==================== design 1
### Metal 3, design 1

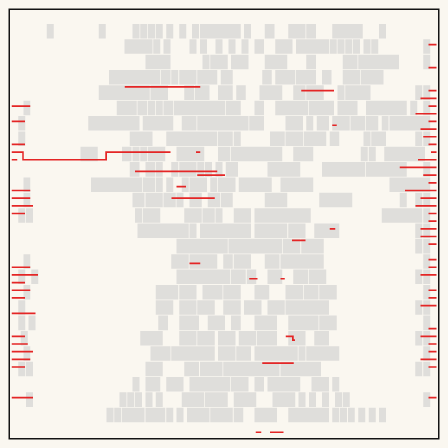

$ cat src/rtl/hazard_pkg.sv
// hazard_pkg: shared types and constants for the pipeline hazard controller.
//   state_t         - memory-wait FSM states (RUN, MEM_WAIT, ERROR)
//   FWD_*           - EX-stage ALU operand forwarding selects
//   RESULT_SRC_LOAD - ResultSrcE encoding that marks a load in execute
package hazard_pkg;

  typedef enum logic [1:0] {
    RUN      = 2'd0,
    MEM_WAIT = 2'd1,
    ERROR    = 2'd2
  } state_t;

  localparam logic [1:0] FWD_RF  = 2'b00;
  localparam logic [1:0] FWD_WB  = 2'b01;
  localparam logic [1:0] FWD_MEM = 2'b10;

  localparam logic [1:0] RESULT_SRC_LOAD = 2'b01;

endpackage

$ cat src/rtl/forward_unit.sv
// forward_unit: combinational forwarding select for one EX-stage operand.
// Ports:
//   i_rs_e        - source register of the operand in execute
//   i_rd_m        - destination register in memory
//   i_reg_write_m - register write enable in memory
//   i_rd_w        - destination register in writeback
//   i_reg_write_w - register write enable in writeback
//   o_fwd         - FWD_MEM / FWD_WB / FWD_RF
module forward_unit
  import hazard_pkg::*;
(
  input  logic [4:0] i_rs_e,
  input  logic [4:0] i_rd_m,
  input  logic       i_reg_write_m,
  input  logic [4:0] i_rd_w,
  input  logic       i_reg_write_w,
  output logic [1:0] o_fwd
);

  // MEM holds the younger result, so it wins over WB; x0 is never forwarded.
  always_comb begin
    if (i_reg_write_m && (i_rd_m != 5'd0) && (i_rd_m == i_rs_e)) begin
      o_fwd = FWD_MEM;
    end else if (i_reg_write_w && (i_rd_w != 5'd0) && (i_rd_w == i_rs_e)) begin
      o_fwd = FWD_WB;
    end else begin
      o_fwd = FWD_RF;
    end
  end

endmodule

$ cat src/rtl/hazard_ctrl.sv
// hazard_ctrl: stall/flush/forwarding controller for the 5-stage RISC-V pipeline.
// Freezes the pipeline while data memory is not ready and latches a sticky
// error if the memory stays busy for MEM_TIMEOUT consecutive cycles.
// Optional build macro: HAZARD_PERF_EN enables saturating performance counters;
// without it the counter ports are tied to zero and no counter flops exist.
// Ports:
//   clk, rst                          - clock, async active-low reset
//   Rs1D, Rs2D                        - decode source registers
//   Rs1E, Rs2E, RdE, ResultSrcE       - execute fields
//   PCSrcE                            - taken branch/jump resolved in execute
//   RdM, RegWriteM, RdW, RegWriteW    - memory/writeback destinations
//   MemReqM, MemReadyM                - data-memory request and ready
//   StallF/D/E/M, FlushD/E/W          - stage register holds and clears
//   ForwardAE, ForwardBE              - ALU operand forwarding selects
//   MemErr                            - sticky data-memory timeout
//   LoadStallCnt, MemWaitCnt, FlushCnt - performance counters
module hazard_ctrl
  import hazard_pkg::*;
#(
  parameter int MEM_TIMEOUT = 256,
  parameter int CNT_WIDTH   = 32
) (
  input  logic                 clk,
  input  logic                 rst,
  input  logic [4:0]           Rs1D,
  input  logic [4:0]           Rs2D,
  input  logic [4:0]           Rs1E,
  input  logic [4:0]           Rs2E,
  input  logic [4:0]           RdE,
  input  logic [1:0]           ResultSrcE,
  input  logic                 PCSrcE,
  input  logic [4:0]           RdM,
  input  logic [4:0]           RdW,
  input  logic                 RegWriteM,
  input  logic                 RegWriteW,
  input  logic                 MemReqM,
  input  logic                 MemReadyM,
  output logic                 StallF,
  output logic                 StallD,
  output logic                 StallE,
  output logic                 StallM,
  output logic                 FlushD,
  output logic                 FlushE,
  output logic                 FlushW,
  output logic [1:0]           ForwardAE,
  output logic [1:0]           ForwardBE,
  output logic                 MemErr,
  output logic [CNT_WIDTH-1:0] LoadStallCnt,
  output logic [CNT_WIDTH-1:0] MemWaitCnt,
  output logic [CNT_WIDTH-1:0] FlushCnt
);

  localparam int WAIT_W = $clog2(MEM_TIMEOUT + 1);
  localparam logic [WAIT_W-1:0] WAIT_LAST = WAIT_W'(MEM_TIMEOUT - 1);

  state_t            r_state, w_next_state;
  logic [WAIT_W-1:0] r_wait_cnt, w_next_wait_cnt;
  logic [1:0]        w_fwd_a, w_fwd_b;
  logic              w_lw_stall, w_mem_hold, w_freeze;

  forward_unit u_fwd_a (
    .i_rs_e        (Rs1E),
    .i_rd_m        (RdM),
    .i_reg_write_m (RegWriteM),
    .i_rd_w        (RdW),
    .i_reg_write_w (RegWriteW),
    .o_fwd         (w_fwd_a)
  );

  forward_unit u_fwd_b (
    .i_rs_e        (Rs2E),
    .i_rd_m        (RdM),
    .i_reg_write_m (RegWriteM),
    .i_rd_w        (RdW),
    .i_reg_write_w (RegWriteW),
    .o_fwd         (w_fwd_b)
  );

  // Outputs are gated by rst so an asserted reset silences the pipeline controls
  // even though the stage inputs may still show a pending hazard.
  assign ForwardAE = rst ? w_fwd_a : FWD_RF;
  assign ForwardBE = rst ? w_fwd_b : FWD_RF;

  assign w_lw_stall = (ResultSrcE == RESULT_SRC_LOAD) && (RdE != 5'd0) &&
                      ((RdE == Rs1D) || (RdE == Rs2D));
  assign w_mem_hold = MemReqM && !MemReadyM;
  assign w_freeze   = w_mem_hold || (r_state == ERROR);
  assign MemErr     = (r_state == ERROR);

  // NOTE: sequential state uses non-blocking assignments so every flop samples
  // the pre-edge values; blocking here would create order-dependent races.
  always_ff @(posedge clk or negedge rst) begin
    if (!rst) begin
      r_state    <= RUN;
      r_wait_cnt <= '0;
    end else begin
      r_state    <= w_next_state;
      r_wait_cnt <= w_next_wait_cnt;
    end
  end

  // NOTE: every signal driven here gets a default first, otherwise paths that
  // skip an assignment would infer latches.
  always_comb begin
    w_next_state    = r_state;
    w_next_wait_cnt = r_wait_cnt;
    unique case (r_state)
      RUN: begin
        if (w_mem_hold) begin
          w_next_state    = MEM_WAIT;
          w_next_wait_cnt = WAIT_W'(1);
        end
      end
      MEM_WAIT: begin
        // A dropped request is treated like an ack: the wait is over.
        if (!w_mem_hold) begin
          w_next_state    = RUN;
          w_next_wait_cnt = '0;
        end else if (r_wait_cnt == WAIT_LAST) begin
          w_next_state = ERROR;
        end else begin
          w_next_wait_cnt = r_wait_cnt + WAIT_W'(1);
        end
      end
      ERROR: begin
        w_next_state = ERROR;
      end
      default: begin
        w_next_state    = RUN;
        w_next_wait_cnt = '0;
      end
    endcase
  end

  // Freeze beats branch, branch beats load-use: a branch discards the D-stage
  // instruction, so its load-use dependency no longer matters.
  always_comb begin
    StallF = 1'b0;
    StallD = 1'b0;
    StallE = 1'b0;
    StallM = 1'b0;
    FlushD = 1'b0;
    FlushE = 1'b0;
    FlushW = 1'b0;
    if (rst) begin
      if (w_freeze) begin
        StallF = 1'b1;
        StallD = 1'b1;
        StallE = 1'b1;
        StallM = 1'b1;
        FlushW = 1'b1;
      end else if (PCSrcE) begin
        FlushD = 1'b1;
        FlushE = 1'b1;
      end else if (w_lw_stall) begin
        StallF = 1'b1;
        StallD = 1'b1;
        FlushE = 1'b1;
      end
    end
  end

`ifdef HAZARD_PERF_EN
  logic w_cnt_load, w_cnt_mem, w_cnt_flush;

  assign w_cnt_load  = rst && !w_freeze && !PCSrcE && w_lw_stall;
  assign w_cnt_mem   = rst && w_mem_hold;
  assign w_cnt_flush = rst && !w_freeze && PCSrcE;

  // NOTE: the counters are plain flops, not a memory, so they take the async
  // reset like the rest of the control state.
  always_ff @(posedge clk or negedge rst) begin
    if (!rst) begin
      LoadStallCnt <= '0;
      MemWaitCnt   <= '0;
      FlushCnt     <= '0;
    end else begin
      if (w_cnt_load  && (LoadStallCnt != '1)) LoadStallCnt <= LoadStallCnt + 1'b1;
      if (w_cnt_mem   && (MemWaitCnt   != '1)) MemWaitCnt   <= MemWaitCnt + 1'b1;
      if (w_cnt_flush && (FlushCnt     != '1)) FlushCnt     <= FlushCnt + 1'b1;
    end
  end
`else
  assign LoadStallCnt = '0;
  assign MemWaitCnt   = '0;
  assign FlushCnt     = '0;
`endif

endmodule
$ cat config.mk
export PLATFORM = sky130hd
export DESIGN_NAME = hazard_ctrl
export DESIGN_NICKNAME = d
export VERILOG_FILES = /design/src/rtl/hazard_pkg.sv /design/src/rtl/forward_unit.sv /design/src/rtl/hazard_ctrl.sv
export SDC_FILE = /design/constraint.sdc
export NUM_CORES = 1
export LEC_CHECK = 0
export CAP_MARGIN = 20
export CORE_UTILIZATION = 33
export CTS_CLUSTER_SIZE = 24
export DETAILED_ROUTE_END_ITERATION = 10
export PLACE_DENSITY = 0.89
export SYNTH_ARGS = -nofsm -noshare
export SYNTH_HDL_FRONTEND = slang
export SYNTH_SLANG_ARGS = --single-unit
$ cat constraint.sdc
create_clock -name clk -period 2 [get_ports clk]
set_input_delay 0.4 -clock clk [delete_from_list [all_inputs] [get_ports clk]]
set_output_delay 0.4 -clock clk [all_outputs]
set_load 0.05 [all_outputs]
==================== design 2
<file path="config.mk">
export PLATFORM = sky130hd
export DESIGN_NAME = game_sequencer
export DESIGN_NICKNAME = d
export VERILOG_FILES = /design/src/rtl/game_sequencer.sv
export SDC_FILE = /design/constraint.sdc
export NUM_CORES = 1
export LEC_CHECK = 0
export CAP_MARGIN = 40
export CORE_MARGIN = 4
export CORE_UTILIZATION = 63
export CTS_CLUSTER_DIAMETER = 150
export DETAILED_ROUTE_END_ITERATION = 10
export DONT_BUFFER_PORTS = 1
export PLACE_DENSITY = 0.85
export SLEW_MARGIN = 20
export SYNTH_ARGS = -nofsm -noshare
export SYNTH_HDL_FRONTEND = slang
export SYNTH_SLANG_ARGS = --single-unit
</file>
<file path="constraint.sdc">
create_clock -name clk -period 2.8 [get_ports clk]
set_input_delay 0.84 -clock clk [delete_from_list [all_inputs] [get_ports clk]]
set_output_delay 0.84 -clock clk [all_outputs]
set_load 0.01 [all_outputs]
</file>
<file path="src/rtl/game_sequencer.sv">
// ============================================================================
// Module      : game_sequencer
// Description : Breakout-style game flow FSM with lives, serve and paddle control.
//               Optional pause support is enabled with macro GAME_PAUSE_EN.
// Revision    : 1.0 - initial release
// ============================================================================
`default_nettype none

module game_sequencer #(
  parameter int LIVES    = 3,
  parameter int PAD_STEP = 5,
  parameter int PAD_MIN  = 100,
  parameter int PAD_MAX  = 370,
  parameter int PAD_INIT = 235
) (
  input  logic       clk,
  input  logic       rst,
  input  logic       tick,
  input  logic       key_start,
  input  logic       key_pause,
  input  logic       key_left,
  input  logic       key_right,
  input  logic       ball_lost,
  input  logic       bricks_clear,
  output logic [2:0] state,
  output logic       step_en,
  output logic       load_level,
  output logic       serve,
  output logic [1:0] lives,
  output logic [9:0] board_x
);

  typedef enum logic [2:0] {
    S_IDLE  = 3'd0,
    S_SERVE = 3'd1,
    S_PLAY  = 3'd2,
    S_PAUSE = 3'd3,
    S_MISS  = 3'd4,
    S_WIN   = 3'd5,
    S_OVER  = 3'd6
  } state_t;

  localparam logic [10:0] C_MIN  = 11'(PAD_MIN);
  localparam logic [10:0] C_MAX  = 11'(PAD_MAX);
  localparam logic [10:0] C_STEP = 11'(PAD_STEP);

  state_t     state_q, state_d;
  logic [1:0] lives_q, lives_d;
  logic [9:0] board_x_q, board_x_d;
  logic       load_level_q, load_level_d;
  logic       start_prev_q, pause_prev_q;

  logic        start_press;
  logic        pause_press;
  logic [10:0] x_ext;
  logic [10:0] x_inc;
  logic [10:0] x_dec;

  assign start_press = key_start & ~start_prev_q;
  assign pause_press = key_pause & ~pause_prev_q;

`ifndef GAME_PAUSE_EN
  logic unused_pause;
  assign unused_pause = pause_press;
`endif

  // Widen to 11 bits so saturation is decided before any 10-bit wrap.
  assign x_ext = {1'b0, board_x_q};
  assign x_inc = x_ext + C_STEP;
  assign x_dec = x_ext - C_STEP;

  always_comb begin
    board_x_d = board_x_q;
    if (tick && (state_q == S_SERVE || state_q == S_PLAY)) begin
      if (key_left && !key_right) begin
        board_x_d = (x_ext < C_MIN + C_STEP) ? C_MIN[9:0] : x_dec[9:0];
      end else if (key_right && !key_left) begin
        board_x_d = (x_inc > C_MAX) ? C_MAX[9:0] : x_inc[9:0];
      end
    end
  end

  always_comb begin
    state_d      = state_q;
    lives_d      = lives_q;
    load_level_d = 1'b0;
    case (state_q)
      S_IDLE: begin
        if (start_press) begin
          state_d      = S_SERVE;
          lives_d      = 2'(LIVES);
          load_level_d = 1'b1;
        end
      end
      S_SERVE: begin
        if (start_press) state_d = S_PLAY;
      end
      S_PLAY: begin
        if (tick && bricks_clear) begin
          state_d = S_WIN;
        end else if (tick && ball_lost) begin
          state_d = S_MISS;
`ifdef GAME_PAUSE_EN
        end else if (pause_press) begin
          state_d = S_PAUSE;
`endif
        end
      end
`ifdef GAME_PAUSE_EN
      S_PAUSE: begin
        if (pause_press) state_d = S_PLAY;
      end
`endif
      S_MISS: begin
        if (lives_q <= 2'd1) begin
          lives_d = 2'd0;
          state_d = S_OVER;
        end else begin
          lives_d = lives_q - 2'd1;
          state_d = S_SERVE;
        end
      end
      S_WIN, S_OVER: begin
        if (start_press) state_d = S_IDLE;
      end
      default: state_d = S_IDLE;
    endcase
  end

  // Previous-key registers reset high so keys held through reset are not presses.
  always_ff @(posedge clk) begin
    if (rst) begin
      state_q      <= S_IDLE;
      lives_q      <= 2'(LIVES);
      board_x_q    <= 10'(PAD_INIT);
      load_level_q <= 1'b0;
      start_prev_q <= 1'b1;
      pause_prev_q <= 1'b1;
    end else begin
      state_q      <= state_d;
      lives_q      <= lives_d;
      board_x_q    <= board_x_d;
      load_level_q <= load_level_d;
      start_prev_q <= key_start;
      pause_prev_q <= key_pause;
    end
  end

  assign state      = state_q;
  assign lives      = lives_q;
  assign board_x    = board_x_q;
  assign load_level = load_level_q;
  assign serve      = (state_q == S_SERVE);
  assign step_en    = (state_q == S_PLAY) & tick;

endmodule

`default_nettype wire

</file>
### Met2 routing, design 1

Scale bar: 20 um.
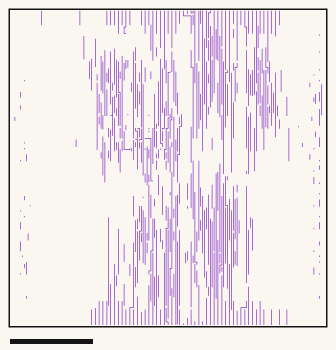
wire length on this layer: 2,800 um
main direction: vertical
nets with wire on the layer: 328
share of all routed wire: 61%
total routed wirelength: 4.57 mm
GRT met2 Usage: 30.7%
total number of vias: 1,523

## Picture notes: 'Metal 3' of design 1
longest straight run: 14.7 um
nets with wire on the layer: 67
met3 Track Usage GR: 2.65%

==> results.txt, design 1 <==
Here are the numbers from the latest Yosys + OpenROAD run.

The cell taking the most area after synthesis is sky130_fd_sc_hd__buf_4. The final reports fail on negative setup slack. The number of non-clock buffers in the layout came out at 80.

The worst reg-to-reg setup slack is 0.14 ns. The area of the placeable core is between 5000 and 6000 sq um. The cell-mix breakdown from Yosys lists the compound-gate area share as about 7.5%.

The clock transition at the registers of the reported paths is 0.05 ns. After detailed routing, the number of remaining DRC violations is 0. Yosys reported a register bit count of 11. After layout, the inverter instance count without clock inverters stands at 6. The OpenROAD warning count came out at 29. The combined area of the multi-input logic cells came out at ~1400 sq um. The total global-route track usage came out at between 10% and 20%. Looking at the clock tree report, the root buffer type is sky130_fd_sc_hd__clkbuf_8. Counting flops with an async set or reset pin after synthesis yields a share of 100%. The synthesized area divided by synthesized cell count came out at between 7 and 8 sq um.

The logic share of the area is 52.6%. The switching power summed over all nets is slightly below 0.0007 W. In this run the most used layer during global routing was met2. Data on the critical path arrives at its endpoint at ~1.8 ns. The cell row count is 26.

The part of the cycle the worst path needs is 109%. The minimum setup slack in the final design is -0.186 ns. The leakage component of the power was reported as roughly 1.2 nW. The final period demand of the worst path is around 2.2 ns. Setup repair after global routing could not meet its margin everywhere. In the detailed route, the total length drawn on met3 is ~220 um.

Switching power as a fraction of the total was reported as between 50% and 60%. The number of filler cells placed in the layout came out at about 470. The nature of the critical path endpoint is a primary output. The register fraction of the total cell area is between 10% and 20%. Per STA, the worst path is made up of buf_6 -> or4_4 -> o21ai_4 -> buf_6 -> nor4_4 -> nor4_4 -> buf_12. The number of instances in the synthesized netlist is approximately 230. The flow ran to the end, but the final reports show violations. After routing the design area is 2620 sq um. The setup violation total in the final timing report is 3.

The half-perimeter wire length of the detailed placement result is approximately 3.5 mm. The global placement routability congestion came out at about 0.94. Per the cell usage report, the commonest logic cell in the layout is sky130_fd_sc_hd__conb_1. The fraction of final layout cells sized beyond drive strength 1 came out at between 30% and 40%.
-- design 1: final timing paths --
check / from / endpoint / cells past startpoint
hold reg to reg: r_wait_cnt[8] / r_wait_cnt[8] / 1
max in group asynchronous: rst / r_wait_cnt[6] / 3
min in group clk: r_wait_cnt[8] / r_wait_cnt[8] / 1
hold / removal: rst / r_wait_cnt[3] / 2
setup reg to reg: r_wait_cnt[0] / r_wait_cnt[7] / 8
setup / recovery: RdM[0] / ForwardBE[0] / 7
-- design 1: sequential cells by signal, summed over array words and instances, names as in the netlist --
signal,cells
r_wait_cnt,9
r_state,2
### Metal 1, design 2

Scale bar: 20 um. Supply wires on this layer in grey.
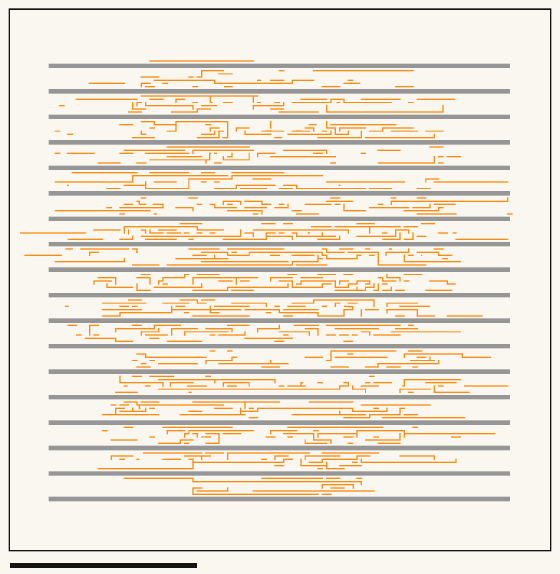
longest straight run: 19.3 um
share of all routed wire: 39%
total number of vias: 1,630
met1 track utilization from global routing: 33.7%

==> results.txt, design 2 <==
Here are the numbers from the latest Yosys + OpenROAD run.

The flow ran to the end, and the final reports show no timing, DRC or antenna violations. Setup repair after global routing left no endpoint under its margin. The setup TNS after final layout is 0 ns. A synthesized cell averages 7.61 sq um. The post-CTS setup-driven buffer insertion count came out at 0.

The average vias per placed instance came out at 7.09. The final standard cell count with taps included and fillers excluded came out at between 200 and 250. Routed signal wires occupy layers up through met4. For this run, asynchronously set or reset flops after synthesis account for 0%. The switching power summed over all nets came out at 0.000144 W.

Per the CTS log, the root buffer master is sky130_fd_sc_hd__clkbuf_4. Of all cell types, the one taking the most synthesized area is sky130_fd_sc_hd__dfxtp_1. The maximum fanout encountered on the critical timing path came out at 19.

The worst-case reg-to-reg path depth is 6. The area of the placeable core is roughly 2300 sq um. The number of violations of the max-capacitance limit came out at 0. For the worst setup path, the data arrival time is 2.62 ns. OpenSTA lists the critical path endpoint as board_x[0]. The number of global-route vias before repair came out at 1,458. The overall die height came out at 57.6 um. The combinational cell power is approximately 0.0001 W.

The synthesis run shows multiplexers occupying around 2.0% of the cell area. For the worst reg-to-reg path, the endpoint reported by OpenROAD is board_x[0]. The tool warning count for the run is 29. TritonRoute output was used to compute an average wire per cell of 17.5 um. The power attributed to the clock group came out at ~0.00013 W. In the layout the commonest cells are sky130_fd_sc_hd__nor2_1, sky130_fd_sc_hd__a21oi_1, sky130_fd_sc_hd__dfxtp_1.

The sequential cell area in the final layout came out at roughly 340 sq um. The post-cts hold-fix buffer tally is 0. Setup slack on the critical path of the routed design comes to around 0.36 ns. TritonCTS created 3 clock buffers. Looking at the hold checks, the worst path lands on load_level. The fraction of final layout cells sized beyond drive strength 1 is 13.9%.

Clock latency on the worst-skew pair, taken at its later pin, is around 0.29 ns. The clock network takes up approximately 1.7% of total cell area after layout. The total routed wirelength is about 4 mm. Grouping non-sequential cells by family puts the most area in AND-OR/OR-AND gates. In this build the clock could be raised as far as roughly 0.41 GHz. The tightest min-delay check is of the in2reg type. The met2 layer wire length in the routed design is approximately 1.9 mm. The chip area is around 3300 sq um. The post-route cell area is about 1600 sq um.

In this run the layout overhead on the synthesized area is reported as 3.06%. Dividing total power by cell area gives a power density of roughly 300 nW/um^2. The worst hold path startpoint is rst. The critical path in this run is classified as reg2reg. Switching power as a fraction of the total was reported as between 20% and 30%. The number of nets with antenna violations after detailed routing is 0.
design 2: worst register-to-register path: stages, from the launching register on:
cell	delay [ns]
sky130_fd_sc_hd__dfxtp_1	0.77
sky130_fd_sc_hd__o21a_2	0.31
sky130_fd_sc_hd__a211oi_1	0.08
sky130_fd_sc_hd__or3_4	0.44
sky130_fd_sc_hd__a32oi_4	0.32
sky130_fd_sc_hd__a2111oi_2	0.13
sky130_fd_sc_hd__a211o_1	0.28
design 2: sequential cells by signal, indices dropped and copies added (netlist names):
name and cells:
state 3, board_x 10, start_prev_q 1, lives 2
load_level 1

==================== design 3
==> src/rtl/penc_pending_16to4_pkg.sv <==
// Shared constants, state encoding and helpers for the pending-request tracker.
package penc_pending_16to4_pkg;

  localparam int N_SRC = 16;
  localparam int IDX_W = 4;

  typedef enum logic {
    IDLE = 1'b0,
    HOLD = 1'b1
  } state_t;

  function automatic logic [N_SRC-1:0] onehot(input logic [IDX_W-1:0] idx);
    logic [N_SRC-1:0] r;
    r = '0;
    r[idx] = 1'b1;
    return r;
  endfunction

endpackage

==> src/rtl/penc_pending_16to4_lo.sv <==
// Combinational 16-to-4 priority encoder; the lowest set bit wins.
module penc_16to4_lo
  import penc_pending_16to4_pkg::*;
(
  input  logic [N_SRC-1:0] req,
  output logic [IDX_W-1:0] idx,
  output logic             any
);

  always_comb begin
    idx = '0;
    any = |req;
    // Scan downward so the last assignment is the lowest index.
    for (int i = N_SRC - 1; i >= 0; i--) begin
      if (req[i]) idx = i[IDX_W-1:0];
    end
  end

endmodule

==> src/rtl/penc_pending_16to4.sv <==
// Sticky pending-request tracker presenting the lowest enabled pending source
// on a registered valid/ready output; re-requests while pending flag overflow.
module penc_pending_16to4
  import penc_pending_16to4_pkg::*;
(
  input  logic             clk,
  input  logic             reset,
  input  logic [N_SRC-1:0] set_,
  input  logic [N_SRC-1:0] mask,
  input  logic             clr_ovf,
  output logic             out_val,
  input  logic             out_rdy,
  output logic [IDX_W-1:0] out_idx,
  output logic [N_SRC-1:0] pending,
  output logic [N_SRC-1:0] ovf,
  output state_t           state
);

  // Handshake: out_idx transfers on any edge where out_val && out_rdy.
  // While out_val is high, out_idx does not change until that transfer.
  logic             hs;
  logic [N_SRC-1:0] clr;
  logic [N_SRC-1:0] cand;
  logic [IDX_W-1:0] sel_idx;
  logic             sel_any;

  assign out_val = (state == HOLD);
  assign hs      = out_val & out_rdy;
  assign clr     = hs ? onehot(out_idx) : '0;
  assign cand    = pending & mask & ~clr;

  penc_16to4_lo u_enc (
    .req (cand),
    .idx (sel_idx),
    .any (sel_any)
  );

  always_ff @(posedge clk or posedge reset) begin
    if (reset) begin
      state   <= IDLE;
      out_idx <= '0;
    end else begin
      case (state)
        IDLE: begin
          if (sel_any) begin
            state   <= HOLD;
            out_idx <= sel_idx;
          end
        end
        HOLD: begin
          // Held index is never preempted; only a handshake moves it.
          if (hs) begin
            if (sel_any) begin
              out_idx <= sel_idx;
            end else begin
              state <= IDLE;
            end
          end
        end
        default: state <= IDLE;
      endcase
    end
  end

  always_ff @(posedge clk or posedge reset) begin
    if (reset) begin
      pending <= '0;
      ovf     <= '0;
    end else begin
      pending <= set_ | (pending & ~clr);
      // The overflow term is ORed after the clear so a same-cycle event survives.
      ovf     <= (clr_ovf ? '0 : ovf) | (set_ & pending & ~clr);
    end
  end

endmodule
==> config.mk <==
export PLATFORM = sky130hd
export DESIGN_NAME = penc_pending_16to4
export DESIGN_NICKNAME = d
export VERILOG_FILES = /design/src/rtl/penc_pending_16to4_pkg.sv /design/src/rtl/penc_pending_16to4_lo.sv /design/src/rtl/penc_pending_16to4.sv
export SDC_FILE = /design/constraint.sdc
export NUM_CORES = 1
export LEC_CHECK = 0
export CAP_MARGIN = 15
export CORE_MARGIN = 8
export CORE_UTILIZATION = 45
export CTS_BUF_LIST = sky130_fd_sc_hd__clkbuf_8
export DETAILED_ROUTE_END_ITERATION = 12
export GPL_TIMING_DRIVEN = 1
export PLACE_DENSITY = 0.83
export SKIP_LAST_GASP = 1
export SYNTH_ARGS = -nofsm -noshare
export SYNTH_HDL_FRONTEND = slang
export SYNTH_SLANG_ARGS = --single-unit
==> constraint.sdc <==
create_clock -name clk -period 2.1 [get_ports clk]
set_input_delay 0.63 -clock clk [delete_from_list [all_inputs] [get_ports clk]]
set_output_delay 0.63 -clock clk [all_outputs]
set_load 0.03 [all_outputs]
==================== design 4
$ cat src/rtl/axi4_ch_buf_pkg.sv
// Shared AXI4 channel payload widths, payload structs and pack/unpack helpers
// for axi4_ch_buf users.
package axi4_ch_buf_pkg;

    localparam int unsigned AXI_ID_W   = 4;
    localparam int unsigned AXI_ADDR_W = 32;
    localparam int unsigned AXI_DATA_W = 64;
    localparam int unsigned AXI_USER_W = 1;

    // AR/AW: id, addr, len(8), size(3), burst(2), lock(1), cache(4), prot(3), qos(4), region(4), user
    function automatic int unsigned ax_width(int unsigned id_w, int unsigned addr_w, int unsigned user_w);
        return id_w + addr_w + 8 + 3 + 2 + 1 + 4 + 3 + 4 + 4 + user_w;
    endfunction

    function automatic int unsigned w_width(int unsigned id_w, int unsigned data_w, int unsigned user_w);
        return id_w + data_w + data_w / 8 + user_w;
    endfunction

    function automatic int unsigned r_width(int unsigned id_w, int unsigned data_w, int unsigned user_w);
        return id_w + data_w + 2 + user_w;
    endfunction

    function automatic int unsigned b_width(int unsigned id_w, int unsigned user_w);
        return id_w + 2 + user_w;
    endfunction

    localparam int unsigned AX_PAYLOAD_W = ax_width(AXI_ID_W, AXI_ADDR_W, AXI_USER_W);
    localparam int unsigned W_PAYLOAD_W  = w_width(AXI_ID_W, AXI_DATA_W, AXI_USER_W);
    localparam int unsigned R_PAYLOAD_W  = r_width(AXI_ID_W, AXI_DATA_W, AXI_USER_W);
    localparam int unsigned B_PAYLOAD_W  = b_width(AXI_ID_W, AXI_USER_W);

    typedef struct packed {
        logic [AXI_ID_W-1:0]   id;
        logic [1:0]            resp;
        logic [AXI_USER_W-1:0] user;
    } b_payload_t;

    typedef struct packed {
        logic [AXI_ID_W-1:0]   id;
        logic [AXI_DATA_W-1:0] data;
        logic [1:0]            resp;
        logic [AXI_USER_W-1:0] user;
    } r_payload_t;

    function automatic logic [B_PAYLOAD_W-1:0] pack_b(input b_payload_t b);
        return B_PAYLOAD_W'(b);
    endfunction

    function automatic b_payload_t unpack_b(input logic [B_PAYLOAD_W-1:0] p);
        return b_payload_t'(p);
    endfunction

    function automatic logic [R_PAYLOAD_W-1:0] pack_r(input r_payload_t r);
        return R_PAYLOAD_W'(r);
    endfunction

    function automatic r_payload_t unpack_r(input logic [R_PAYLOAD_W-1:0] p);
        return r_payload_t'(p);
    endfunction

endpackage

$ cat src/rtl/axi4_ch_buf_mem.sv
// Entry storage for axi4_ch_buf: register array with one write port and
// one asynchronous read port. Contents are not reset.
module axi4_ch_buf_mem #(
    parameter int unsigned DEPTH = 4,
    parameter int unsigned WIDTH = 65,
    parameter int unsigned ADDR_WIDTH = $clog2(DEPTH)
) (
    input  logic                  clk,
    input  logic                  we,
    input  logic [ADDR_WIDTH-1:0] waddr,
    input  logic [WIDTH-1:0]      wdata,
    input  logic [ADDR_WIDTH-1:0] raddr,
    output logic [WIDTH-1:0]      rdata
);

    logic [WIDTH-1:0] mem [DEPTH];

    always_ff @(posedge clk) begin
        if (we) begin
            mem[waddr] <= wdata;
        end
    end

    assign rdata = mem[raddr];

endmodule

$ cat src/rtl/axi4_ch_buf.sv
// Burst-aware elastic buffer for one AXI4 channel with occupancy and burst counts.
// Define AXI4_CH_BUF_PKT_MODE_EN for store-and-forward release of complete bursts.
module axi4_ch_buf
    import axi4_ch_buf_pkg::*;
#(
    parameter int unsigned PAYLOAD_WIDTH = 64,
    parameter int unsigned DEPTH = 4,
    parameter int unsigned CNT_WIDTH = $clog2(DEPTH + 1)
) (
    input  logic                     aclk,
    input  logic                     areset,
    input  logic                     s_valid,
    output logic                     s_ready,
    input  logic [PAYLOAD_WIDTH-1:0] s_payload,
    input  logic                     s_last,
    output logic                     m_valid,
    input  logic                     m_ready,
    output logic [PAYLOAD_WIDTH-1:0] m_payload,
    output logic                     m_last,
    output logic [CNT_WIDTH-1:0]     count,
    output logic [CNT_WIDTH-1:0]     burst_count
);

    localparam int unsigned PTR_WIDTH   = $clog2(DEPTH);
    localparam int unsigned ENTRY_WIDTH = PAYLOAD_WIDTH + 1;
    localparam logic [CNT_WIDTH-1:0] FULL = CNT_WIDTH'(DEPTH);
    localparam logic [CNT_WIDTH-1:0] ONE  = CNT_WIDTH'(1);

    logic [PTR_WIDTH-1:0]   wr_ptr, wr_ptr_nxt;
    logic [PTR_WIDTH-1:0]   rd_ptr, rd_ptr_nxt;
    logic [CNT_WIDTH-1:0]   count_nxt, burst_nxt;
    logic                   s_ready_nxt, m_valid_nxt;
    logic                   push, pop;
    logic [ENTRY_WIDTH-1:0] head;

    assign push = s_valid & s_ready;
    assign pop  = m_valid & m_ready;

    // Next-state for pointers, counters and the registered handshake flags
    always_comb begin
        wr_ptr_nxt  = wr_ptr;
        rd_ptr_nxt  = rd_ptr;
        count_nxt   = count;
        burst_nxt   = burst_count;
        s_ready_nxt = 1'b0;
        m_valid_nxt = 1'b0;

        if (push) begin
            wr_ptr_nxt = wr_ptr + PTR_WIDTH'(1);
        end
        if (pop) begin
            rd_ptr_nxt = rd_ptr + PTR_WIDTH'(1);
        end

        case ({push, pop})
            2'b10:   count_nxt = count + ONE;
            2'b01:   count_nxt = count - ONE;
            default: count_nxt = count;
        endcase

        case ({push & s_last, pop & m_last})
            2'b10:   burst_nxt = burst_count + ONE;
            2'b01:   burst_nxt = burst_count - ONE;
            default: burst_nxt = burst_count;
        endcase

        // Ready is a pure register so m_ready never reaches s_ready combinationally
        s_ready_nxt = (count_nxt != FULL);
`ifdef AXI4_CH_BUF_PKT_MODE_EN
        // Full-buffer fallback lets bursts longer than DEPTH drain instead of deadlocking
        m_valid_nxt = (count_nxt != '0) & ((burst_nxt != '0) | (count_nxt == FULL));
`else
        m_valid_nxt = (count_nxt != '0);
`endif
    end

    always_ff @(posedge aclk) begin
        if (areset) begin
            wr_ptr      <= '0;
            rd_ptr      <= '0;
            count       <= '0;
            burst_count <= '0;
            s_ready     <= 1'b0;
            m_valid     <= 1'b0;
        end else begin
            wr_ptr      <= wr_ptr_nxt;
            rd_ptr      <= rd_ptr_nxt;
            count       <= count_nxt;
            burst_count <= burst_nxt;
            s_ready     <= s_ready_nxt;
            m_valid     <= m_valid_nxt;
        end
    end

    axi4_ch_buf_mem #(
        .DEPTH      (DEPTH),
        .WIDTH      (ENTRY_WIDTH),
        .ADDR_WIDTH (PTR_WIDTH)
    ) u_mem (
        .clk   (aclk),
        .we    (push),
        .waddr (wr_ptr),
        .wdata ({s_last, s_payload}),
        .raddr (rd_ptr),
        .rdata (head)
    );

    assign m_last    = head[ENTRY_WIDTH-1];
    assign m_payload = head[PAYLOAD_WIDTH-1:0];

endmodule

$ cat config.mk
export PLATFORM = sky130hd
export DESIGN_NAME = axi4_ch_buf
export DESIGN_NICKNAME = d
export VERILOG_FILES = /design/src/rtl/axi4_ch_buf_pkg.sv /design/src/rtl/axi4_ch_buf_mem.sv /design/src/rtl/axi4_ch_buf.sv
export SDC_FILE = /design/constraint.sdc
export NUM_CORES = 1
export LEC_CHECK = 0
export ABC_AREA = 1
export CAP_MARGIN = 20
export CORE_MARGIN = 4
export CORE_UTILIZATION = 49
export CTS_CLUSTER_DIAMETER = 120
export DETAILED_ROUTE_END_ITERATION = 7
export PLACE_DENSITY = 0.81
export SYNTH_ARGS = -nofsm -noshare
export SYNTH_HDL_FRONTEND = slang
export SYNTH_SLANG_ARGS = --single-unit
$ cat constraint.sdc
create_clock -name aclk -period 4.5 [get_ports aclk]
set_clock_uncertainty 0.05 [all_clocks]
set_input_delay 1.125 -clock aclk [delete_from_list [all_inputs] [get_ports aclk]]
set_output_delay 1.125 -clock aclk [all_outputs]
set_load 0.01 [all_outputs]
==================== design 5
[config.mk]
export PLATFORM = sky130hd
export DESIGN_NAME = bcd_change_dispenser
export DESIGN_NICKNAME = d
export VERILOG_FILES = /design/src/rtl/bcd_change_dispenser.sv
export SDC_FILE = /design/constraint.sdc
export NUM_CORES = 1
export LEC_CHECK = 0
export ABC_AREA = 1
export CORE_ASPECT_RATIO = 1.2
export CORE_MARGIN = 2
export CORE_UTILIZATION = 54
export CTS_CLUSTER_DIAMETER = 50
export DETAILED_ROUTE_END_ITERATION = 8
export PLACE_DENSITY = 0.8
export REMOVE_ABC_BUFFERS = 1
export SLEW_MARGIN = 20
export SYNTH_ARGS = -nofsm -noshare
export SYNTH_HDL_FRONTEND = slang
export SYNTH_SLANG_ARGS = --single-unit
export TNS_END_PERCENT = 50
[constraint.sdc]
create_clock -name clk -period 4.05 [get_ports clk]
set_clock_uncertainty 0.2 [all_clocks]
set_input_delay 0.405 -clock clk [delete_from_list [all_inputs] [get_ports clk]]
set_output_delay 0.405 -clock clk [all_outputs]
set_load 0.03 [all_outputs]
[src/rtl/bcd_change_dispenser.sv]
// Change-return engine: subtracts the BCD price from the BCD credit, then pays the
// difference out coin by coin (largest coin first) over a req/ack handshake.
module bcd_change_dispenser #(
    parameter int unsigned TIMEOUT = 16,
    parameter int unsigned CNT_W   = 5
) (
    input  logic             clk,
    input  logic             rst_n,
    input  logic             start,
    input  logic             clear,
    input  logic [3:0]       credit_tens,
    input  logic [3:0]       credit_ones,
    input  logic [3:0]       price_tens,
    input  logic [3:0]       price_ones,
    input  logic             coin_ack,
    output logic             coin_req,
    output logic [1:0]       coin_sel,
    output logic [3:0]       bal_tens,
    output logic [3:0]       bal_ones,
    output logic [CNT_W-1:0] coins_out,
    output logic             busy,
    output logic             done,
    output logic             fault,
    output logic [1:0]       err_code
);

    typedef enum logic [2:0] {S_IDLE, S_SUB, S_SEL, S_REQ, S_DONE, S_FAULT} state_t;

    localparam logic [1:0] SEL_1  = 2'd0;
    localparam logic [1:0] SEL_5  = 2'd1;
    localparam logic [1:0] SEL_10 = 2'd2;

    localparam logic [1:0] ERR_NONE    = 2'd0;
    localparam logic [1:0] ERR_CREDIT  = 2'd1;
    localparam logic [1:0] ERR_TIMEOUT = 2'd2;
    localparam logic [1:0] ERR_BCD     = 2'd3;

    localparam logic [7:0] TIMER_LAST = 8'(TIMEOUT - 1);

    state_t           state_q, state_d;
    logic [3:0]       ct_q, ct_d, co_q, co_d, pt_q, pt_d, po_q, po_d;
    logic [3:0]       bal_t_q, bal_t_d, bal_o_q, bal_o_d;
    logic [1:0]       sel_q, sel_d;
    logic [1:0]       err_q, err_d;
    logic [CNT_W-1:0] coins_q, coins_d;
    logic [7:0]       timer_q, timer_d;

    logic       digits_ok;
    logic [4:0] ones_diff, tens_diff;
    logic       borrow;
    logic [3:0] ones_fix;

    assign digits_ok = (credit_tens <= 4'd9) && (credit_ones <= 4'd9) &&
                       (price_tens  <= 4'd9) && (price_ones  <= 4'd9);

    // Digit-wise subtract in 5 bits so bit 4 acts as the sign/borrow.
    always_comb begin
        ones_diff = {1'b0, co_q} - {1'b0, po_q};
        borrow    = ones_diff[4];
        ones_fix  = borrow ? (ones_diff[3:0] + 4'd10) : ones_diff[3:0];
        tens_diff = {1'b0, ct_q} - {1'b0, pt_q} - {4'd0, borrow};
    end

    always_comb begin
        // NOTE: every target gets a hold value first so no path can infer a latch.
        state_d = state_q;
        ct_d    = ct_q;
        co_d    = co_q;
        pt_d    = pt_q;
        po_d    = po_q;
        bal_t_d = bal_t_q;
        bal_o_d = bal_o_q;
        sel_d   = sel_q;
        err_d   = err_q;
        coins_d = coins_q;
        timer_d = timer_q;

        if (clear) begin
            state_d = S_IDLE;
            bal_t_d = '0;
            bal_o_d = '0;
            sel_d   = '0;
            err_d   = ERR_NONE;
            coins_d = '0;
            timer_d = '0;
        end else begin
            unique case (state_q)
                S_IDLE: if (start) begin
                    ct_d    = credit_tens;
                    co_d    = credit_ones;
                    pt_d    = price_tens;
                    po_d    = price_ones;
                    coins_d = '0;
                    err_d   = digits_ok ? ERR_NONE : ERR_BCD;
                    state_d = digits_ok ? S_SUB : S_FAULT;
                end
                S_SUB: begin
                    if (tens_diff[4]) begin
                        err_d   = ERR_CREDIT;
                        state_d = S_FAULT;
                    end else begin
                        bal_t_d = tens_diff[3:0];
                        bal_o_d = ones_fix;
                        state_d = S_SEL;
                    end
                end
                S_SEL: begin
                    timer_d = '0;
                    if (bal_t_q == 4'd0 && bal_o_q == 4'd0) begin
                        state_d = S_DONE;
                    end else begin
                        if (bal_t_q != 4'd0)      sel_d = SEL_10;
                        else if (bal_o_q >= 4'd5) sel_d = SEL_5;
                        else                      sel_d = SEL_1;
                        state_d = S_REQ;
                    end
                end
                S_REQ: begin
                    // An ack on the terminal timer cycle still counts as a delivered coin.
                    if (coin_ack) begin
                        unique case (sel_q)
                            SEL_10:  bal_t_d = bal_t_q - 4'd1;
                            SEL_5:   bal_o_d = bal_o_q - 4'd5;
                            default: bal_o_d = bal_o_q - 4'd1;
                        endcase
                        if (coins_q != '1) coins_d = coins_q + 1'b1;
                        state_d = S_SEL;
                    end else if (timer_q == TIMER_LAST) begin
                        err_d   = ERR_TIMEOUT;
                        state_d = S_FAULT;
                    end else begin
                        timer_d = timer_q + 8'd1;
                    end
                end
                S_DONE: begin
                    bal_t_d = '0;
                    bal_o_d = '0;
                    state_d = S_IDLE;
                end
                S_FAULT: state_d = S_FAULT;
                default: state_d = S_IDLE;
            endcase
        end
    end

    // NOTE: state registers use non-blocking assignments so all flops update together.
    always_ff @(posedge clk) begin
        if (!rst_n) begin
            state_q <= S_IDLE;
            ct_q    <= '0;
            co_q    <= '0;
            pt_q    <= '0;
            po_q    <= '0;
            bal_t_q <= '0;
            bal_o_q <= '0;
            sel_q   <= '0;
            err_q   <= ERR_NONE;
            coins_q <= '0;
            timer_q <= '0;
        end else begin
            state_q <= state_d;
            ct_q    <= ct_d;
            co_q    <= co_d;
            pt_q    <= pt_d;
            po_q    <= po_d;
            bal_t_q <= bal_t_d;
            bal_o_q <= bal_o_d;
            sel_q   <= sel_d;
            err_q   <= err_d;
            coins_q <= coins_d;
            timer_q <= timer_d;
        end
    end

    assign coin_req  = (state_q == S_REQ);
    assign coin_sel  = sel_q;
    assign bal_tens  = bal_t_q;
    assign bal_ones  = bal_o_q;
    assign coins_out = coins_q;
    assign busy      = (state_q != S_IDLE);
    assign done      = (state_q == S_DONE);
    assign fault     = (state_q == S_FAULT);
    assign err_code  = err_q;

endmodule

==================== design 6
<file path="src/rtl/smvm_stream_packer.sv">
// smvm_stream_packer: turns one sparse matrix-vector frame (header, dense vector, nonzero tuples)
// into the SMVM byte stream, pads nonzeros to a multiple of K and enforces an inter-frame gap.
module smvm_stream_packer #(
  parameter int K          = 4,
  parameter int GAP_CYCLES = 6
) (
  input  logic       clk,
  input  logic       rst_n,
  input  logic       s_valid,
  output logic       s_ready,
  input  logic [7:0] s_val,
  input  logic [7:0] s_col,
  input  logic       s_rowend,
  input  logic       s_eof,
  input  logic       err_clr,
  output logic       m_valid,
  output logic [7:0] m_val,
  output logic       m_ipv,
  output logic       busy,
  output logic       frame_done,
  output logic       cfg_err,
  output logic       proto_err
);

  localparam int GW = (K > 1) ? $clog2(K) : 1;
  localparam int CW = (GAP_CYCLES > 1) ? $clog2(GAP_CYCLES + 1) : 1;

  typedef enum logic [3:0] {
    S_IDLE, S_HDR, S_EMITC, S_VEC, S_NZV, S_NZI,
    S_PADV, S_PADI, S_TERM, S_GAP, S_DROP
  } state_t;

  state_t          state_q, state_d;
  logic [7:0]      rows_q, rows_d;
  logic [7:0]      cols_q, cols_d;
  logic [7:0]      vcnt_q, vcnt_d;
  logic [7:0]      col_q, col_d;
  logic            eof_q, eof_d;
  logic [GW-1:0]   gcnt_q, gcnt_d, gcnt_inc;
  logic [CW-1:0]   gap_q, gap_d;
  logic            m_valid_d, m_ipv_d;
  logic [7:0]      m_val_d;
  logic            cfg_set, proto_set;

  assign gcnt_inc   = (gcnt_q == GW'(K - 1)) ? '0 : gcnt_q + 1'b1;
  assign busy       = (state_q != S_IDLE);
  assign frame_done = (state_q == S_TERM);

  always_comb begin
    s_ready = 1'b0;
    case (state_q)
      S_IDLE, S_HDR, S_VEC, S_NZV, S_DROP: s_ready = 1'b1;
      default:                             s_ready = 1'b0;
    endcase
  end

  always_comb begin
    // NOTE: every variable written here gets a default first, so no path can infer a latch.
    state_d   = state_q;
    rows_d    = rows_q;
    cols_d    = cols_q;
    vcnt_d    = vcnt_q;
    col_d     = col_q;
    eof_d     = eof_q;
    gcnt_d    = gcnt_q;
    gap_d     = gap_q;
    m_valid_d = 1'b0;
    m_val_d   = 8'd0;
    m_ipv_d   = 1'b0;
    cfg_set   = 1'b0;
    proto_set = 1'b0;

    case (state_q)
      S_IDLE: begin
        if (s_valid) begin
          rows_d  = s_val;
          state_d = S_HDR;
        end
      end
      S_HDR: begin
        if (s_valid) begin
          if (s_val == 8'd0) begin
            cfg_set = 1'b1;
            state_d = S_DROP;
          end else begin
            cols_d    = s_val;
            m_valid_d = 1'b1;
            m_val_d   = rows_q;
            state_d   = S_EMITC;
          end
        end
      end
      S_EMITC: begin
        m_valid_d = 1'b1;
        m_val_d   = cols_q;
        vcnt_d    = 8'd0;
        state_d   = S_VEC;
      end
      S_VEC: begin
        // SMVM cannot stall, so a bubble still consumes a vector slot as zero.
        m_valid_d = 1'b1;
        m_val_d   = s_valid ? s_val : 8'd0;
        proto_set = ~s_valid;
        vcnt_d    = vcnt_q + 8'd1;
        if (vcnt_q == cols_q - 8'd1) state_d = S_NZV;
      end
      S_NZV: begin
        m_valid_d = 1'b1;
        if (s_valid) begin
          m_val_d = s_val;
          m_ipv_d = s_rowend;
          col_d   = s_col;
          eof_d   = s_eof;
        end else begin
          col_d = 8'd0;
          eof_d = 1'b0;
        end
        state_d = S_NZI;
      end
      S_NZI: begin
        m_valid_d = 1'b1;
        m_val_d   = col_q;
        gcnt_d    = gcnt_inc;
        if (eof_q) state_d = (gcnt_inc == '0) ? S_TERM : S_PADV;
        else       state_d = S_NZV;
      end
      S_PADV: begin
        m_valid_d = 1'b1;
        state_d   = S_PADI;
      end
      S_PADI: begin
        m_valid_d = 1'b1;
        gcnt_d    = gcnt_inc;
        state_d   = (gcnt_inc == '0) ? S_TERM : S_PADV;
      end
      S_TERM: begin
        gap_d   = CW'(GAP_CYCLES);
        gcnt_d  = '0;
        eof_d   = 1'b0;
        state_d = S_GAP;
      end
      S_GAP: begin
        gap_d = gap_q - 1'b1;
        if (gap_q <= CW'(1)) state_d = S_IDLE;
      end
      S_DROP: begin
        if (s_valid && s_eof) state_d = S_IDLE;
      end
      default: state_d = S_IDLE;
    endcase
  end

  // NOTE: sequential state uses non-blocking assignments only, so every flop samples pre-edge values.
  always_ff @(posedge clk or negedge rst_n) begin
    if (!rst_n) begin
      state_q   <= S_IDLE;
      rows_q    <= 8'd0;
      cols_q    <= 8'd0;
      vcnt_q    <= 8'd0;
      col_q     <= 8'd0;
      eof_q     <= 1'b0;
      gcnt_q    <= '0;
      gap_q     <= '0;
      m_valid   <= 1'b0;
      m_val     <= 8'd0;
      m_ipv     <= 1'b0;
      cfg_err   <= 1'b0;
      proto_err <= 1'b0;
    end else begin
      state_q   <= state_d;
      rows_q    <= rows_d;
      cols_q    <= cols_d;
      vcnt_q    <= vcnt_d;
      col_q     <= col_d;
      eof_q     <= eof_d;
      gcnt_q    <= gcnt_d;
      gap_q     <= gap_d;
      m_valid   <= m_valid_d;
      m_val     <= m_val_d;
      m_ipv     <= m_ipv_d;
      // A new error in the same cycle as err_clr takes priority.
      cfg_err   <= cfg_set | (cfg_err & ~err_clr);
      proto_err <= proto_set | (proto_err & ~err_clr);
    end
  end

endmodule

</file>
<file path="config.mk">
export PLATFORM = sky130hd
export DESIGN_NAME = smvm_stream_packer
export DESIGN_NICKNAME = d
export VERILOG_FILES = /design/src/rtl/smvm_stream_packer.sv
export SDC_FILE = /design/constraint.sdc
export NUM_CORES = 1
export LEC_CHECK = 0
export CAP_MARGIN = 20
export CORE_ASPECT_RATIO = 2
export CORE_MARGIN = 5
export CORE_UTILIZATION = 45
export CTS_BUF_LIST = sky130_fd_sc_hd__clkbuf_16
export DETAILED_ROUTE_END_ITERATION = 12
export PLACE_DENSITY = 0.79
export SLEW_MARGIN = 20
export SYNTH_ARGS = -nofsm -noshare
export SYNTH_HDL_FRONTEND = slang
export SYNTH_SLANG_ARGS = --single-unit
</file>
<file path="constraint.sdc">
create_clock -name clk -period 1.8 [get_ports clk]
set_input_delay 0.36 -clock clk [delete_from_list [all_inputs] [get_ports clk]]
set_output_delay 0.36 -clock clk [all_outputs]
set_load 0.05 [all_outputs]
</file>
==================== design 7
[src/rtl/button_debouncer.sv]
// rtl/button_debouncer.sv - two-flop synchroniser plus four-state bounce filter for one raw input
module button_debouncer #(
  parameter int unsigned DEBOUNCE_CYCLES = 50000,
  parameter int unsigned CNT_WIDTH       = 16,
  parameter bit          ACTIVE_LOW_IN   = 1'b0
) (
  input  logic CLK,
  input  logic Reset_N,
  input  logic Button_In,
  output logic Level_Out,
  output logic Busy,
  output logic Bounce_Detected
);

  localparam logic [CNT_WIDTH-1:0] CNT_LAST = CNT_WIDTH'(DEBOUNCE_CYCLES - 1);

  typedef enum logic [1:0] {
    IDLE_LOW  = 2'd0,
    WAIT_HIGH = 2'd1,
    IDLE_HIGH = 2'd2,
    WAIT_LOW  = 2'd3
  } state_t;

  state_t               state;
  state_t               state_nxt;
  logic [1:0]           sync;
  logic                 s;
  logic [CNT_WIDTH-1:0] cnt;
  logic [CNT_WIDTH-1:0] cnt_nxt;
  logic                 level_nxt;
  logic                 busy_nxt;
  logic                 bounce_nxt;
  logic                 cnt_done;

  // Reset value makes the polarity-corrected sample read as deasserted.
  always_ff @(posedge CLK or negedge Reset_N) begin
    if (!Reset_N) begin
      sync <= {2{ACTIVE_LOW_IN}};
    end else begin
      sync <= {sync[0], Button_In};
    end
  end

  assign s        = sync[1] ^ ACTIVE_LOW_IN;
  assign cnt_done = (cnt == CNT_LAST);

  always_ff @(posedge CLK or negedge Reset_N) begin
    if (!Reset_N) begin
      state           <= IDLE_LOW;
      cnt             <= '0;
      Level_Out       <= 1'b0;
      Busy            <= 1'b0;
      Bounce_Detected <= 1'b0;
    end else begin
      state           <= state_nxt;
      cnt             <= cnt_nxt;
      Level_Out       <= level_nxt;
      Busy            <= busy_nxt;
      Bounce_Detected <= bounce_nxt;
    end
  end

  // Abort is checked before terminal count so a glitch in the last wait cycle still cancels.
  always_comb begin
    state_nxt = state;
    case (state)
      IDLE_LOW:  state_nxt = s ? WAIT_HIGH : IDLE_LOW;
      WAIT_HIGH: begin
        if (!s)            state_nxt = IDLE_LOW;
        else if (cnt_done) state_nxt = IDLE_HIGH;
        else               state_nxt = WAIT_HIGH;
      end
      IDLE_HIGH: state_nxt = s ? IDLE_HIGH : WAIT_LOW;
      WAIT_LOW:  begin
        if (s)             state_nxt = IDLE_HIGH;
        else if (cnt_done) state_nxt = IDLE_LOW;
        else               state_nxt = WAIT_LOW;
      end
      default:   state_nxt = IDLE_LOW;
    endcase
  end

  always_comb begin
    cnt_nxt    = cnt;
    level_nxt  = Level_Out;
    busy_nxt   = Busy;
    bounce_nxt = 1'b0;
    case (state)
      IDLE_LOW: begin
        if (s) begin
          cnt_nxt  = '0;
          busy_nxt = 1'b1;
        end
      end
      WAIT_HIGH: begin
        if (!s) begin
          busy_nxt   = 1'b0;
          bounce_nxt = 1'b1;
        end else if (cnt_done) begin
          level_nxt = 1'b1;
          busy_nxt  = 1'b0;
        end else begin
          cnt_nxt = cnt + 1'b1;
        end
      end
      IDLE_HIGH: begin
        if (!s) begin
          cnt_nxt  = '0;
          busy_nxt = 1'b1;
        end
      end
      WAIT_LOW: begin
        if (s) begin
          busy_nxt   = 1'b0;
          bounce_nxt = 1'b1;
        end else if (cnt_done) begin
          level_nxt = 1'b0;
          busy_nxt  = 1'b0;
        end else begin
          cnt_nxt = cnt + 1'b1;
        end
      end
      default: begin
        cnt_nxt   = '0;
        level_nxt = 1'b0;
        busy_nxt  = 1'b0;
      end
    endcase
  end

endmodule

[config.mk]
export PLATFORM = sky130hd
export DESIGN_NAME = button_debouncer
export DESIGN_NICKNAME = d
export VERILOG_FILES = /design/src/rtl/button_debouncer.sv
export SDC_FILE = /design/constraint.sdc
export NUM_CORES = 1
export LEC_CHECK = 0
export ABC_AREA = 1
export ABC_CLOCK_PERIOD_IN_PS = 3700
export CORE_MARGIN = 2
export CORE_UTILIZATION = 65
export CTS_BUF_LIST = sky130_fd_sc_hd__clkbuf_2
export CTS_CLUSTER_DIAMETER = 40
export CTS_CLUSTER_SIZE = 25
export DETAILED_ROUTE_END_ITERATION = 10
export GPL_ROUTABILITY_DRIVEN = 0
export PLACE_DENSITY = 0.85
export SYNTH_ARGS = -nofsm -noshare
export SYNTH_HDL_FRONTEND = slang
export SYNTH_SLANG_ARGS = --single-unit
[constraint.sdc]
create_clock -name CLK -period 3.7 [get_ports CLK]
set_input_delay 0.925 -clock CLK [delete_from_list [all_inputs] [get_ports CLK]]
set_output_delay 0.925 -clock CLK [all_outputs]
set_load 0.005 [all_outputs]
### Met2 routing, design 3

Scale bar: 20 um.
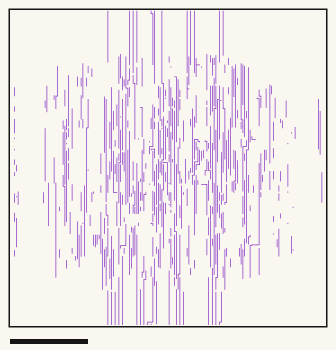
wire length on this layer: 2,650 um
longest straight run: 28.2 um
main direction: vertical
nets with wire on the layer: 286
share of all routed wire: 47%
GRT met2 Usage: 27.6%
total routed wirelength: 5.65 mm
total number of vias: 1,806

==> results.txt, design 3 <==
Here are the numbers from the latest Yosys + OpenROAD run.

The endpoint required time on the critical path came out at between 1 and 1.5 ns. The number of I/O port buffers came out at around 73. The most used flip-flop cell after synthesis is sky130_fd_sc_hd__dfrtp_1. The min-delay analysis places its worst path in the category reg2reg.

STA classifies the critical path endpoint as a primary output. OpenSTA lists the critical path endpoint as out_idx[1]. The number of flip-flops and latches is 37.

For reference, the critical path cell chain is clkdlybuf4s50_1. The maximum fanout encountered on the critical timing path came out at 7. Power spread over the standard cell area amounts to ~670 nW/um^2. The simple-gate portion of the synthesized area came out at 16.7%. The cell kind with the greatest summed area is non-clock buffers. The cell taking the most area after synthesis is sky130_fd_sc_hd__dfrtp_1. In the final layout, flip-flops and latches take up a little under a third of the cell area. The data arrival time of the worst path came out at 1.43 ns.

The initial detailed-routing violation count is 135. The flow ran to the end, and the final reports show no timing, DRC or antenna violations. After layout, the worst path uses between 90% and 100% of the clock period.

Together, buffers and inverters on the worst path number 1. The chip area came out at around 6500 sq um. The post-cts hold-fix buffer tally came out at 0. The fraction of post-synthesis cell area in the top cell type by area is 48.9%.
## design 3: metal layers
| layer | GRT usage [%] | share of wire, % |
|---|---|---|
| met1 | 22.3 | 43 |
| met2 | 27.6 | 47 |
| met3 | 5.08 | 8.8 |
| met4 | 6.07 | 1.5 |
| met5 | 0 | 0 |
## design 3: power breakdown
group	total, W	internal [W]	switching [W]
logic	0.000618	0.000300	0.000318
registers	0.000822	0.000769	0.0000538
clock network	0.000548	0.000297	0.000252
total	0.00199	0.00137	0.000623
## design 3: flip-flops by register name, summed over array words and instances, names as in the netlist
register  cells
out_val       1
pending      16
ovf          16
out_idx       4
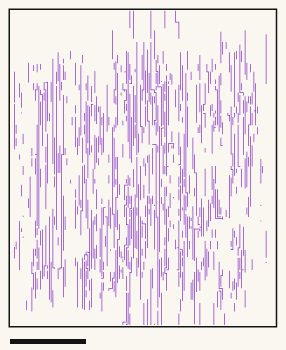
*Met2 routing, design 5*
Scale bar: 20 um.
longest straight run: 37.7 um
share of all routed wire: 53%
nets with wire on the layer: 396
GRT met2 Usage: 40.4%
total routed wirelength: 6.05 mm
total number of vias: 2,673

==> results.txt, design 5 <==
Here are the numbers from the latest Yosys + OpenROAD run.

In the final design, more cell area goes to logic gates than to any other class. The simple-gate portion of the synthesized area came out at between 30% and 40%. For this design, Yosys synthesis ends with a cell count of 417. At the worst endpoint, the required time is 4.09 ns.

The global placement routability congestion came out at ~0.84. The number of antenna violations at the first check in global routing is 0. The adder and majority cell fraction of the synthesized area came out at 10.6%. Setup repair after global routing left no endpoint under its margin.

Per the repair_timing log after CTS, setup buffers inserted total 0. Per the synthesis report, the single largest cell type by area occupies 31.3% of cell area. The proportion of power drawn by combinational gates is between 30% and 40%. Per the final report, the share of cell area in non-clock buffers is 12.2%. The clock network area share came out at roughly 2.7%. The cell taking the most area after synthesis is sky130_fd_sc_hd__dfxtp_1. The timing-limited maximum frequency is 0.321 GHz. For reference, the top cells by count after synthesis are sky130_fd_sc_hd__nand2_1, sky130_fd_sc_hd__nor2_1, sky130_fd_sc_hd__inv_1. For reference, the critical path cell chain is inv_1 -> ha_1 -> inv_1 -> fa_1 -> nand3_1 -> nand3_1 -> fa_1 -> inv_1 -> fa_1 -> nand2_1 -> nand2_1 -> nand3_1 -> nand3_1 -> nand3_2 -> nand2_1 -> nand2_1 -> nor2_1. In this run, synthesis inferred 0 flip-flops with an integrated enable.

The fraction of the mapped netlist area in compound gates came out at 13.0%. The maximum resistive drop on vdd came out at approximately 210 uV. The prevailing post-synth register cell is sky130_fd_sc_hd__dfxtp_1. met2 is the most crowded layer. The post-cts hold-fix buffer tally is 0. The met1 capacity usage during global routing is approximately a quarter. The run finished with clean final reports.

In this run the tightest slew margin relative to its limit is between 50 and 60%. The tool warning count for the run is 29. In the final layout, the fill cell count is 448. The setup TNS after final layout came out at 0 ns. The maximum number of pins on one net before global-route repair is 26. The number of non-clock buffers in the layout came out at around 40. The flip-flop count of the largest register, all copies and words added is 8.

TritonCTS built the clock tree. The share of total power in the clock network came out at between 20% and 30%. The fraction of final layout cells sized beyond drive strength 1 came out at under 10%. For this run, the script counts the antenna cells in the layout as 0.

STA classifies the critical path endpoint as a register. The cell row count is 28. The synthesis report lists the most area-consuming cells as sky130_fd_sc_hd__dfxtp_1, sky130_fd_sc_hd__nand2_1, sky130_fd_sc_hd__nor2_1, sky130_fd_sc_hd__ha_1, sky130_fd_sc_hd__inv_1.
design 5: metal layers:
layer	wire [um]	vias up
met1	2600	1199
li1	-	1426
met3	143	7
met4	77	0
met2	3220	41
met5	0	-
design 5: how the worst min path moves through the flow:
stage / start / end / slack [ns] / cells after the start
floorplan: po_q[3] / po_q[3] / 0.23 / 2
global placement: co_q[0] / co_q[0] / 0.25 / 2
detailed placement: co_q[0] / co_q[0] / 0.26 / 2
CTS: co_q[0] / co_q[0] / 0.27 / 2
global route: co_q[0] / co_q[0] / 0.30 / 2
finish: co_q[0] / co_q[0] / 0.27 / 2
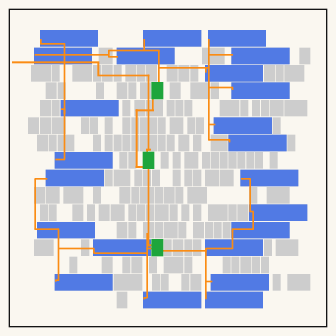
*Clock distribution, design 7*
[clock wires] orange | length: 244 um
[cells driving clock nets] green | count: 3
[flip-flops] blue | count: 23
routed clock nets: 4
flops lie: spread over the die
Clock Latency Late Sink: 0.33 ns
clock group share of total power: 25.1%
P_clk: 0.000100 W
maximum clock skew at final layout: 0.00517 ns

==> results.txt, design 7 <==
Here are the numbers from the latest Yosys + OpenROAD run.

The run finished with clean final reports. The number of global-route vias before repair was ~1,100. Yosys mapped a number of flops with a built-in enable equal to 0. Data arrives at the worst endpoint at 1.23 ns. The hold violation count in the final report came out at 0. The clock tree from TritonCTS is yes. The number of I/O port buffers is 5. The share of the core area taken by cells at floorplan is between 60 and 70%.

The flow reported a cell area power density of about 280 nW/um^2. The register with the most flip-flops in the layout has 16 of them. The average vias per placed instance is about 5.6. The chip area came out at roughly 2400 sq um. The group drawing the most power is registers. Per the synthesis report, the simple-gate share of the synthesized area is 35.6%. The dominant logic cell type in the layout is sky130_fd_sc_hd__nand2_1.

The worst slew margin relative to its limit is 34.9%. The biggest slice of the area belongs to logic gates. The maximum resistive drop on vdd came out at 191 uV. The diode insertion count for antenna repair came out at 0. The final-layout worst hold slack is approximately 0.38 ns. The clock transition at the registers of the reported paths came out at about 0.20 ns. From the final report, the count of setup violators was given as 0.

The cell-mix breakdown from Yosys lists the adder-cell area share as less than 1%. Of the post-synthesis cell area, the dominant cell type holds 43.1%. Setup slack closes at approximately 1.5 ns. In this run the worst hold path is classified as reg2reg.

Yosys reported a register bit count of 23. The final period demand of the worst path came out at 2.15 ns. The synthesized net count came out at 187. The post-CTS setup-driven buffer insertion count came out at 0. By area the synthesized netlist is led by sky130_fd_sc_hd__dfrtp_1, sky130_fd_sc_hd__nand2_1, sky130_fd_sc_hd__nand3_1, sky130_fd_sc_hd__nor2_1, sky130_fd_sc_hd__inv_1. The maximum cell stage delay along the critical path came out at 0.50 ns.

In the synthesized netlist, the dominant kind of combinational cell is simple AND/OR/NAND/NOR gates. The worst setup path is captured at a primary output. The maximum buffer depth of the clock tree came out at 2. The area share of xor/xnor cells in the synthesized design is under 10%. In this run, distinct cell masters in the synthesized netlist total 24. The number of warnings issued by yosys is 0.

The total routed wirelength is 2.75 mm. Per the run report, area growth between synthesis and finish was 5.44%. Including well taps, the total number of placed cells is 211. The clock buffer instance count of the final layout came out at 4. For this run the aggregate overflow at the end of global routing stands at 0. Among all stages on the critical path, the largest delay is contributed by sky130_fd_sc_hd__clkdlybuf4s50_1. sky130_fd_sc_hd__nand2_1 is the most common cell in the netlist. CTS saw 23 sinks. The final design was reported to hold multi-input combinational gates totalling about 140. The DRC violation count after routing came out at 0.
-- design 7: final timing paths --
path,start,end,slack (ns),cells after the start
setup / recovery,Busy,Busy,1.55,1
hold / removal,sync[0],sync[1],0.38,0
setup reg to reg,cnt[1],cnt[9],1.62,9
hold reg to reg,sync[0],sync[1],0.38,0
max in group asynchronous,Reset_N,Level_Out,2.02,1
min in group asynchronous,Reset_N,cnt[10],1.10,1
-- design 7: metal layers --
metal  vias to the layer above  wire length (um)  GRT usage [%]
li1                        599                 -              -
met1                       541              1150           31.6
met2                        50              1400           42.6
met3                        14               132           3.68
met4                         0                67           11.9
met5                         -                 0              0
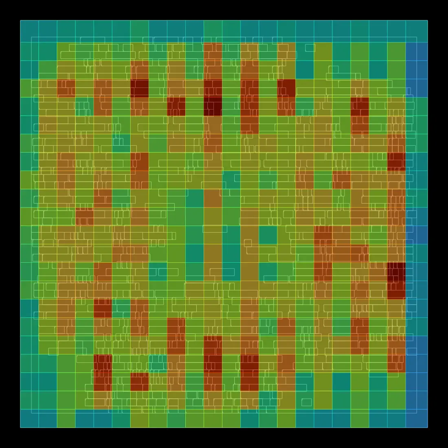
*Routing congestion, design 4*
met1 track utilization from global routing: 22.9%
GR peak layer: met2
aggregate global-route resource usage: 17.7%
met3 Track Usage GR: 3.17%
core occupancy in the finished layout: 62.6%

==> results.txt, design 4 <==
Here are the numbers from the latest Yosys + OpenROAD run.

The power consumed by sequential cells came out at 0.00319 W. The maximum resistive drop on vdd came out at roughly 450 uV. The part of the cycle the worst path needs is around 92%. The maximum fanout encountered on the critical timing path came out at ~48. On the worst path, the slowest cell contributes a delay of 0.75 ns. Leaving out fill and tap cells, the most frequent cells in the layout are sky130_fd_sc_hd__edfxtp_1, sky130_fd_sc_hd__clkdlybuf4s50_1, sky130_fd_sc_hd__nor2_1. For this configuration, the core starts out at a cell density of between 50% and 60%. The internal power consumption is approximately 0.0049 W. The global placement routability congestion is about 0.74. CTS added clock buffers totalling 27. The placed standard-cell area came out at about 12,000 sq um. The flow ran to the end, and the final reports show no timing, DRC or antenna violations.

The clock sink count came out at between 200 and 300. Signal nets in the final route climb as high as met4. The number of nets in the synthesized netlist is slightly below 800. The number of I/O port buffers is between 100 and 150. The proportion of power drawn by combinational gates is approximately 22%. The met1 wire length came out at 8.77 mm. Per the synth stats, the flop cell with the highest instance count is sky130_fd_sc_hd__edfxtp_1. The total of flip-flops plus latches after synthesis came out at about 270.
design 4: final cells by class:
cell class              instances  area [sq um]  share of cell area, %
diodes                          1          2.50                 0.0195
clock inverters                12          92.6                  0.722
well taps                     270           338                   2.63
inverters                      16          62.6                  0.488
multi-input cells             382          1970                   15.4
repair buffers                152          1560                   12.1
clock buffers                  34           702                   5.47
flip-flops and latches        274          8090                   63.1
design 4: state kept, by name, indices dropped and copies added (netlist names), named ones only:
signal,flops
u_mem.mem,260
s_ready,1
wr_ptr,2
rd_ptr,2
m_valid,1
burst_count,3
count,3
### Met2 routing, design 6

Scale bar: 20 um.
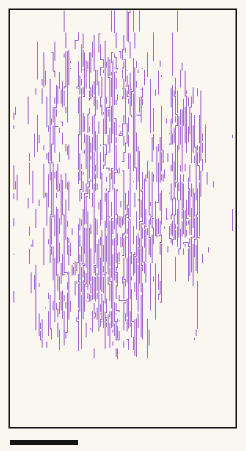
nets with wire on the layer: 356
longest straight run: 31.5 um
share of all routed wire: 51%
total number of vias: 2,704
GRT met2 Usage: 32.1%

==> results.txt, design 6 <==
Here are the numbers from the latest Yosys + OpenROAD run.

The run finished, with violations left. The checks that failed: negative setup slack. TritonCTS built the clock tree.

The combined area of the multi-input logic cells is 1440 sq um. The setup violation total in the final timing report is 2. The setup TNS after final layout came out at -0.00882 ns. The diode insertion count for antenna repair came out at 0.

STA classifies the critical path endpoint as a register. The number of filler cells placed in the layout came out at about 470. The worst slew margin relative to its limit is between 70 and 80%. The minimum setup slack in the final design came out at -0.00819 ns. The internal power consumption is slightly above 0.004 W. The area share of xor/xnor cells in the synthesized design came out at under 10%.

The timing report attributes the biggest portion of critical-path delay to simple AND/OR/NAND/NOR gates. The placed standard-cell area is approximately 3500 sq um. There are about 54 flip-flops and latches. After synthesis, the cell types taking the most area are sky130_fd_sc_hd__dfrtp_1, sky130_fd_sc_hd__o21ai_0, sky130_fd_sc_hd__nand2_1, sky130_fd_sc_hd__a222oi_1, sky130_fd_sc_hd__xor2_1.

The total routed wirelength came out at 7.67 mm. The power per cell area is 1810 nW/um^2. The async set or reset register ratio after synthesis came out at 100%. On the final layout, the worst clock skew is a little over 0.008 ns. For reference, the top logic cell family by area is simple AND/OR/NAND/NOR gates. The clock buffer instance count of the final layout came out at 5. The starting density of the core is 45.6%. The post-route cell area is ~4000 sq um. Among the stages of the critical path, the cell type that occurs most often is sky130_fd_sc_hd__buf_4. The final period demand of the worst path came out at ~1.8 ns. The number of nets with antenna violations after detailed routing is 0.
design 6: worst paths after layout:
path / start / to / slack, ns
setup / recovery: cols_q[2] / state_q[0] / -0.008
hold / removal: rst_n / vcnt_q[0] / 0.05
setup reg to reg: cols_q[2] / state_q[0] / -0.008
hold reg to reg: rows_q[6] / rows_q[6] / 0.49
max in group asynchronous: rst_n / cols_q[0] / 1.48
min in group clk: s_val[0] / cols_q[0] / 0.43
design 6: cell families after synthesis:
family,Yosys count
buf+inv,37
mux,3
simple gates,116
xor+xnor,14
compound gates,83
flops,54
fa+ha+maj,5

## Gallery

Met4 routing.
shot_01.png
Scale bar: 50 um. Supply wires on this layer in grey.
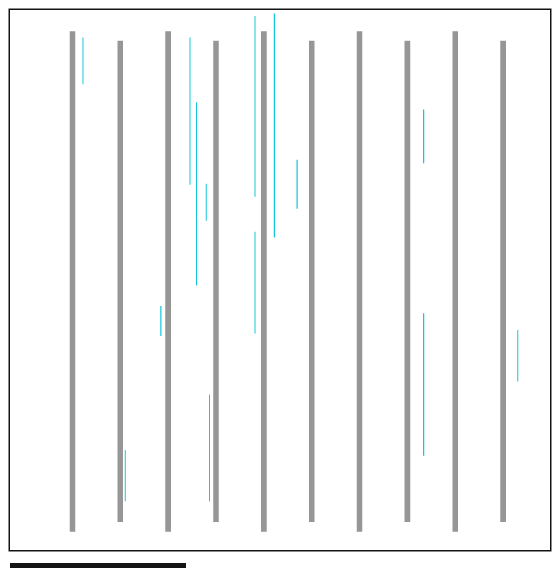
shot_02.png
Scale bar: 20 um. Supply wires on this layer in grey.
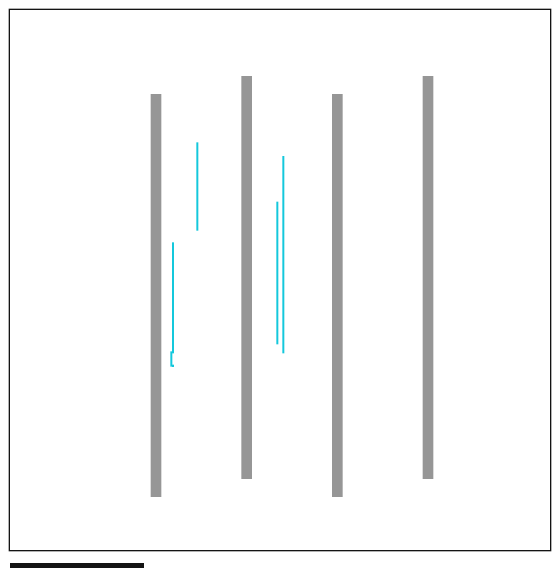
shot_03.png
Scale bar: 20 um. Supply wires on this layer in grey.
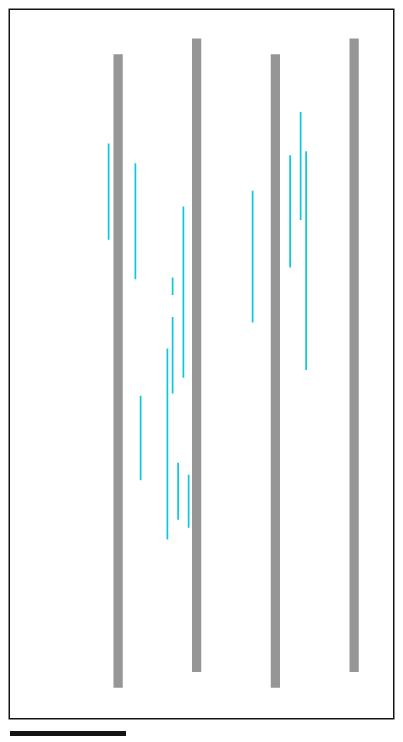
For design 6, see shot_03.png.
For design 4, see shot_01.png.
For design 3, see shot_02.png.
The one with the smallest die is shot_02.png.
The one with the largest die is shot_01.png.

Key to shot_01.png:
nets with wire on the layer: 7
wire length on this layer: 394 um
longest straight run: 63.2 um
main direction: vertical


==================== design 8
### Met2 routing, design 8

Scale bar: 50 um.
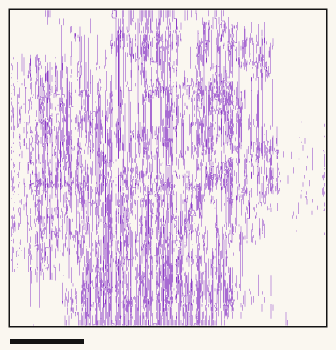

==> config.mk <==
export PLATFORM = sky130hd
export DESIGN_NAME = conv_requant_pool_flat
export DESIGN_NICKNAME = d
export VERILOG_FILES = /design/src/rtl/npu_pkg.sv /design/src/rtl/conv_requant_pool_if.sv /design/src/rtl/conv_requant_pool_requant_relu_sat.sv /design/src/rtl/conv_requant_pool.sv /design/src/flat_wrapper.sv
export SDC_FILE = /design/constraint.sdc
export NUM_CORES = 1
export LEC_CHECK = 0
export ABC_CLOCK_PERIOD_IN_PS = 12800
export CORE_MARGIN = 2
export CORE_UTILIZATION = 35
export CTS_CLUSTER_SIZE = 12
export DETAILED_ROUTE_END_ITERATION = 10
export PLACE_DENSITY = 0.69
export SLEW_MARGIN = 20
export SYNTH_ARGS = -nofsm -noshare
export SYNTH_HDL_FRONTEND = slang
export SYNTH_SLANG_ARGS = --single-unit
==> constraint.sdc <==
create_clock -name clk -period 12.8 [get_ports clk]
set_input_delay 2.56 -clock clk [delete_from_list [all_inputs] [get_ports clk]]
set_output_delay 2.56 -clock clk [all_outputs]
set_load 0.005 [all_outputs]
==> src/rtl/npu_pkg.sv <==
// Shared types and constants for the NPU post-convolution datapath.
package npu_pkg;

    localparam int CONV_OUT_DIM = 4;
    localparam int POOL_DIM     = 2;

    typedef logic signed [15:0] conv_out_t;
    typedef logic signed [7:0]  q8_t;

    typedef enum logic [1:0] {
        ST_IDLE = 2'd0,
        ST_PROC = 2'd1,
        ST_EMIT = 2'd2,
        ST_FIN  = 2'd3
    } crp_state_e;

endpackage

==> src/rtl/conv_requant_pool_if.sv <==
// Tile input, pooled-sample stream and status bundle for conv_requant_pool.
interface conv_requant_pool_if #(
    parameter int DATA_W = 16,
    parameter int OUT_W  = 8
);
    logic                                 conv_done;
    logic [0:3][0:3][DATA_W-1:0]          c;
    logic signed [DATA_W-1:0]             bias;
    logic [3:0]                           shift;
    logic                                 out_valid;
    logic                                 out_ready;
    logic signed [OUT_W-1:0]              out_data;
    logic                                 out_last;
    logic                                 busy;
    logic                                 tile_done;
    logic                                 tile_sat;
    logic                                 overrun;

    modport master (
        output conv_done, c, bias, shift, out_ready,
        input  out_valid, out_data, out_last, busy, tile_done, tile_sat, overrun
    );

    modport slave (
        input  conv_done, c, bias, shift, out_ready,
        output out_valid, out_data, out_last, busy, tile_done, tile_sat, overrun
    );
endinterface

==> src/rtl/conv_requant_pool_requant_relu_sat.sv <==
// Per-element bias add, ReLU, rounding right-shift and saturation to the
// positive int8 range. Purely combinational.
module requant_relu_sat #(
    parameter int DATA_W = 16,
    parameter int OUT_W  = 8
) (
    input  logic signed [DATA_W-1:0] c_i,
    input  logic signed [DATA_W-1:0] bias_i,
    input  logic [3:0]               shift_i,
    output logic signed [OUT_W-1:0]  q_o,
    output logic                     sat_o
);
    localparam int RW = DATA_W + 2;
    localparam logic [RW-1:0] Q_MAX = RW'((2 ** (OUT_W - 1)) - 1);
    localparam logic [RW-1:0] ONE   = RW'(1);

    logic [DATA_W:0] sum_s;
    logic [RW-1:0]   relu_s;
    logic [RW-1:0]   half_s;
    logic [RW-1:0]   rnd_s;

    // Sum is one bit wider than the operands so c + bias never wraps.
    always_comb begin
        sum_s = {c_i[DATA_W-1], c_i} + {bias_i[DATA_W-1], bias_i};
        if (sum_s[DATA_W]) begin
            relu_s = '0;
        end else begin
            relu_s = {1'b0, sum_s};
        end
        if (shift_i == 4'd0) begin
            half_s = '0;
        end else begin
            half_s = ONE << (shift_i - 4'd1);
        end
        rnd_s = (relu_s + half_s) >> shift_i;
        if (rnd_s > Q_MAX) begin
            q_o   = Q_MAX[OUT_W-1:0];
            sat_o = 1'b1;
        end else begin
            q_o   = rnd_s[OUT_W-1:0];
            sat_o = 1'b0;
        end
    end

endmodule

==> src/rtl/conv_requant_pool.sv <==
// Captures a 4x4 convolution tile, requantises each element to int8 and
// streams the four 2x2 max-pooled results over a valid/ready handshake.
module conv_requant_pool
    import npu_pkg::*;
#(
    parameter int DATA_W = 16,
    parameter int OUT_W  = 8
) (
    input logic               clk,
    input logic               rst,
    conv_requant_pool_if.slave bus
);
    crp_state_e                                          state_q, state_d;
    logic [0:CONV_OUT_DIM-1][0:CONV_OUT_DIM-1][DATA_W-1:0] c_q, c_d;
    logic signed [DATA_W-1:0]                            bias_q, bias_d;
    logic [3:0]                                          shift_q, shift_d;
    logic [3:0]                                          cnt_q, cnt_d;
    logic signed [OUT_W-1:0]                             max_q, max_d;
    logic signed [OUT_W-1:0]                             out_data_q, out_data_d;
    logic out_valid_q, out_valid_d, out_last_q, out_last_d;
    logic busy_q, busy_d, tile_done_q, tile_done_d;
    logic tile_sat_q, tile_sat_d, overrun_q, overrun_d;

    logic [1:0]              row_s, col_s;
    logic signed [OUT_W-1:0] q_s, win_max_s;
    logic                    sat_s;

    // Counter bits {3,2} pick the window, bits {1,0} the element inside it.
    assign row_s = {cnt_q[3], cnt_q[1]};
    assign col_s = {cnt_q[2], cnt_q[0]};

    requant_relu_sat #(.DATA_W(DATA_W), .OUT_W(OUT_W)) u_requant (
        .c_i    (c_q[row_s][col_s]),
        .bias_i (bias_q),
        .shift_i(shift_q),
        .q_o    (q_s),
        .sat_o  (sat_s)
    );

    assign win_max_s = ((cnt_q[1:0] == 2'd0) || (q_s > max_q)) ? q_s : max_q;

    // Next-state and datapath update.
    always_comb begin
        state_d     = state_q;
        c_d         = c_q;
        bias_d      = bias_q;
        shift_d     = shift_q;
        cnt_d       = cnt_q;
        max_d       = max_q;
        out_data_d  = out_data_q;
        out_valid_d = out_valid_q;
        out_last_d  = out_last_q;
        tile_sat_d  = tile_sat_q;
        overrun_d   = overrun_q | (bus.conv_done && (state_q != ST_IDLE));
        case (state_q)
            ST_IDLE: begin
                if (bus.conv_done) begin
                    c_d        = bus.c;
                    bias_d     = bus.bias;
                    shift_d    = bus.shift;
                    cnt_d      = 4'd0;
                    max_d      = '0;
                    tile_sat_d = 1'b0;
                    state_d    = ST_PROC;
                end else begin
                    state_d = ST_IDLE;
                end
            end
            ST_PROC: begin
                cnt_d      = cnt_q + 4'd1;
                max_d      = win_max_s;
                tile_sat_d = tile_sat_q | sat_s;
                if (cnt_q[1:0] == 2'd3) begin
                    out_data_d  = win_max_s;
                    out_valid_d = 1'b1;
                    out_last_d  = (cnt_q == 4'd15);
                    state_d     = ST_EMIT;
                end else begin
                    state_d = ST_PROC;
                end
            end
            ST_EMIT: begin
                if (bus.out_ready) begin
                    out_valid_d = 1'b0;
                    out_last_d  = 1'b0;
                    state_d     = out_last_q ? ST_FIN : ST_PROC;
                end else begin
                    state_d = ST_EMIT;
                end
            end
            ST_FIN: begin
                state_d = ST_IDLE;
            end
            default: begin
                state_d = ST_IDLE;
            end
        endcase
        busy_d      = (state_d != ST_IDLE);
        tile_done_d = (state_d == ST_FIN);
    end

    // State and output registers.
    always_ff @(posedge clk) begin
        if (rst) begin
            state_q     <= ST_IDLE;
            c_q         <= '0;
            bias_q      <= '0;
            shift_q     <= 4'd0;
            cnt_q       <= 4'd0;
            max_q       <= '0;
            out_data_q  <= '0;
            out_valid_q <= 1'b0;
            out_last_q  <= 1'b0;
            busy_q      <= 1'b0;
            tile_done_q <= 1'b0;
            tile_sat_q  <= 1'b0;
            overrun_q   <= 1'b0;
        end else begin
            state_q     <= state_d;
            c_q         <= c_d;
            bias_q      <= bias_d;
            shift_q     <= shift_d;
            cnt_q       <= cnt_d;
            max_q       <= max_d;
            out_data_q  <= out_data_d;
            out_valid_q <= out_valid_d;
            out_last_q  <= out_last_d;
            busy_q      <= busy_d;
            tile_done_q <= tile_done_d;
            tile_sat_q  <= tile_sat_d;
            overrun_q   <= overrun_d;
        end
    end

    assign bus.out_valid = out_valid_q;
    assign bus.out_data  = out_data_q;
    assign bus.out_last  = out_last_q;
    assign bus.busy      = busy_q;
    assign bus.tile_done = tile_done_q;
    assign bus.tile_sat  = tile_sat_q;
    assign bus.overrun   = overrun_q;

endmodule
==> src/flat_wrapper.sv <==
// flat-port wrapper written by rule: the top's interface ports become plain ports
module conv_requant_pool_flat import npu_pkg::*;
#(
    parameter int DATA_W = 16,
    parameter int OUT_W  = 8
)
  (clk, rst, bus_conv_done, bus_c, bus_bias, bus_shift, bus_out_ready, bus_out_valid, bus_out_data, bus_out_last, bus_busy, bus_tile_done, bus_tile_sat, bus_overrun);
  conv_requant_pool_if #(.DATA_W(DATA_W), .OUT_W(OUT_W)) bus_i ();
  input logic clk;
  input logic rst;
  input wire logic [$bits(bus_i.conv_done)-1:0] bus_conv_done;
  input wire logic [$bits(bus_i.c)-1:0] bus_c;
  input wire logic [$bits(bus_i.bias)-1:0] bus_bias;
  input wire logic [$bits(bus_i.shift)-1:0] bus_shift;
  input wire logic [$bits(bus_i.out_ready)-1:0] bus_out_ready;
  output wire logic [$bits(bus_i.out_valid)-1:0] bus_out_valid;
  output wire logic [$bits(bus_i.out_data)-1:0] bus_out_data;
  output wire logic [$bits(bus_i.out_last)-1:0] bus_out_last;
  output wire logic [$bits(bus_i.busy)-1:0] bus_busy;
  output wire logic [$bits(bus_i.tile_done)-1:0] bus_tile_done;
  output wire logic [$bits(bus_i.tile_sat)-1:0] bus_tile_sat;
  output wire logic [$bits(bus_i.overrun)-1:0] bus_overrun;
  assign bus_i.conv_done = bus_conv_done;
  assign bus_i.c = bus_c;
  assign bus_i.bias = bus_bias;
  assign bus_i.shift = bus_shift;
  assign bus_i.out_ready = bus_out_ready;
  assign bus_out_valid = bus_i.out_valid;
  assign bus_out_data = bus_i.out_data;
  assign bus_out_last = bus_i.out_last;
  assign bus_busy = bus_i.busy;
  assign bus_tile_done = bus_i.tile_done;
  assign bus_tile_sat = bus_i.tile_sat;
  assign bus_overrun = bus_i.overrun;
  conv_requant_pool #(.DATA_W(DATA_W), .OUT_W(OUT_W)) u_core (.clk(clk), .rst(rst), .bus(bus_i));
endmodule
==================== design 9
`src/rtl/demux_pkg.sv`:
```
// Shared types and constants for the demux arbiter: FSM states, requester count,
// address width and destination encodings.
package demux_pkg;

    localparam int N_REQ  = 4;
    localparam int ADDR_W = 2;

    localparam logic [ADDR_W-1:0] DEST_A = 2'd0;
    localparam logic [ADDR_W-1:0] DEST_B = 2'd1;
    localparam logic [ADDR_W-1:0] DEST_C = 2'd2;
    localparam logic [ADDR_W-1:0] DEST_D = 2'd3;

    typedef enum logic [1:0] {
        IDLE  = 2'd0,
        DRIVE = 2'd1,
        DONE  = 2'd2
    } state_t;

    // One-hot pulse vector for a requester index.
    function automatic logic [N_REQ-1:0] onehot_req(input logic [ADDR_W-1:0] idx);
        logic [N_REQ-1:0] v;
        v      = '0;
        v[idx] = 1'b1;
        return v;
    endfunction

endpackage

```
`src/rtl/demux_arbiter_if.sv`:
```
// Requester and demux-side signals of the arbiter. The master side is the
// request source and LED/demux consumer; the slave side is the arbiter.
interface demux_arbiter_if;
    import demux_pkg::*;

    logic [N_REQ-1:0]        req_valid;
    logic [ADDR_W*N_REQ-1:0] req_addr;
    logic [N_REQ-1:0]        req_data;
    logic [N_REQ-1:0]        req_done;
    logic [ADDR_W-1:0]       demux_addr;
    logic                    demux_data;
    logic                    busy;
    logic [N_REQ-1:0]        out_q;

    modport master (
        output req_valid, req_addr, req_data,
        input  req_done, demux_addr, demux_data, busy, out_q
    );

    modport slave (
        input  req_valid, req_addr, req_data,
        output req_done, demux_addr, demux_data, busy, out_q
    );

endinterface

```
`src/rtl/rr_pick4.sv`:
```
// Combinational round-robin picker: grants the first set request bit found
// searching upward from (last + 1) with wrap-around.
module rr_pick4
    import demux_pkg::*;
(
    input  logic [N_REQ-1:0]  req,
    input  logic [ADDR_W-1:0] last,
    output logic [ADDR_W-1:0] gnt_idx,
    output logic              any
);

    // Walk from lowest to highest priority so the last hit is the winner;
    // the 2-bit index wraps naturally.
    always_comb begin
        // NOTE: every always_comb output gets a default before any branch so
        // no path leaves it unassigned and infers a latch.
        gnt_idx = last;
        any     = |req;
        for (int k = N_REQ; k >= 1; k--) begin
            logic [ADDR_W-1:0] idx;
            idx = last + ADDR_W'(k);
            if (req[idx]) gnt_idx = idx;
        end
    end

endmodule

```
`src/rtl/demux_arbiter.sv`:
```
// Round-robin arbiter that time-shares a 1-to-4 single-bit demux among four
// requesters and keeps a held copy of each destination's last routed bit.
module demux_arbiter
    import demux_pkg::*;
#(
    parameter int DWELL_CYCLES = 4,
    parameter int CNT_W        = 8
) (
    input  logic            clk,
    input  logic            rst_n,
    demux_arbiter_if.slave  bus
);

    state_t              state_q, state_d;
    logic [CNT_W-1:0]    cnt_q, cnt_d;
    logic [ADDR_W-1:0]   grant_q, grant_d;
    logic [ADDR_W-1:0]   last_grant_q, last_grant_d;
    logic [ADDR_W-1:0]   addr_q, addr_d;
    logic                data_q, data_d;
    logic [ADDR_W-1:0]   demux_addr_q, demux_addr_d;
    logic                demux_data_q, demux_data_d;
    logic                busy_q, busy_d;
    logic [N_REQ-1:0]    req_done_q, req_done_d;
    logic [N_REQ-1:0]    held_q, held_d;

    logic [ADDR_W-1:0]   pick_idx;
    logic                pick_any;
    logic [ADDR_W-1:0]   pick_addr;
    logic                pick_data;

    rr_pick4 u_pick (
        .req     (bus.req_valid),
        .last    (last_grant_q),
        .gnt_idx (pick_idx),
        .any     (pick_any)
    );

    assign pick_addr = bus.req_addr[{pick_idx, 1'b0} +: ADDR_W];
    assign pick_data = bus.req_data[pick_idx];

    // All outputs are registered and updated on the state transition that
    // enters the cycle they describe, so they never glitch.
    always_comb begin
        state_d      = state_q;
        cnt_d        = cnt_q;
        grant_d      = grant_q;
        last_grant_d = last_grant_q;
        addr_d       = addr_q;
        data_d       = data_q;
        demux_addr_d = demux_addr_q;
        demux_data_d = demux_data_q;
        busy_d       = busy_q;
        req_done_d   = '0;
        held_d       = held_q;

        unique case (state_q)
            IDLE: begin
                if (pick_any) begin
                    grant_d      = pick_idx;
                    addr_d       = pick_addr;
                    data_d       = pick_data;
                    cnt_d        = CNT_W'(DWELL_CYCLES - 1);
                    demux_addr_d = pick_addr;
                    demux_data_d = pick_data;
                    busy_d       = 1'b1;
                    state_d      = DRIVE;
                end
            end
            DRIVE: begin
                if (cnt_q == '0) begin
                    demux_data_d = 1'b0;
                    req_done_d   = onehot_req(grant_q);
                    state_d      = DONE;
                end else begin
                    cnt_d = cnt_q - CNT_W'(1);
                end
            end
            DONE: begin
                held_d[addr_q] = data_q;
                last_grant_d   = grant_q;
                busy_d         = 1'b0;
                state_d        = IDLE;
            end
            default: begin
                state_d = IDLE;
            end
        endcase
    end

    always_ff @(posedge clk or negedge rst_n) begin
        if (!rst_n) begin
            // NOTE: the held output bank is only four flops and must read as
            // zero after reset, so it is reset like any other state.
            state_q      <= IDLE;
            cnt_q        <= '0;
            grant_q      <= '0;
            last_grant_q <= DEST_D;
            addr_q       <= '0;
            data_q       <= 1'b0;
            demux_addr_q <= '0;
            demux_data_q <= 1'b0;
            busy_q       <= 1'b0;
            req_done_q   <= '0;
            held_q       <= '0;
        end else begin
            // NOTE: state updates use non-blocking assignments so every flop
            // samples the pre-edge values regardless of statement order.
            state_q      <= state_d;
            cnt_q        <= cnt_d;
            grant_q      <= grant_d;
            last_grant_q <= last_grant_d;
            addr_q       <= addr_d;
            data_q       <= data_d;
            demux_addr_q <= demux_addr_d;
            demux_data_q <= demux_data_d;
            busy_q       <= busy_d;
            req_done_q   <= req_done_d;
            held_q       <= held_d;
        end
    end

    assign bus.req_done   = req_done_q;
    assign bus.demux_addr = demux_addr_q;
    assign bus.demux_data = demux_data_q;
    assign bus.busy       = busy_q;
    assign bus.out_q      = held_q;

endmodule
```
`src/flat_wrapper.sv`:
```
// flat-port wrapper written by rule: the top's interface ports become plain ports
module demux_arbiter_flat import demux_pkg::*;
#(
    parameter int DWELL_CYCLES = 4,
    parameter int CNT_W        = 8
)
  (clk, rst_n, bus_req_valid, bus_req_addr, bus_req_data, bus_req_done, bus_demux_addr, bus_demux_data, bus_busy, bus_out_q);
  demux_arbiter_if bus_i ();
  input  logic clk;
  input  logic rst_n;
  input wire logic [$bits(bus_i.req_valid)-1:0] bus_req_valid;
  input wire logic [$bits(bus_i.req_addr)-1:0] bus_req_addr;
  input wire logic [$bits(bus_i.req_data)-1:0] bus_req_data;
  output wire logic [$bits(bus_i.req_done)-1:0] bus_req_done;
  output wire logic [$bits(bus_i.demux_addr)-1:0] bus_demux_addr;
  output wire logic [$bits(bus_i.demux_data)-1:0] bus_demux_data;
  output wire logic [$bits(bus_i.busy)-1:0] bus_busy;
  output wire logic [$bits(bus_i.out_q)-1:0] bus_out_q;
  assign bus_i.req_valid = bus_req_valid;
  assign bus_i.req_addr = bus_req_addr;
  assign bus_i.req_data = bus_req_data;
  assign bus_req_done = bus_i.req_done;
  assign bus_demux_addr = bus_i.demux_addr;
  assign bus_demux_data = bus_i.demux_data;
  assign bus_busy = bus_i.busy;
  assign bus_out_q = bus_i.out_q;
  demux_arbiter #(.DWELL_CYCLES(DWELL_CYCLES), .CNT_W(CNT_W)) u_core (.clk(clk), .rst_n(rst_n), .bus(bus_i));
endmodule
```
`config.mk`:
```
export PLATFORM = sky130hd
export DESIGN_NAME = demux_arbiter_flat
export DESIGN_NICKNAME = d
export VERILOG_FILES = /design/src/rtl/demux_pkg.sv /design/src/rtl/demux_arbiter_if.sv /design/src/rtl/rr_pick4.sv /design/src/rtl/demux_arbiter.sv /design/src/flat_wrapper.sv
export SDC_FILE = /design/constraint.sdc
export NUM_CORES = 1
export LEC_CHECK = 0
export CAP_MARGIN = 20
export CELL_PAD_IN_SITES_DETAIL_PLACEMENT = 0
export CELL_PAD_IN_SITES_GLOBAL_PLACEMENT = 1
export CORE_MARGIN = 2
export CORE_UTILIZATION = 35
export CTS_CLUSTER_SIZE = 16
export DETAILED_ROUTE_END_ITERATION = 7
export HOLD_SLACK_MARGIN = 0.12
export PLACE_DENSITY_LB_ADDON = 0.1
export SYNTH_ARGS = -nofsm -noshare
export SYNTH_HDL_FRONTEND = slang
export SYNTH_SLANG_ARGS = --single-unit
```
`constraint.sdc`:
```
create_clock -name clk -period 2 [get_ports clk]
set_clock_uncertainty 0.1 [all_clocks]
set_input_delay 0.4 -clock clk [delete_from_list [all_inputs] [get_ports clk]]
set_output_delay 0.4 -clock clk [all_outputs]
set_load 0.05 [all_outputs]
```
### Metal 1, design 8

Scale bar: 50 um. Supply wires on this layer in grey.
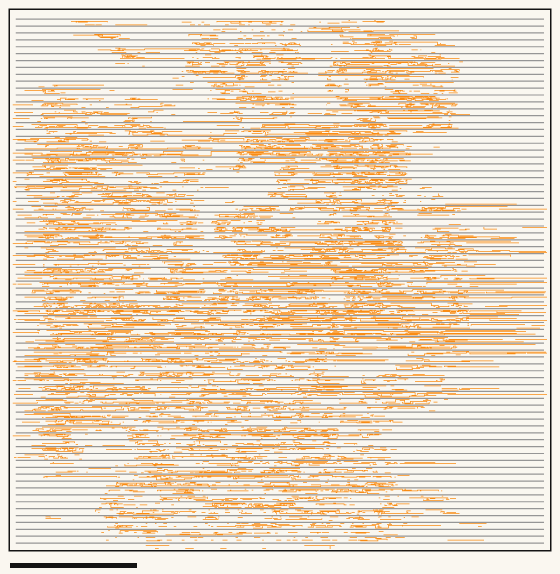
nets with wire on the layer: 2,216
wire length on this layer: 21.9 mm
longest straight run: 75.0 um
total routed wirelength: 51.0 mm
total number of vias: 14,100
met1 track utilization from global routing: 28.8%

### Routing congestion, design 8

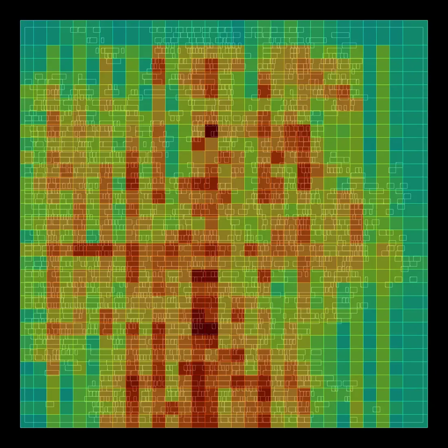
GR peak layer: met2
aggregate global-route resource usage: 22.2%

About 'Met2 routing' of design 8:
wire length on this layer: 23.5 mm
share of all routed wire: 46%
longest straight run: 83.6 um
main direction: vertical
nets with wire on the layer: 1,980
GRT met2 Usage: 36.1%

==> results.txt, design 8 <==
Here are the numbers from the latest Yosys + OpenROAD run.

Of the post-synthesis cell area, the dominant cell type holds between 30% and 40%. After its last routability iteration, the placer logged a weighted congestion of 0.891. The critical path startpoint category is a register. The run finished with clean final reports.

The setup violation total in the final timing report came out at 0. Per the detail_route report, vias per standard cell equal roughly 5.3. The non-clock inverter instance count of the final layout came out at 32. The OpenROAD warning count is 37. The clock sink count is 304. The design has a little over 300 sequential cells. The worst hold path startpoint is u_core.c_q[9].

The number of warnings issued by yosys came out at 0. The power consumed by sequential cells came out at 0.00104 W. The maximum cell stage delay along the critical path is approximately 0.98 ns. The worst-margin pin slew is 1.06 ns. The clock buffer instance count of the final layout is ~49. The cell total after placement came out at approximately 2,600. The global-route wire length before repair came out at between 70 and 80 mm.

The internal power consumption is 0.00184 W. The proportion of power drawn by combinational gates came out at between 10% and 20%. The routed length on met3 came out at around 3.6 mm. The region available for standard cell placement spans about 43,000 sq um. The logic share of the area came out at between 40 and 50%. The timing-limited maximum frequency came out at 0.0912 GHz. Between the synthesized netlist and the finished layout, the area growth was recorded as 29.2%. For reference, the critical path is captured by u_core.bus.out_data[5]. The setup TNS after final layout came out at 0 ns. The sequential cell area in the final layout came out at ~6000 sq um.

Of the combinational cells, the family taking the most area is simple AND/OR/NAND/NOR gates. The register fraction of the total cell area came out at approximately 30%. The count of library flops with an enable pin is 0.

The worst pin sits at a relative slew slack of slightly below 30%. The portion of synthesized area spent on multiplexers is approximately an eighth. The later-pin clock latency in the skew report came out at around 0.54 ns. The share of total power dissipated in the clock network is 40.0%. The final report gives the standard cell area, fillers excluded, as slightly below 20,000 sq um. The number of instances in the synthesized netlist is roughly 1,900. The final period demand of the worst path came out at 10.96 ns. For hold timing, the worst endpoint is u_core.c_q[9]. The diode insertion count for antenna repair is 2.

Counting cells, the worst reg-to-reg path comes to 37. On the reported timing paths, the clock transition at the registers reads approximately 0.06 ns. The async set or reset register ratio after synthesis is 0%. The maximum resistive drop on vdd came out at 88.2 uV. The met1 wire length came out at between 20 and 25 mm. The number of nets with antenna violations after detailed routing is 0. Counting instances in the post-synthesis netlist gives the leading cell types as sky130_fd_sc_hd__nand2_1, sky130_fd_sc_hd__a21oi_1, sky130_fd_sc_hd__dfxtp_1.
==> design 8: cell families (layout without fill, tap and decap cells) <==
kind of cell | Yosys count | after routing
compound gates | 466 | 466
fa+ha+maj | 45 | 45
simple gates | 752 | 752
buf+inv | 169 | 399
flops | 304 | 304
mux | 100 | 100
other cells | 1 | 4
xor+xnor | 19 | 19
==> design 8: state kept, by name (all words and copies together) (netlist names), 2 cells and up <==
| signal | count |
|---|---|
| u_core.c_q | 256 |
| u_core.bias_q | 16 |
| u_core.bus.out_data | 8 |
| u_core.max_q | 8 |
| u_core.cnt_q | 4 |
| u_core.shift_q | 4 |
| u_core.state_q | 2 |
### Met2 routing, design 9

Scale bar: 20 um.
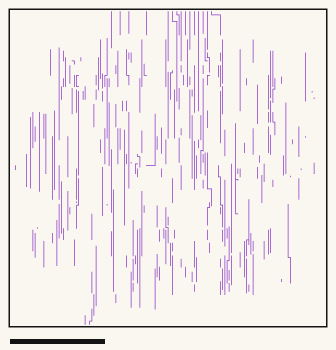
longest straight run: 21.4 um
wire length on this layer: 1,420 um
main direction: vertical
nets with wire on the layer: 175
share of all routed wire: 48%
GRT met2 Usage: 23.1%
total routed wirelength: 3.00 mm

==> results.txt, design 9 <==
Here are the numbers from the latest Yosys + OpenROAD run.

The flow ran to the end, and the final reports show no timing, DRC or antenna violations. After synthesis, the mean cell area works out to between 10 and 15 sq um. Looking at the clock tree report, the root buffer type is sky130_fd_sc_hd__clkbuf_8. The post-cts hold-fix buffer tally came out at 0. Listed in order, past its start point the critical path passes clkdlybuf4s50_1 -> buf_4 -> nand2b_1 -> a21oi_2 -> nor2_4 -> mux2_4 -> a221o_1. The number of global-route vias before repair came out at ~1,100. Ranking logic cells in the layout by count gives the top entries sky130_fd_sc_hd__buf_4, sky130_fd_sc_hd__dfrtp_1, sky130_fd_sc_hd__clkdlybuf4s50_1. The simple-gate portion of the synthesized area is between 20% and 30%. The worst register-to-register path has a setup slack of 0.12 ns. The final-layout worst hold slack came out at around 0.38 ns. The utilization after layout came out at roughly half.

The number of levels the H-tree was split into is 1. The worst slew margin relative to its limit came out at between 60% and 70%. The finished cells cover roughly 1900 sq um. The fraction of the mapped netlist area in compound gates came out at roughly 14%. The final period demand of the worst path came out at slightly below 2 ns. Counting flops per register, the top entry is u_core.cnt_q. The multiplexer share of the synthesized area is just over 8%. The maximum fanout encountered on the critical timing path came out at 3. The cell total after placement is approximately 220. The initial detailed-routing violation count came out at between 40 and 50. The analysis attributes to cell leakage a power of around 0.85 nW. The dominant logic cell type in the layout is sky130_fd_sc_hd__buf_4. The I/O pin total came out at 30.
[design 9: area by class of cell]
cell class | instances | area, sq um
Fill cell | 365 | 1800
Timing Repair Buffer | 49 | 423
Tap cell | 48 | 60.1
Sequential cell | 27 | 678
Clock buffer | 4 | 45.0
Multi-Input combinational cell | 95 | 697
Inverter | 3 | 11.3
[design 9: power breakdown]
group	total (W)	internal (W)	leakage [nW]	switching (W)
clock network	0.000305	0.000143	0.0228	0.000162
registers	0.000938	0.000746	0.337	0.000193
logic	0.00125	0.000544	0.494	0.000704

==================== design 10
### Met2 routing, design 10

Scale bar: 50 um.
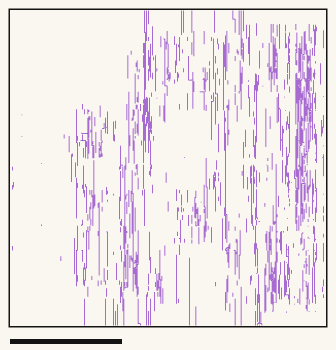

==> src/rtl/ad9783_driver.sv <==
// AD9783 dual-DAC driver: forwarded clock, DDR sample bus with DCI strobe,
// SPI register access and DAC hardware-reset control from a command port.
module ad9783_driver #(
  parameter int SPI_HALF   = 4,
  parameter int RST_CYCLES = 16
) (
  input  logic        clk_in,
  input  logic        rst_in,
  input  logic        cmd_trig_in,
  input  logic [15:0] cmd_addr_in,
  input  logic [15:0] cmd_data_in,
  output logic [15:0] cmd_data_out,
  output logic        rst_out,
  output logic        spi_scs_out,
  output logic        spi_sck_out,
  output logic        spi_sdo_out,
  input  logic        spi_sdi_in,
  input  logic [15:0] DAC0_in,
  input  logic [15:0] DAC1_in,
  output logic        CLK_out_p,
  output logic        CLK_out_n,
  output logic        DCI_out_p,
  output logic        DCI_out_n,
  output logic [15:0] D_out_p,
  output logic [15:0] D_out_n
);

  localparam int DW = (SPI_HALF > 1) ? $clog2(SPI_HALF) : 1;
  localparam int CW = $clog2(RST_CYCLES + 1);
  localparam logic [DW-1:0] DIV_LAST = DW'(SPI_HALF - 1);
  localparam logic [CW-1:0] RST_LAST = CW'(RST_CYCLES);

  typedef enum logic [1:0] {ST_IDLE, ST_SETUP, ST_SHIFT, ST_HOLD} spi_state_e;

  spi_state_e    state_q, state_d;
  logic [DW-1:0] div_q, div_d;
  logic          ph_q, ph_d;
  logic [3:0]    bit_q, bit_d;
  logic [15:0]   sh_q, sh_d;
  logic          is_rd_q, is_rd_d;
  logic [7:0]    rd_sh_q, rd_sh_d;
  logic [7:0]    rd_byte_q, rd_byte_d;
  logic [CW-1:0] rst_cnt_q, rst_cnt_d;
  logic          rst_out_q, rst_out_d;
  logic [15:0]   dac0_q, dac1_q;
  logic          dci_en_q;

  logic busy, cmd_ok, spi_go, rst_go, div_last;
  logic unused_bits;

  // Command handshake: cmd_trig_in is a one-cycle valid; the port is ready
  // only while the SPI engine is idle, and a strobe seen while busy is lost.
  assign busy     = (state_q != ST_IDLE);
  assign cmd_ok   = cmd_trig_in && !busy;
  assign spi_go   = cmd_ok && (cmd_addr_in == 16'h0000 || cmd_addr_in == 16'h0001);
  assign rst_go   = cmd_ok && (cmd_addr_in == 16'h0002);
  assign div_last = (div_q == DIV_LAST);
  assign unused_bits = ^cmd_data_in[15:13];

  // State register
  always_ff @(posedge clk_in or negedge rst_in) begin
    if (!rst_in) begin
      state_q   <= ST_IDLE;
      div_q     <= '0;
      ph_q      <= 1'b0;
      bit_q     <= '0;
      sh_q      <= '0;
      is_rd_q   <= 1'b0;
      rd_sh_q   <= '0;
      rd_byte_q <= '0;
      rst_cnt_q <= '0;
      rst_out_q <= 1'b1;
      dac0_q    <= '0;
      dac1_q    <= '0;
      dci_en_q  <= 1'b0;
    end else begin
      state_q   <= state_d;
      div_q     <= div_d;
      ph_q      <= ph_d;
      bit_q     <= bit_d;
      sh_q      <= sh_d;
      is_rd_q   <= is_rd_d;
      rd_sh_q   <= rd_sh_d;
      rd_byte_q <= rd_byte_d;
      rst_cnt_q <= rst_cnt_d;
      rst_out_q <= rst_out_d;
      dac0_q    <= DAC0_in;
      dac1_q    <= DAC1_in;
      dci_en_q  <= 1'b1;
    end
  end

  // Next-state logic
  always_comb begin
    state_d = state_q;
    case (state_q)
      ST_IDLE:  if (spi_go) state_d = ST_SETUP;
      ST_SETUP: if (div_last) state_d = ST_SHIFT;
      ST_SHIFT: if (div_last && ph_q && bit_q == 4'd15) state_d = ST_HOLD;
      ST_HOLD:  if (div_last) state_d = ST_IDLE;
      default:  state_d = ST_IDLE;
    endcase
  end

  // SCK phase timing, shift registers and readback capture
  always_comb begin
    div_d     = div_q;
    ph_d      = ph_q;
    bit_d     = bit_q;
    sh_d      = sh_q;
    is_rd_d   = is_rd_q;
    rd_sh_d   = rd_sh_q;
    rd_byte_d = rd_byte_q;
    if (state_q == ST_IDLE) begin
      div_d = '0;
      ph_d  = 1'b0;
      bit_d = '0;
      if (spi_go) begin
        sh_d    = {cmd_addr_in[0], 2'b00, cmd_data_in[12:8],
                   cmd_addr_in[0] ? 8'h00 : cmd_data_in[7:0]};
        is_rd_d = cmd_addr_in[0];
        rd_sh_d = '0;
      end
    end else begin
      div_d = div_last ? '0 : div_q + 1'b1;
      if (state_q == ST_SHIFT && div_last) begin
        ph_d = ~ph_q;
        // ph_q low -> SCK about to rise (sample); high -> about to fall (shift)
        if (!ph_q) begin
          if (bit_q[3]) rd_sh_d = {rd_sh_q[6:0], spi_sdi_in};
        end else begin
          sh_d  = {sh_q[14:0], 1'b0};
          bit_d = bit_q + 1'b1;
        end
      end
      if (state_q == ST_HOLD && div_last && is_rd_q) rd_byte_d = rd_sh_q;
    end
  end

  // DAC reset line: auto-release counter, overridable by command 0x0002
  always_comb begin
    rst_cnt_d = rst_cnt_q;
    rst_out_d = rst_out_q;
    if (rst_cnt_q != RST_LAST) begin
      rst_cnt_d = rst_cnt_q + 1'b1;
      if (rst_cnt_q == RST_LAST - 1'b1) rst_out_d = 1'b0;
    end
    if (rst_go) begin
      rst_out_d = cmd_data_in[0];
      rst_cnt_d = RST_LAST;
    end
  end

  // Outputs
  always_comb begin
    spi_scs_out  = (state_q == ST_IDLE);
    spi_sck_out  = (state_q == ST_SHIFT) && ph_q;
    spi_sdo_out  = busy && sh_q[15];
    cmd_data_out = {busy, 7'b0, rd_byte_q};
    rst_out      = rst_out_q;
  end

  // ODDR-style DDR mux: DAC0 word while clk_in is high, DAC1 while low
  assign CLK_out_p = clk_in;
  assign CLK_out_n = ~clk_in;
  assign DCI_out_p = clk_in & dci_en_q;
  assign DCI_out_n = ~DCI_out_p;
  assign D_out_p   = clk_in ? dac0_q : dac1_q;
  assign D_out_n   = ~D_out_p;

endmodule

==> config.mk <==
export PLATFORM = sky130hd
export DESIGN_NAME = ad9783_driver
export DESIGN_NICKNAME = d
export VERILOG_FILES = /design/src/rtl/ad9783_driver.sv
export SDC_FILE = /design/constraint.sdc
export NUM_CORES = 1
export LEC_CHECK = 0
export ABC_AREA = 1
export CAP_MARGIN = 15
export CORE_MARGIN = 4
export CORE_UTILIZATION = 20
export DETAILED_ROUTE_END_ITERATION = 16
export PLACE_DENSITY_LB_ADDON = 0.15
export SLEW_MARGIN = 5
export SYNTH_ARGS = -nofsm -noshare
export SYNTH_HDL_FRONTEND = slang
export SYNTH_SLANG_ARGS = --single-unit
==> constraint.sdc <==
create_clock -name clk_in -period 2.15 [get_ports clk_in]
set_input_delay 0.645 -clock clk_in [delete_from_list [all_inputs] [get_ports clk_in]]
set_output_delay 0.645 -clock clk_in [all_outputs]
set_load 0.005 [all_outputs]
==================== design 11
[src/rtl/key_scanner.sv]
// Four-key debounced scanner: 2-flop synchronizer, debounce FSM with press/release
// acceptance pulses, one-hot/binary key outputs and a multi-press flag.
module key_scanner #(
    parameter int DEBOUNCE_CYCLES = 4
) (
    input  logic       clk,
    input  logic       reset,
    input  logic [3:0] btn,
    output logic [3:0] key_onehot,
    output logic [1:0] key_code,
    output logic       key_valid,
    output logic       key_release,
    output logic       multi_press,
    output logic [1:0] dbg_state
);

    typedef enum logic [1:0] {
        IDLE     = 2'd0,
        DEBOUNCE = 2'd1,
        PRESSED  = 2'd2,
        RELEASE  = 2'd3
    } state_t;

    localparam logic [7:0] N_CYC = 8'(DEBOUNCE_CYCLES);

    logic [3:0] r_sync1;
    logic [3:0] r_sync2;
    state_t     r_state;
    logic [7:0] r_cnt;
    logic [3:0] r_cand;
    logic [3:0] r_key_onehot;
    logic [1:0] r_key_code;
    logic       r_key_valid;
    logic       r_key_release;
    logic       r_multi;

    state_t     w_state_nx;
    logic [7:0] w_cnt_nx;
    logic [3:0] w_cand_nx;
    logic [3:0] w_onehot_nx;
    logic [1:0] w_code_nx;
    logic       w_valid_nx;
    logic       w_release_nx;
    logic [7:0] w_cnt_inc;
    logic       w_multi;
    logic       w_single;
    logic [1:0] w_cand_code;

    // x & (x-1) clears the lowest set bit, so a nonzero result means two or more bits.
    assign w_multi   = (r_sync2 & (r_sync2 - 4'd1)) != 4'd0;
    assign w_single  = (r_sync2 != 4'd0) && !w_multi;
    assign w_cnt_inc = r_cnt + 8'd1;

    always_comb begin
        w_cand_code = 2'd0;
        case (r_cand)
            4'b0010: w_cand_code = 2'd1;
            4'b0100: w_cand_code = 2'd2;
            4'b1000: w_cand_code = 2'd3;
            default: w_cand_code = 2'd0;
        endcase
    end

    always_comb begin
        w_state_nx   = r_state;
        w_cnt_nx     = r_cnt;
        w_cand_nx    = r_cand;
        w_onehot_nx  = r_key_onehot;
        w_code_nx    = r_key_code;
        w_valid_nx   = 1'b0;
        w_release_nx = 1'b0;
        case (r_state)
            IDLE: begin
                if (w_single) begin
                    w_cand_nx  = r_sync2;
                    w_cnt_nx   = 8'd1;
                    w_state_nx = DEBOUNCE;
                end
            end
            DEBOUNCE: begin
                if (r_sync2 == r_cand) begin
                    if (w_cnt_inc == N_CYC) begin
                        w_cnt_nx    = 8'd0;
                        w_state_nx  = PRESSED;
                        w_onehot_nx = r_cand;
                        w_code_nx   = w_cand_code;
                        w_valid_nx  = 1'b1;
                    end else begin
                        w_cnt_nx = w_cnt_inc;
                    end
                end else begin
                    w_cnt_nx   = 8'd0;
                    w_state_nx = IDLE;
                end
            end
            PRESSED: begin
                if (r_sync2 == 4'd0) begin
                    w_cnt_nx   = 8'd1;
                    w_state_nx = RELEASE;
                end
            end
            RELEASE: begin
                if (r_sync2 == 4'd0) begin
                    if (w_cnt_inc == N_CYC) begin
                        w_cnt_nx     = 8'd0;
                        w_state_nx   = IDLE;
                        w_onehot_nx  = 4'd0;
                        w_code_nx    = 2'd0;
                        w_release_nx = 1'b1;
                    end else begin
                        w_cnt_nx = w_cnt_inc;
                    end
                end else begin
                    w_cnt_nx   = 8'd0;
                    w_state_nx = PRESSED;
                end
            end
            default: begin
                w_cnt_nx   = 8'd0;
                w_state_nx = IDLE;
            end
        endcase
    end

    always_ff @(posedge clk) begin
        if (reset) begin
            r_sync1       <= 4'd0;
            r_sync2       <= 4'd0;
            r_state       <= IDLE;
            r_cnt         <= 8'd0;
            r_cand        <= 4'd0;
            r_key_onehot  <= 4'd0;
            r_key_code    <= 2'd0;
            r_key_valid   <= 1'b0;
            r_key_release <= 1'b0;
            r_multi       <= 1'b0;
        end else begin
            r_sync1       <= btn;
            r_sync2       <= r_sync1;
            r_state       <= w_state_nx;
            r_cnt         <= w_cnt_nx;
            r_cand        <= w_cand_nx;
            r_key_onehot  <= w_onehot_nx;
            r_key_code    <= w_code_nx;
            r_key_valid   <= w_valid_nx;
            r_key_release <= w_release_nx;
            r_multi       <= w_multi;
        end
    end

    assign key_onehot  = r_key_onehot;
    assign key_code    = r_key_code;
    assign key_valid   = r_key_valid;
    assign key_release = r_key_release;
    assign multi_press = r_multi;
    assign dbg_state   = r_state;

endmodule

[config.mk]
export PLATFORM = sky130hd
export DESIGN_NAME = key_scanner
export DESIGN_NICKNAME = d
export VERILOG_FILES = /design/src/rtl/key_scanner.sv
export SDC_FILE = /design/constraint.sdc
export NUM_CORES = 1
export LEC_CHECK = 0
export CORE_UTILIZATION = 54
export CTS_CLUSTER_DIAMETER = 150
export CTS_CLUSTER_SIZE = 25
export DETAILED_ROUTE_END_ITERATION = 6
export PLACE_DENSITY = 0.77
export SYNTH_ARGS = -nofsm -noshare
export SYNTH_HDL_FRONTEND = slang
export SYNTH_SLANG_ARGS = --single-unit
[constraint.sdc]
create_clock -name clk -period 1.8 [get_ports clk]
set_input_delay 0.36 -clock clk [delete_from_list [all_inputs] [get_ports clk]]
set_output_delay 0.36 -clock clk [all_outputs]
set_load 0.05 [all_outputs]
### Clock distribution, design 11

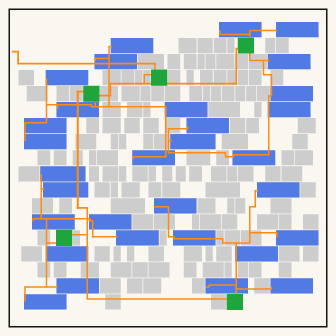
[clock wires] orange | length: 371 um
[cells driving clock nets] green | count: 5
[flip-flops] blue | count: 31
flops lie: spread over the die
P_clk: 0.000355 W
Clock Latency Late Sink: 0.33 ns

==> results.txt, design 11 <==
Here are the numbers from the latest Yosys + OpenROAD run.

The hold violation count in the final report is 0. The number of standard cells reported by yosys is about 150. The maximum cell stage delay along the critical path is 0.49 ns.

The x dimension of the die came out at 53.6 um. STA puts the critical path data arrival time at around 1.9 ns. The most repeated cell in the gate-level netlist after synthesis is sky130_fd_sc_hd__dfxtp_1.

The number of levels the H-tree was split into came out at 2. The overall overflow remaining after global route is 0. In this run the critical path is formed by xor2_1 -> or3_1 -> o22ai_2 -> a41oi_1 -> a31oi_1. The transition time recorded at the tightest slew-check pin is 0.484 ns. The cell resize tally after clock tree synthesis came out at 2. The synthesis-to-layout area growth came out at 18.1%. The synthesis area per yosys came out at ~1400 sq um. The post-cts hold-fix buffer tally is 0.

The fraction of final layout cells sized beyond drive strength 1 came out at 20.8%. The diode insertion count for antenna repair is 0. The part of the cycle the worst path needs is just over 90%. The half-perimeter wire length of the detailed placement result came out at 2.09 mm.

The power per cell area came out at about 740 nW/um^2. The setup skew after layout came out at between 0.01 and 0.015 ns. The chip area is 2880 sq um. The total routed wirelength came out at 2.87 mm. The number of distinct library cells after synthesis came out at 41. The flow ran to the end, and the final reports show no timing, DRC or antenna violations. The maximum resistive drop on vdd came out at roughly 600 uV. The buffer cell driving the clock tree root is sky130_fd_sc_hd__clkbuf_4.

In the final report, the number of pins over their slew limit comes to 0. The worst reg-to-reg setup slack came out at approximately 0.12 ns. The I/O pin total came out at 17. Looking at the setup timing report, the critical path kind is reg2reg.

The synthesized area divided by synthesized cell count came out at approximately 9.4 sq um. The number of detailed-route iterations in the first pass came out at 7. The maximum fanout encountered on the critical timing path came out at 8. The maximum number of pins on one net before global-route repair came out at 24. The top cell types in the final layout, fill and taps aside, are sky130_fd_sc_hd__dfxtp_1, sky130_fd_sc_hd__buf_4, sky130_fd_sc_hd__nand2b_1. The number of antenna violations at the first check in global routing is 0. The worst setup slack before clock tree synthesis is -0.0397 ns. Among logic cells in the layout, the one with the most instances is sky130_fd_sc_hd__dfxtp_1. Using the TritonRoute via totals, the vias-per-cell ratio works out to ~5.7. The global-route wire length before repair came out at between 4 and 5 mm. The final-layout worst hold slack came out at ~0.44 ns. The clock sink count came out at 31. Looking at the cell usage after synthesis, the top flip-flop cell is sky130_fd_sc_hd__dfxtp_1.
-- design 11: power by group --
part	internal, W	switching (W)
sequential	0.000705	0.0000166
clock	0.000139	0.000217
combinational	0.0000827	0.0000936
-- design 11: final cells by class --
class / count / area, sq um
Sequential cell: 31 / 624
Tap cell: 30 / 37.5
Multi-Input combinational cell: 108 / 753
Fill cell: 217 / 800
Inverter: 5 / 18.8
Clock buffer: 6 / 41.3
Timing Repair Buffer: 28 / 225
-- design 11: metal layers --
layer	share of wire (%)	track usage, %
met5	0	0
met4	1.8	15.4
met3	5.3	6.21
met2	48	38.8
met1	45	23.6
### Met4 routing, design 10

Scale bar: 50 um. Supply wires on this layer in grey.
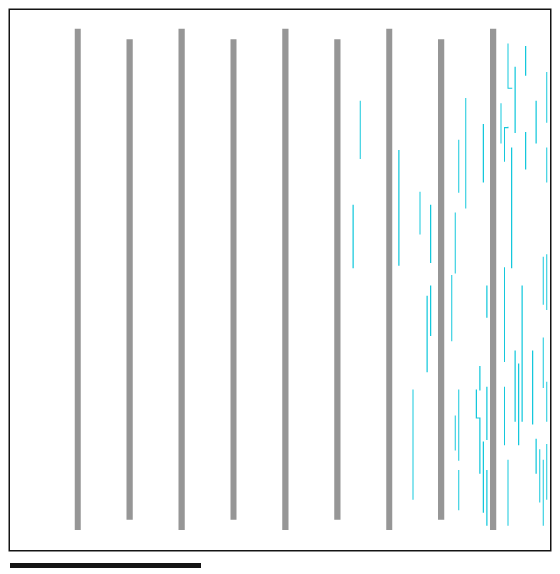
share of all routed wire: 6.0%
wire length on this layer: 743 um
main direction: vertical
nets with wire on the layer: 44
longest straight run: 35.4 um
total routed wirelength: 12.4 mm
total number of vias: 3,325

### Metal 3, design 10

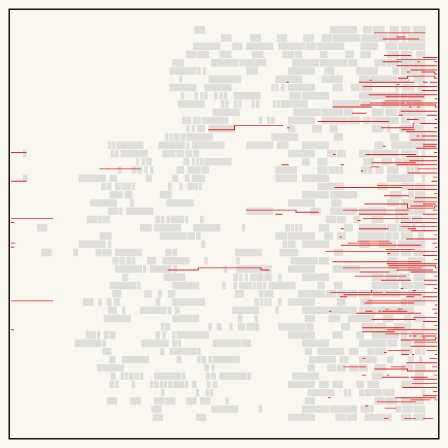
wire length on this layer: 1,500 um
nets with wire on the layer: 145
share of all routed wire: 12%
met3 Track Usage GR: 9.29%

About 'Met2 routing' of design 10:
main direction: vertical
share of all routed wire: 41%
GRT met2 Usage: 15.4%

==> results.txt, design 10 <==
Here are the numbers from the latest Yosys + OpenROAD run.

The checks that failed: negative setup slack. The total global-route track usage came out at around an eighth. The worst setup slack before clock tree synthesis came out at -0.335 ns. The combined area of the multi-input logic cells came out at roughly 1500 sq um.

The number of global-route vias before repair is approximately 4,300. After floorplanning, the die was sized to cover about 20,000 sq um. The clock tree from TritonCTS is yes. For this run, the final setup violation count is recorded as about 43. The part of the Yosys area used for sequential elements is roughly 57%. The initial detailed-routing violation count is 87. The minimum setup slack in the final design is -0.502 ns. Among logic cells in the layout, the one with the most instances is sky130_fd_sc_hd__dfrtp_1.

The number of non-clock buffers in the layout came out at ~94. In this run the worst setup path begins at clk_in. The register fraction of the total cell area is 29.5%. The tightest min-delay check is of the in2async type. The flow ran to the end, but the final reports show violations.
==> design 10: timing repair <==
action | in CTS | in global routing
setup buffers | 48 | 7
pin swaps | 25 | 12
resized | 311 | 14
setup endpoints to repair | 74 | 55
gates cloned | 0 | 0
==> design 10: metal layers <==
layer,global-route usage [%],vias up,part of all wire (%)
met2,15.4,210,41
met3,9.29,95,12
met1,13.7,1481,41
li1,-,1539,-
met4,16.0,0,6.0
met5,0,-,0

==> screenshots <==
Routing congestion.
picture 1
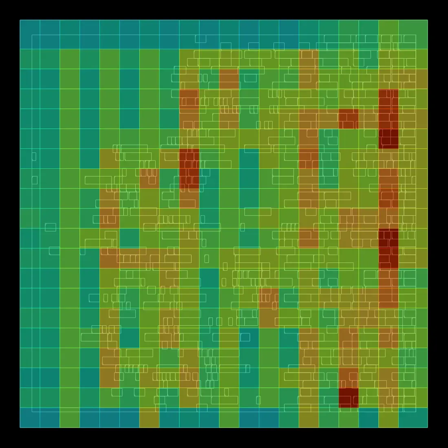
picture 2
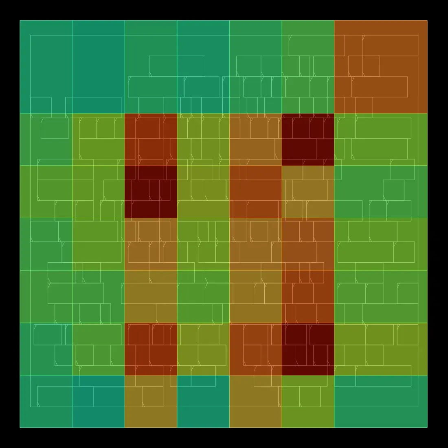
The one with the highest utilization is picture 2.
The one with the highest track usage is picture 2.
picture 1 -> design 10
picture 2 -> design 11



==> gallery <==
Clock distribution.
Plate I
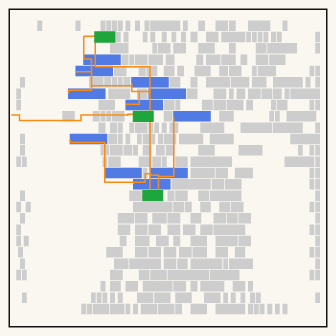
Plate II
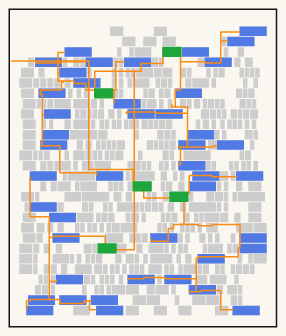
Plate III
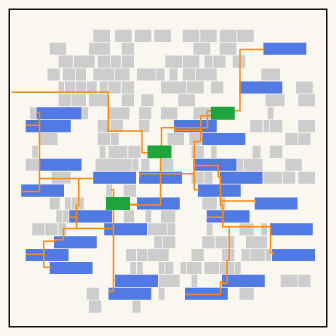
| from | picture |
|---|---|
| design 5 | Plate II |
| design 1 | Plate I |
| design 9 | Plate III |
The one with the most sequential cells is Plate II.
The one with the fewest sequential cells is Plate I.

Key to Plate II:
[flip-flops] blue | count: 44
[cells driving clock nets] green | count: 5
[clock wires] orange | length: 568 um
routed clock nets: 6
flops lie: spread over the die


==> notes/layouts.md <==
Pictures saved along the way, in no particular order.

Routing congestion.
(a)
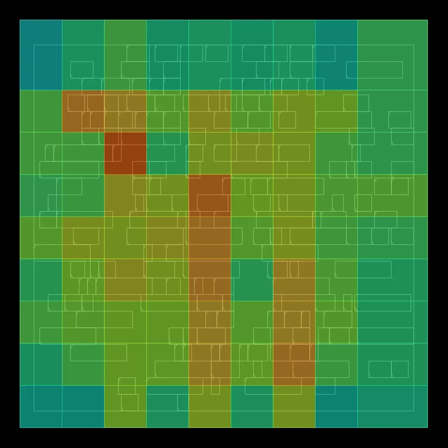
(b)
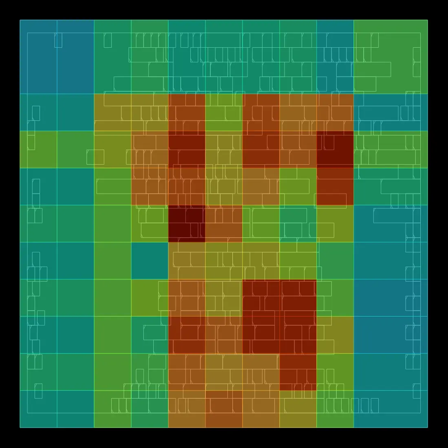
(c)
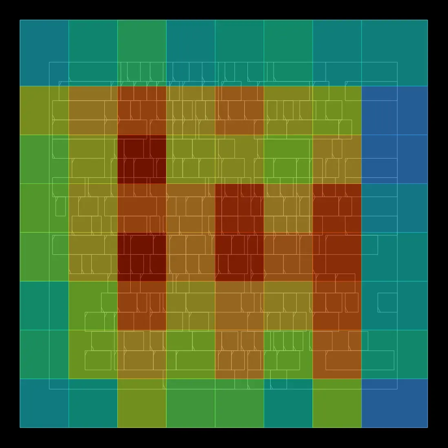
(d)
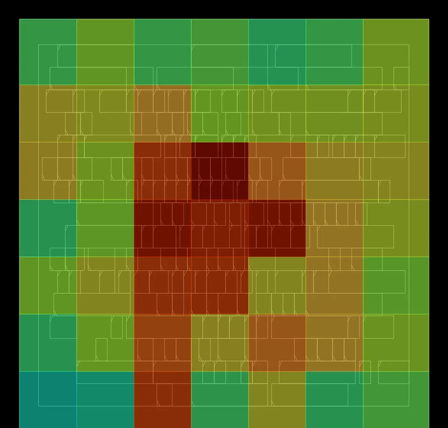
(e)
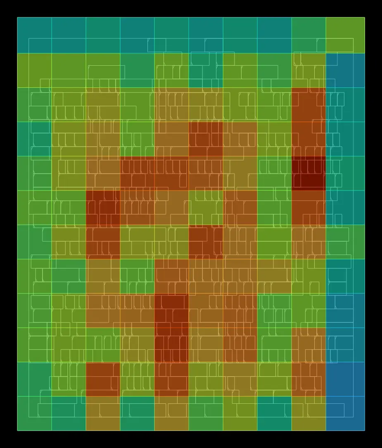
(f)
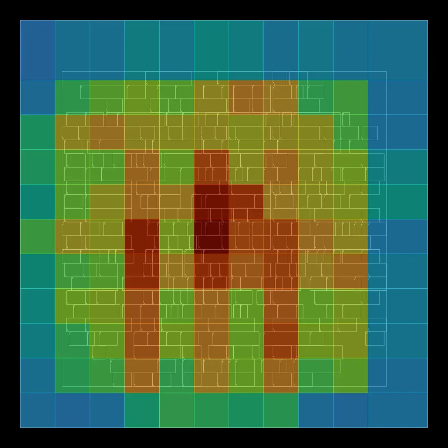
(b) is design 1.
(a) is design 9.
(c) is design 2.
(d) is design 7.
(e) is design 5.
(f) is design 3.

Power is estimated from default activity; no workload was simulated.
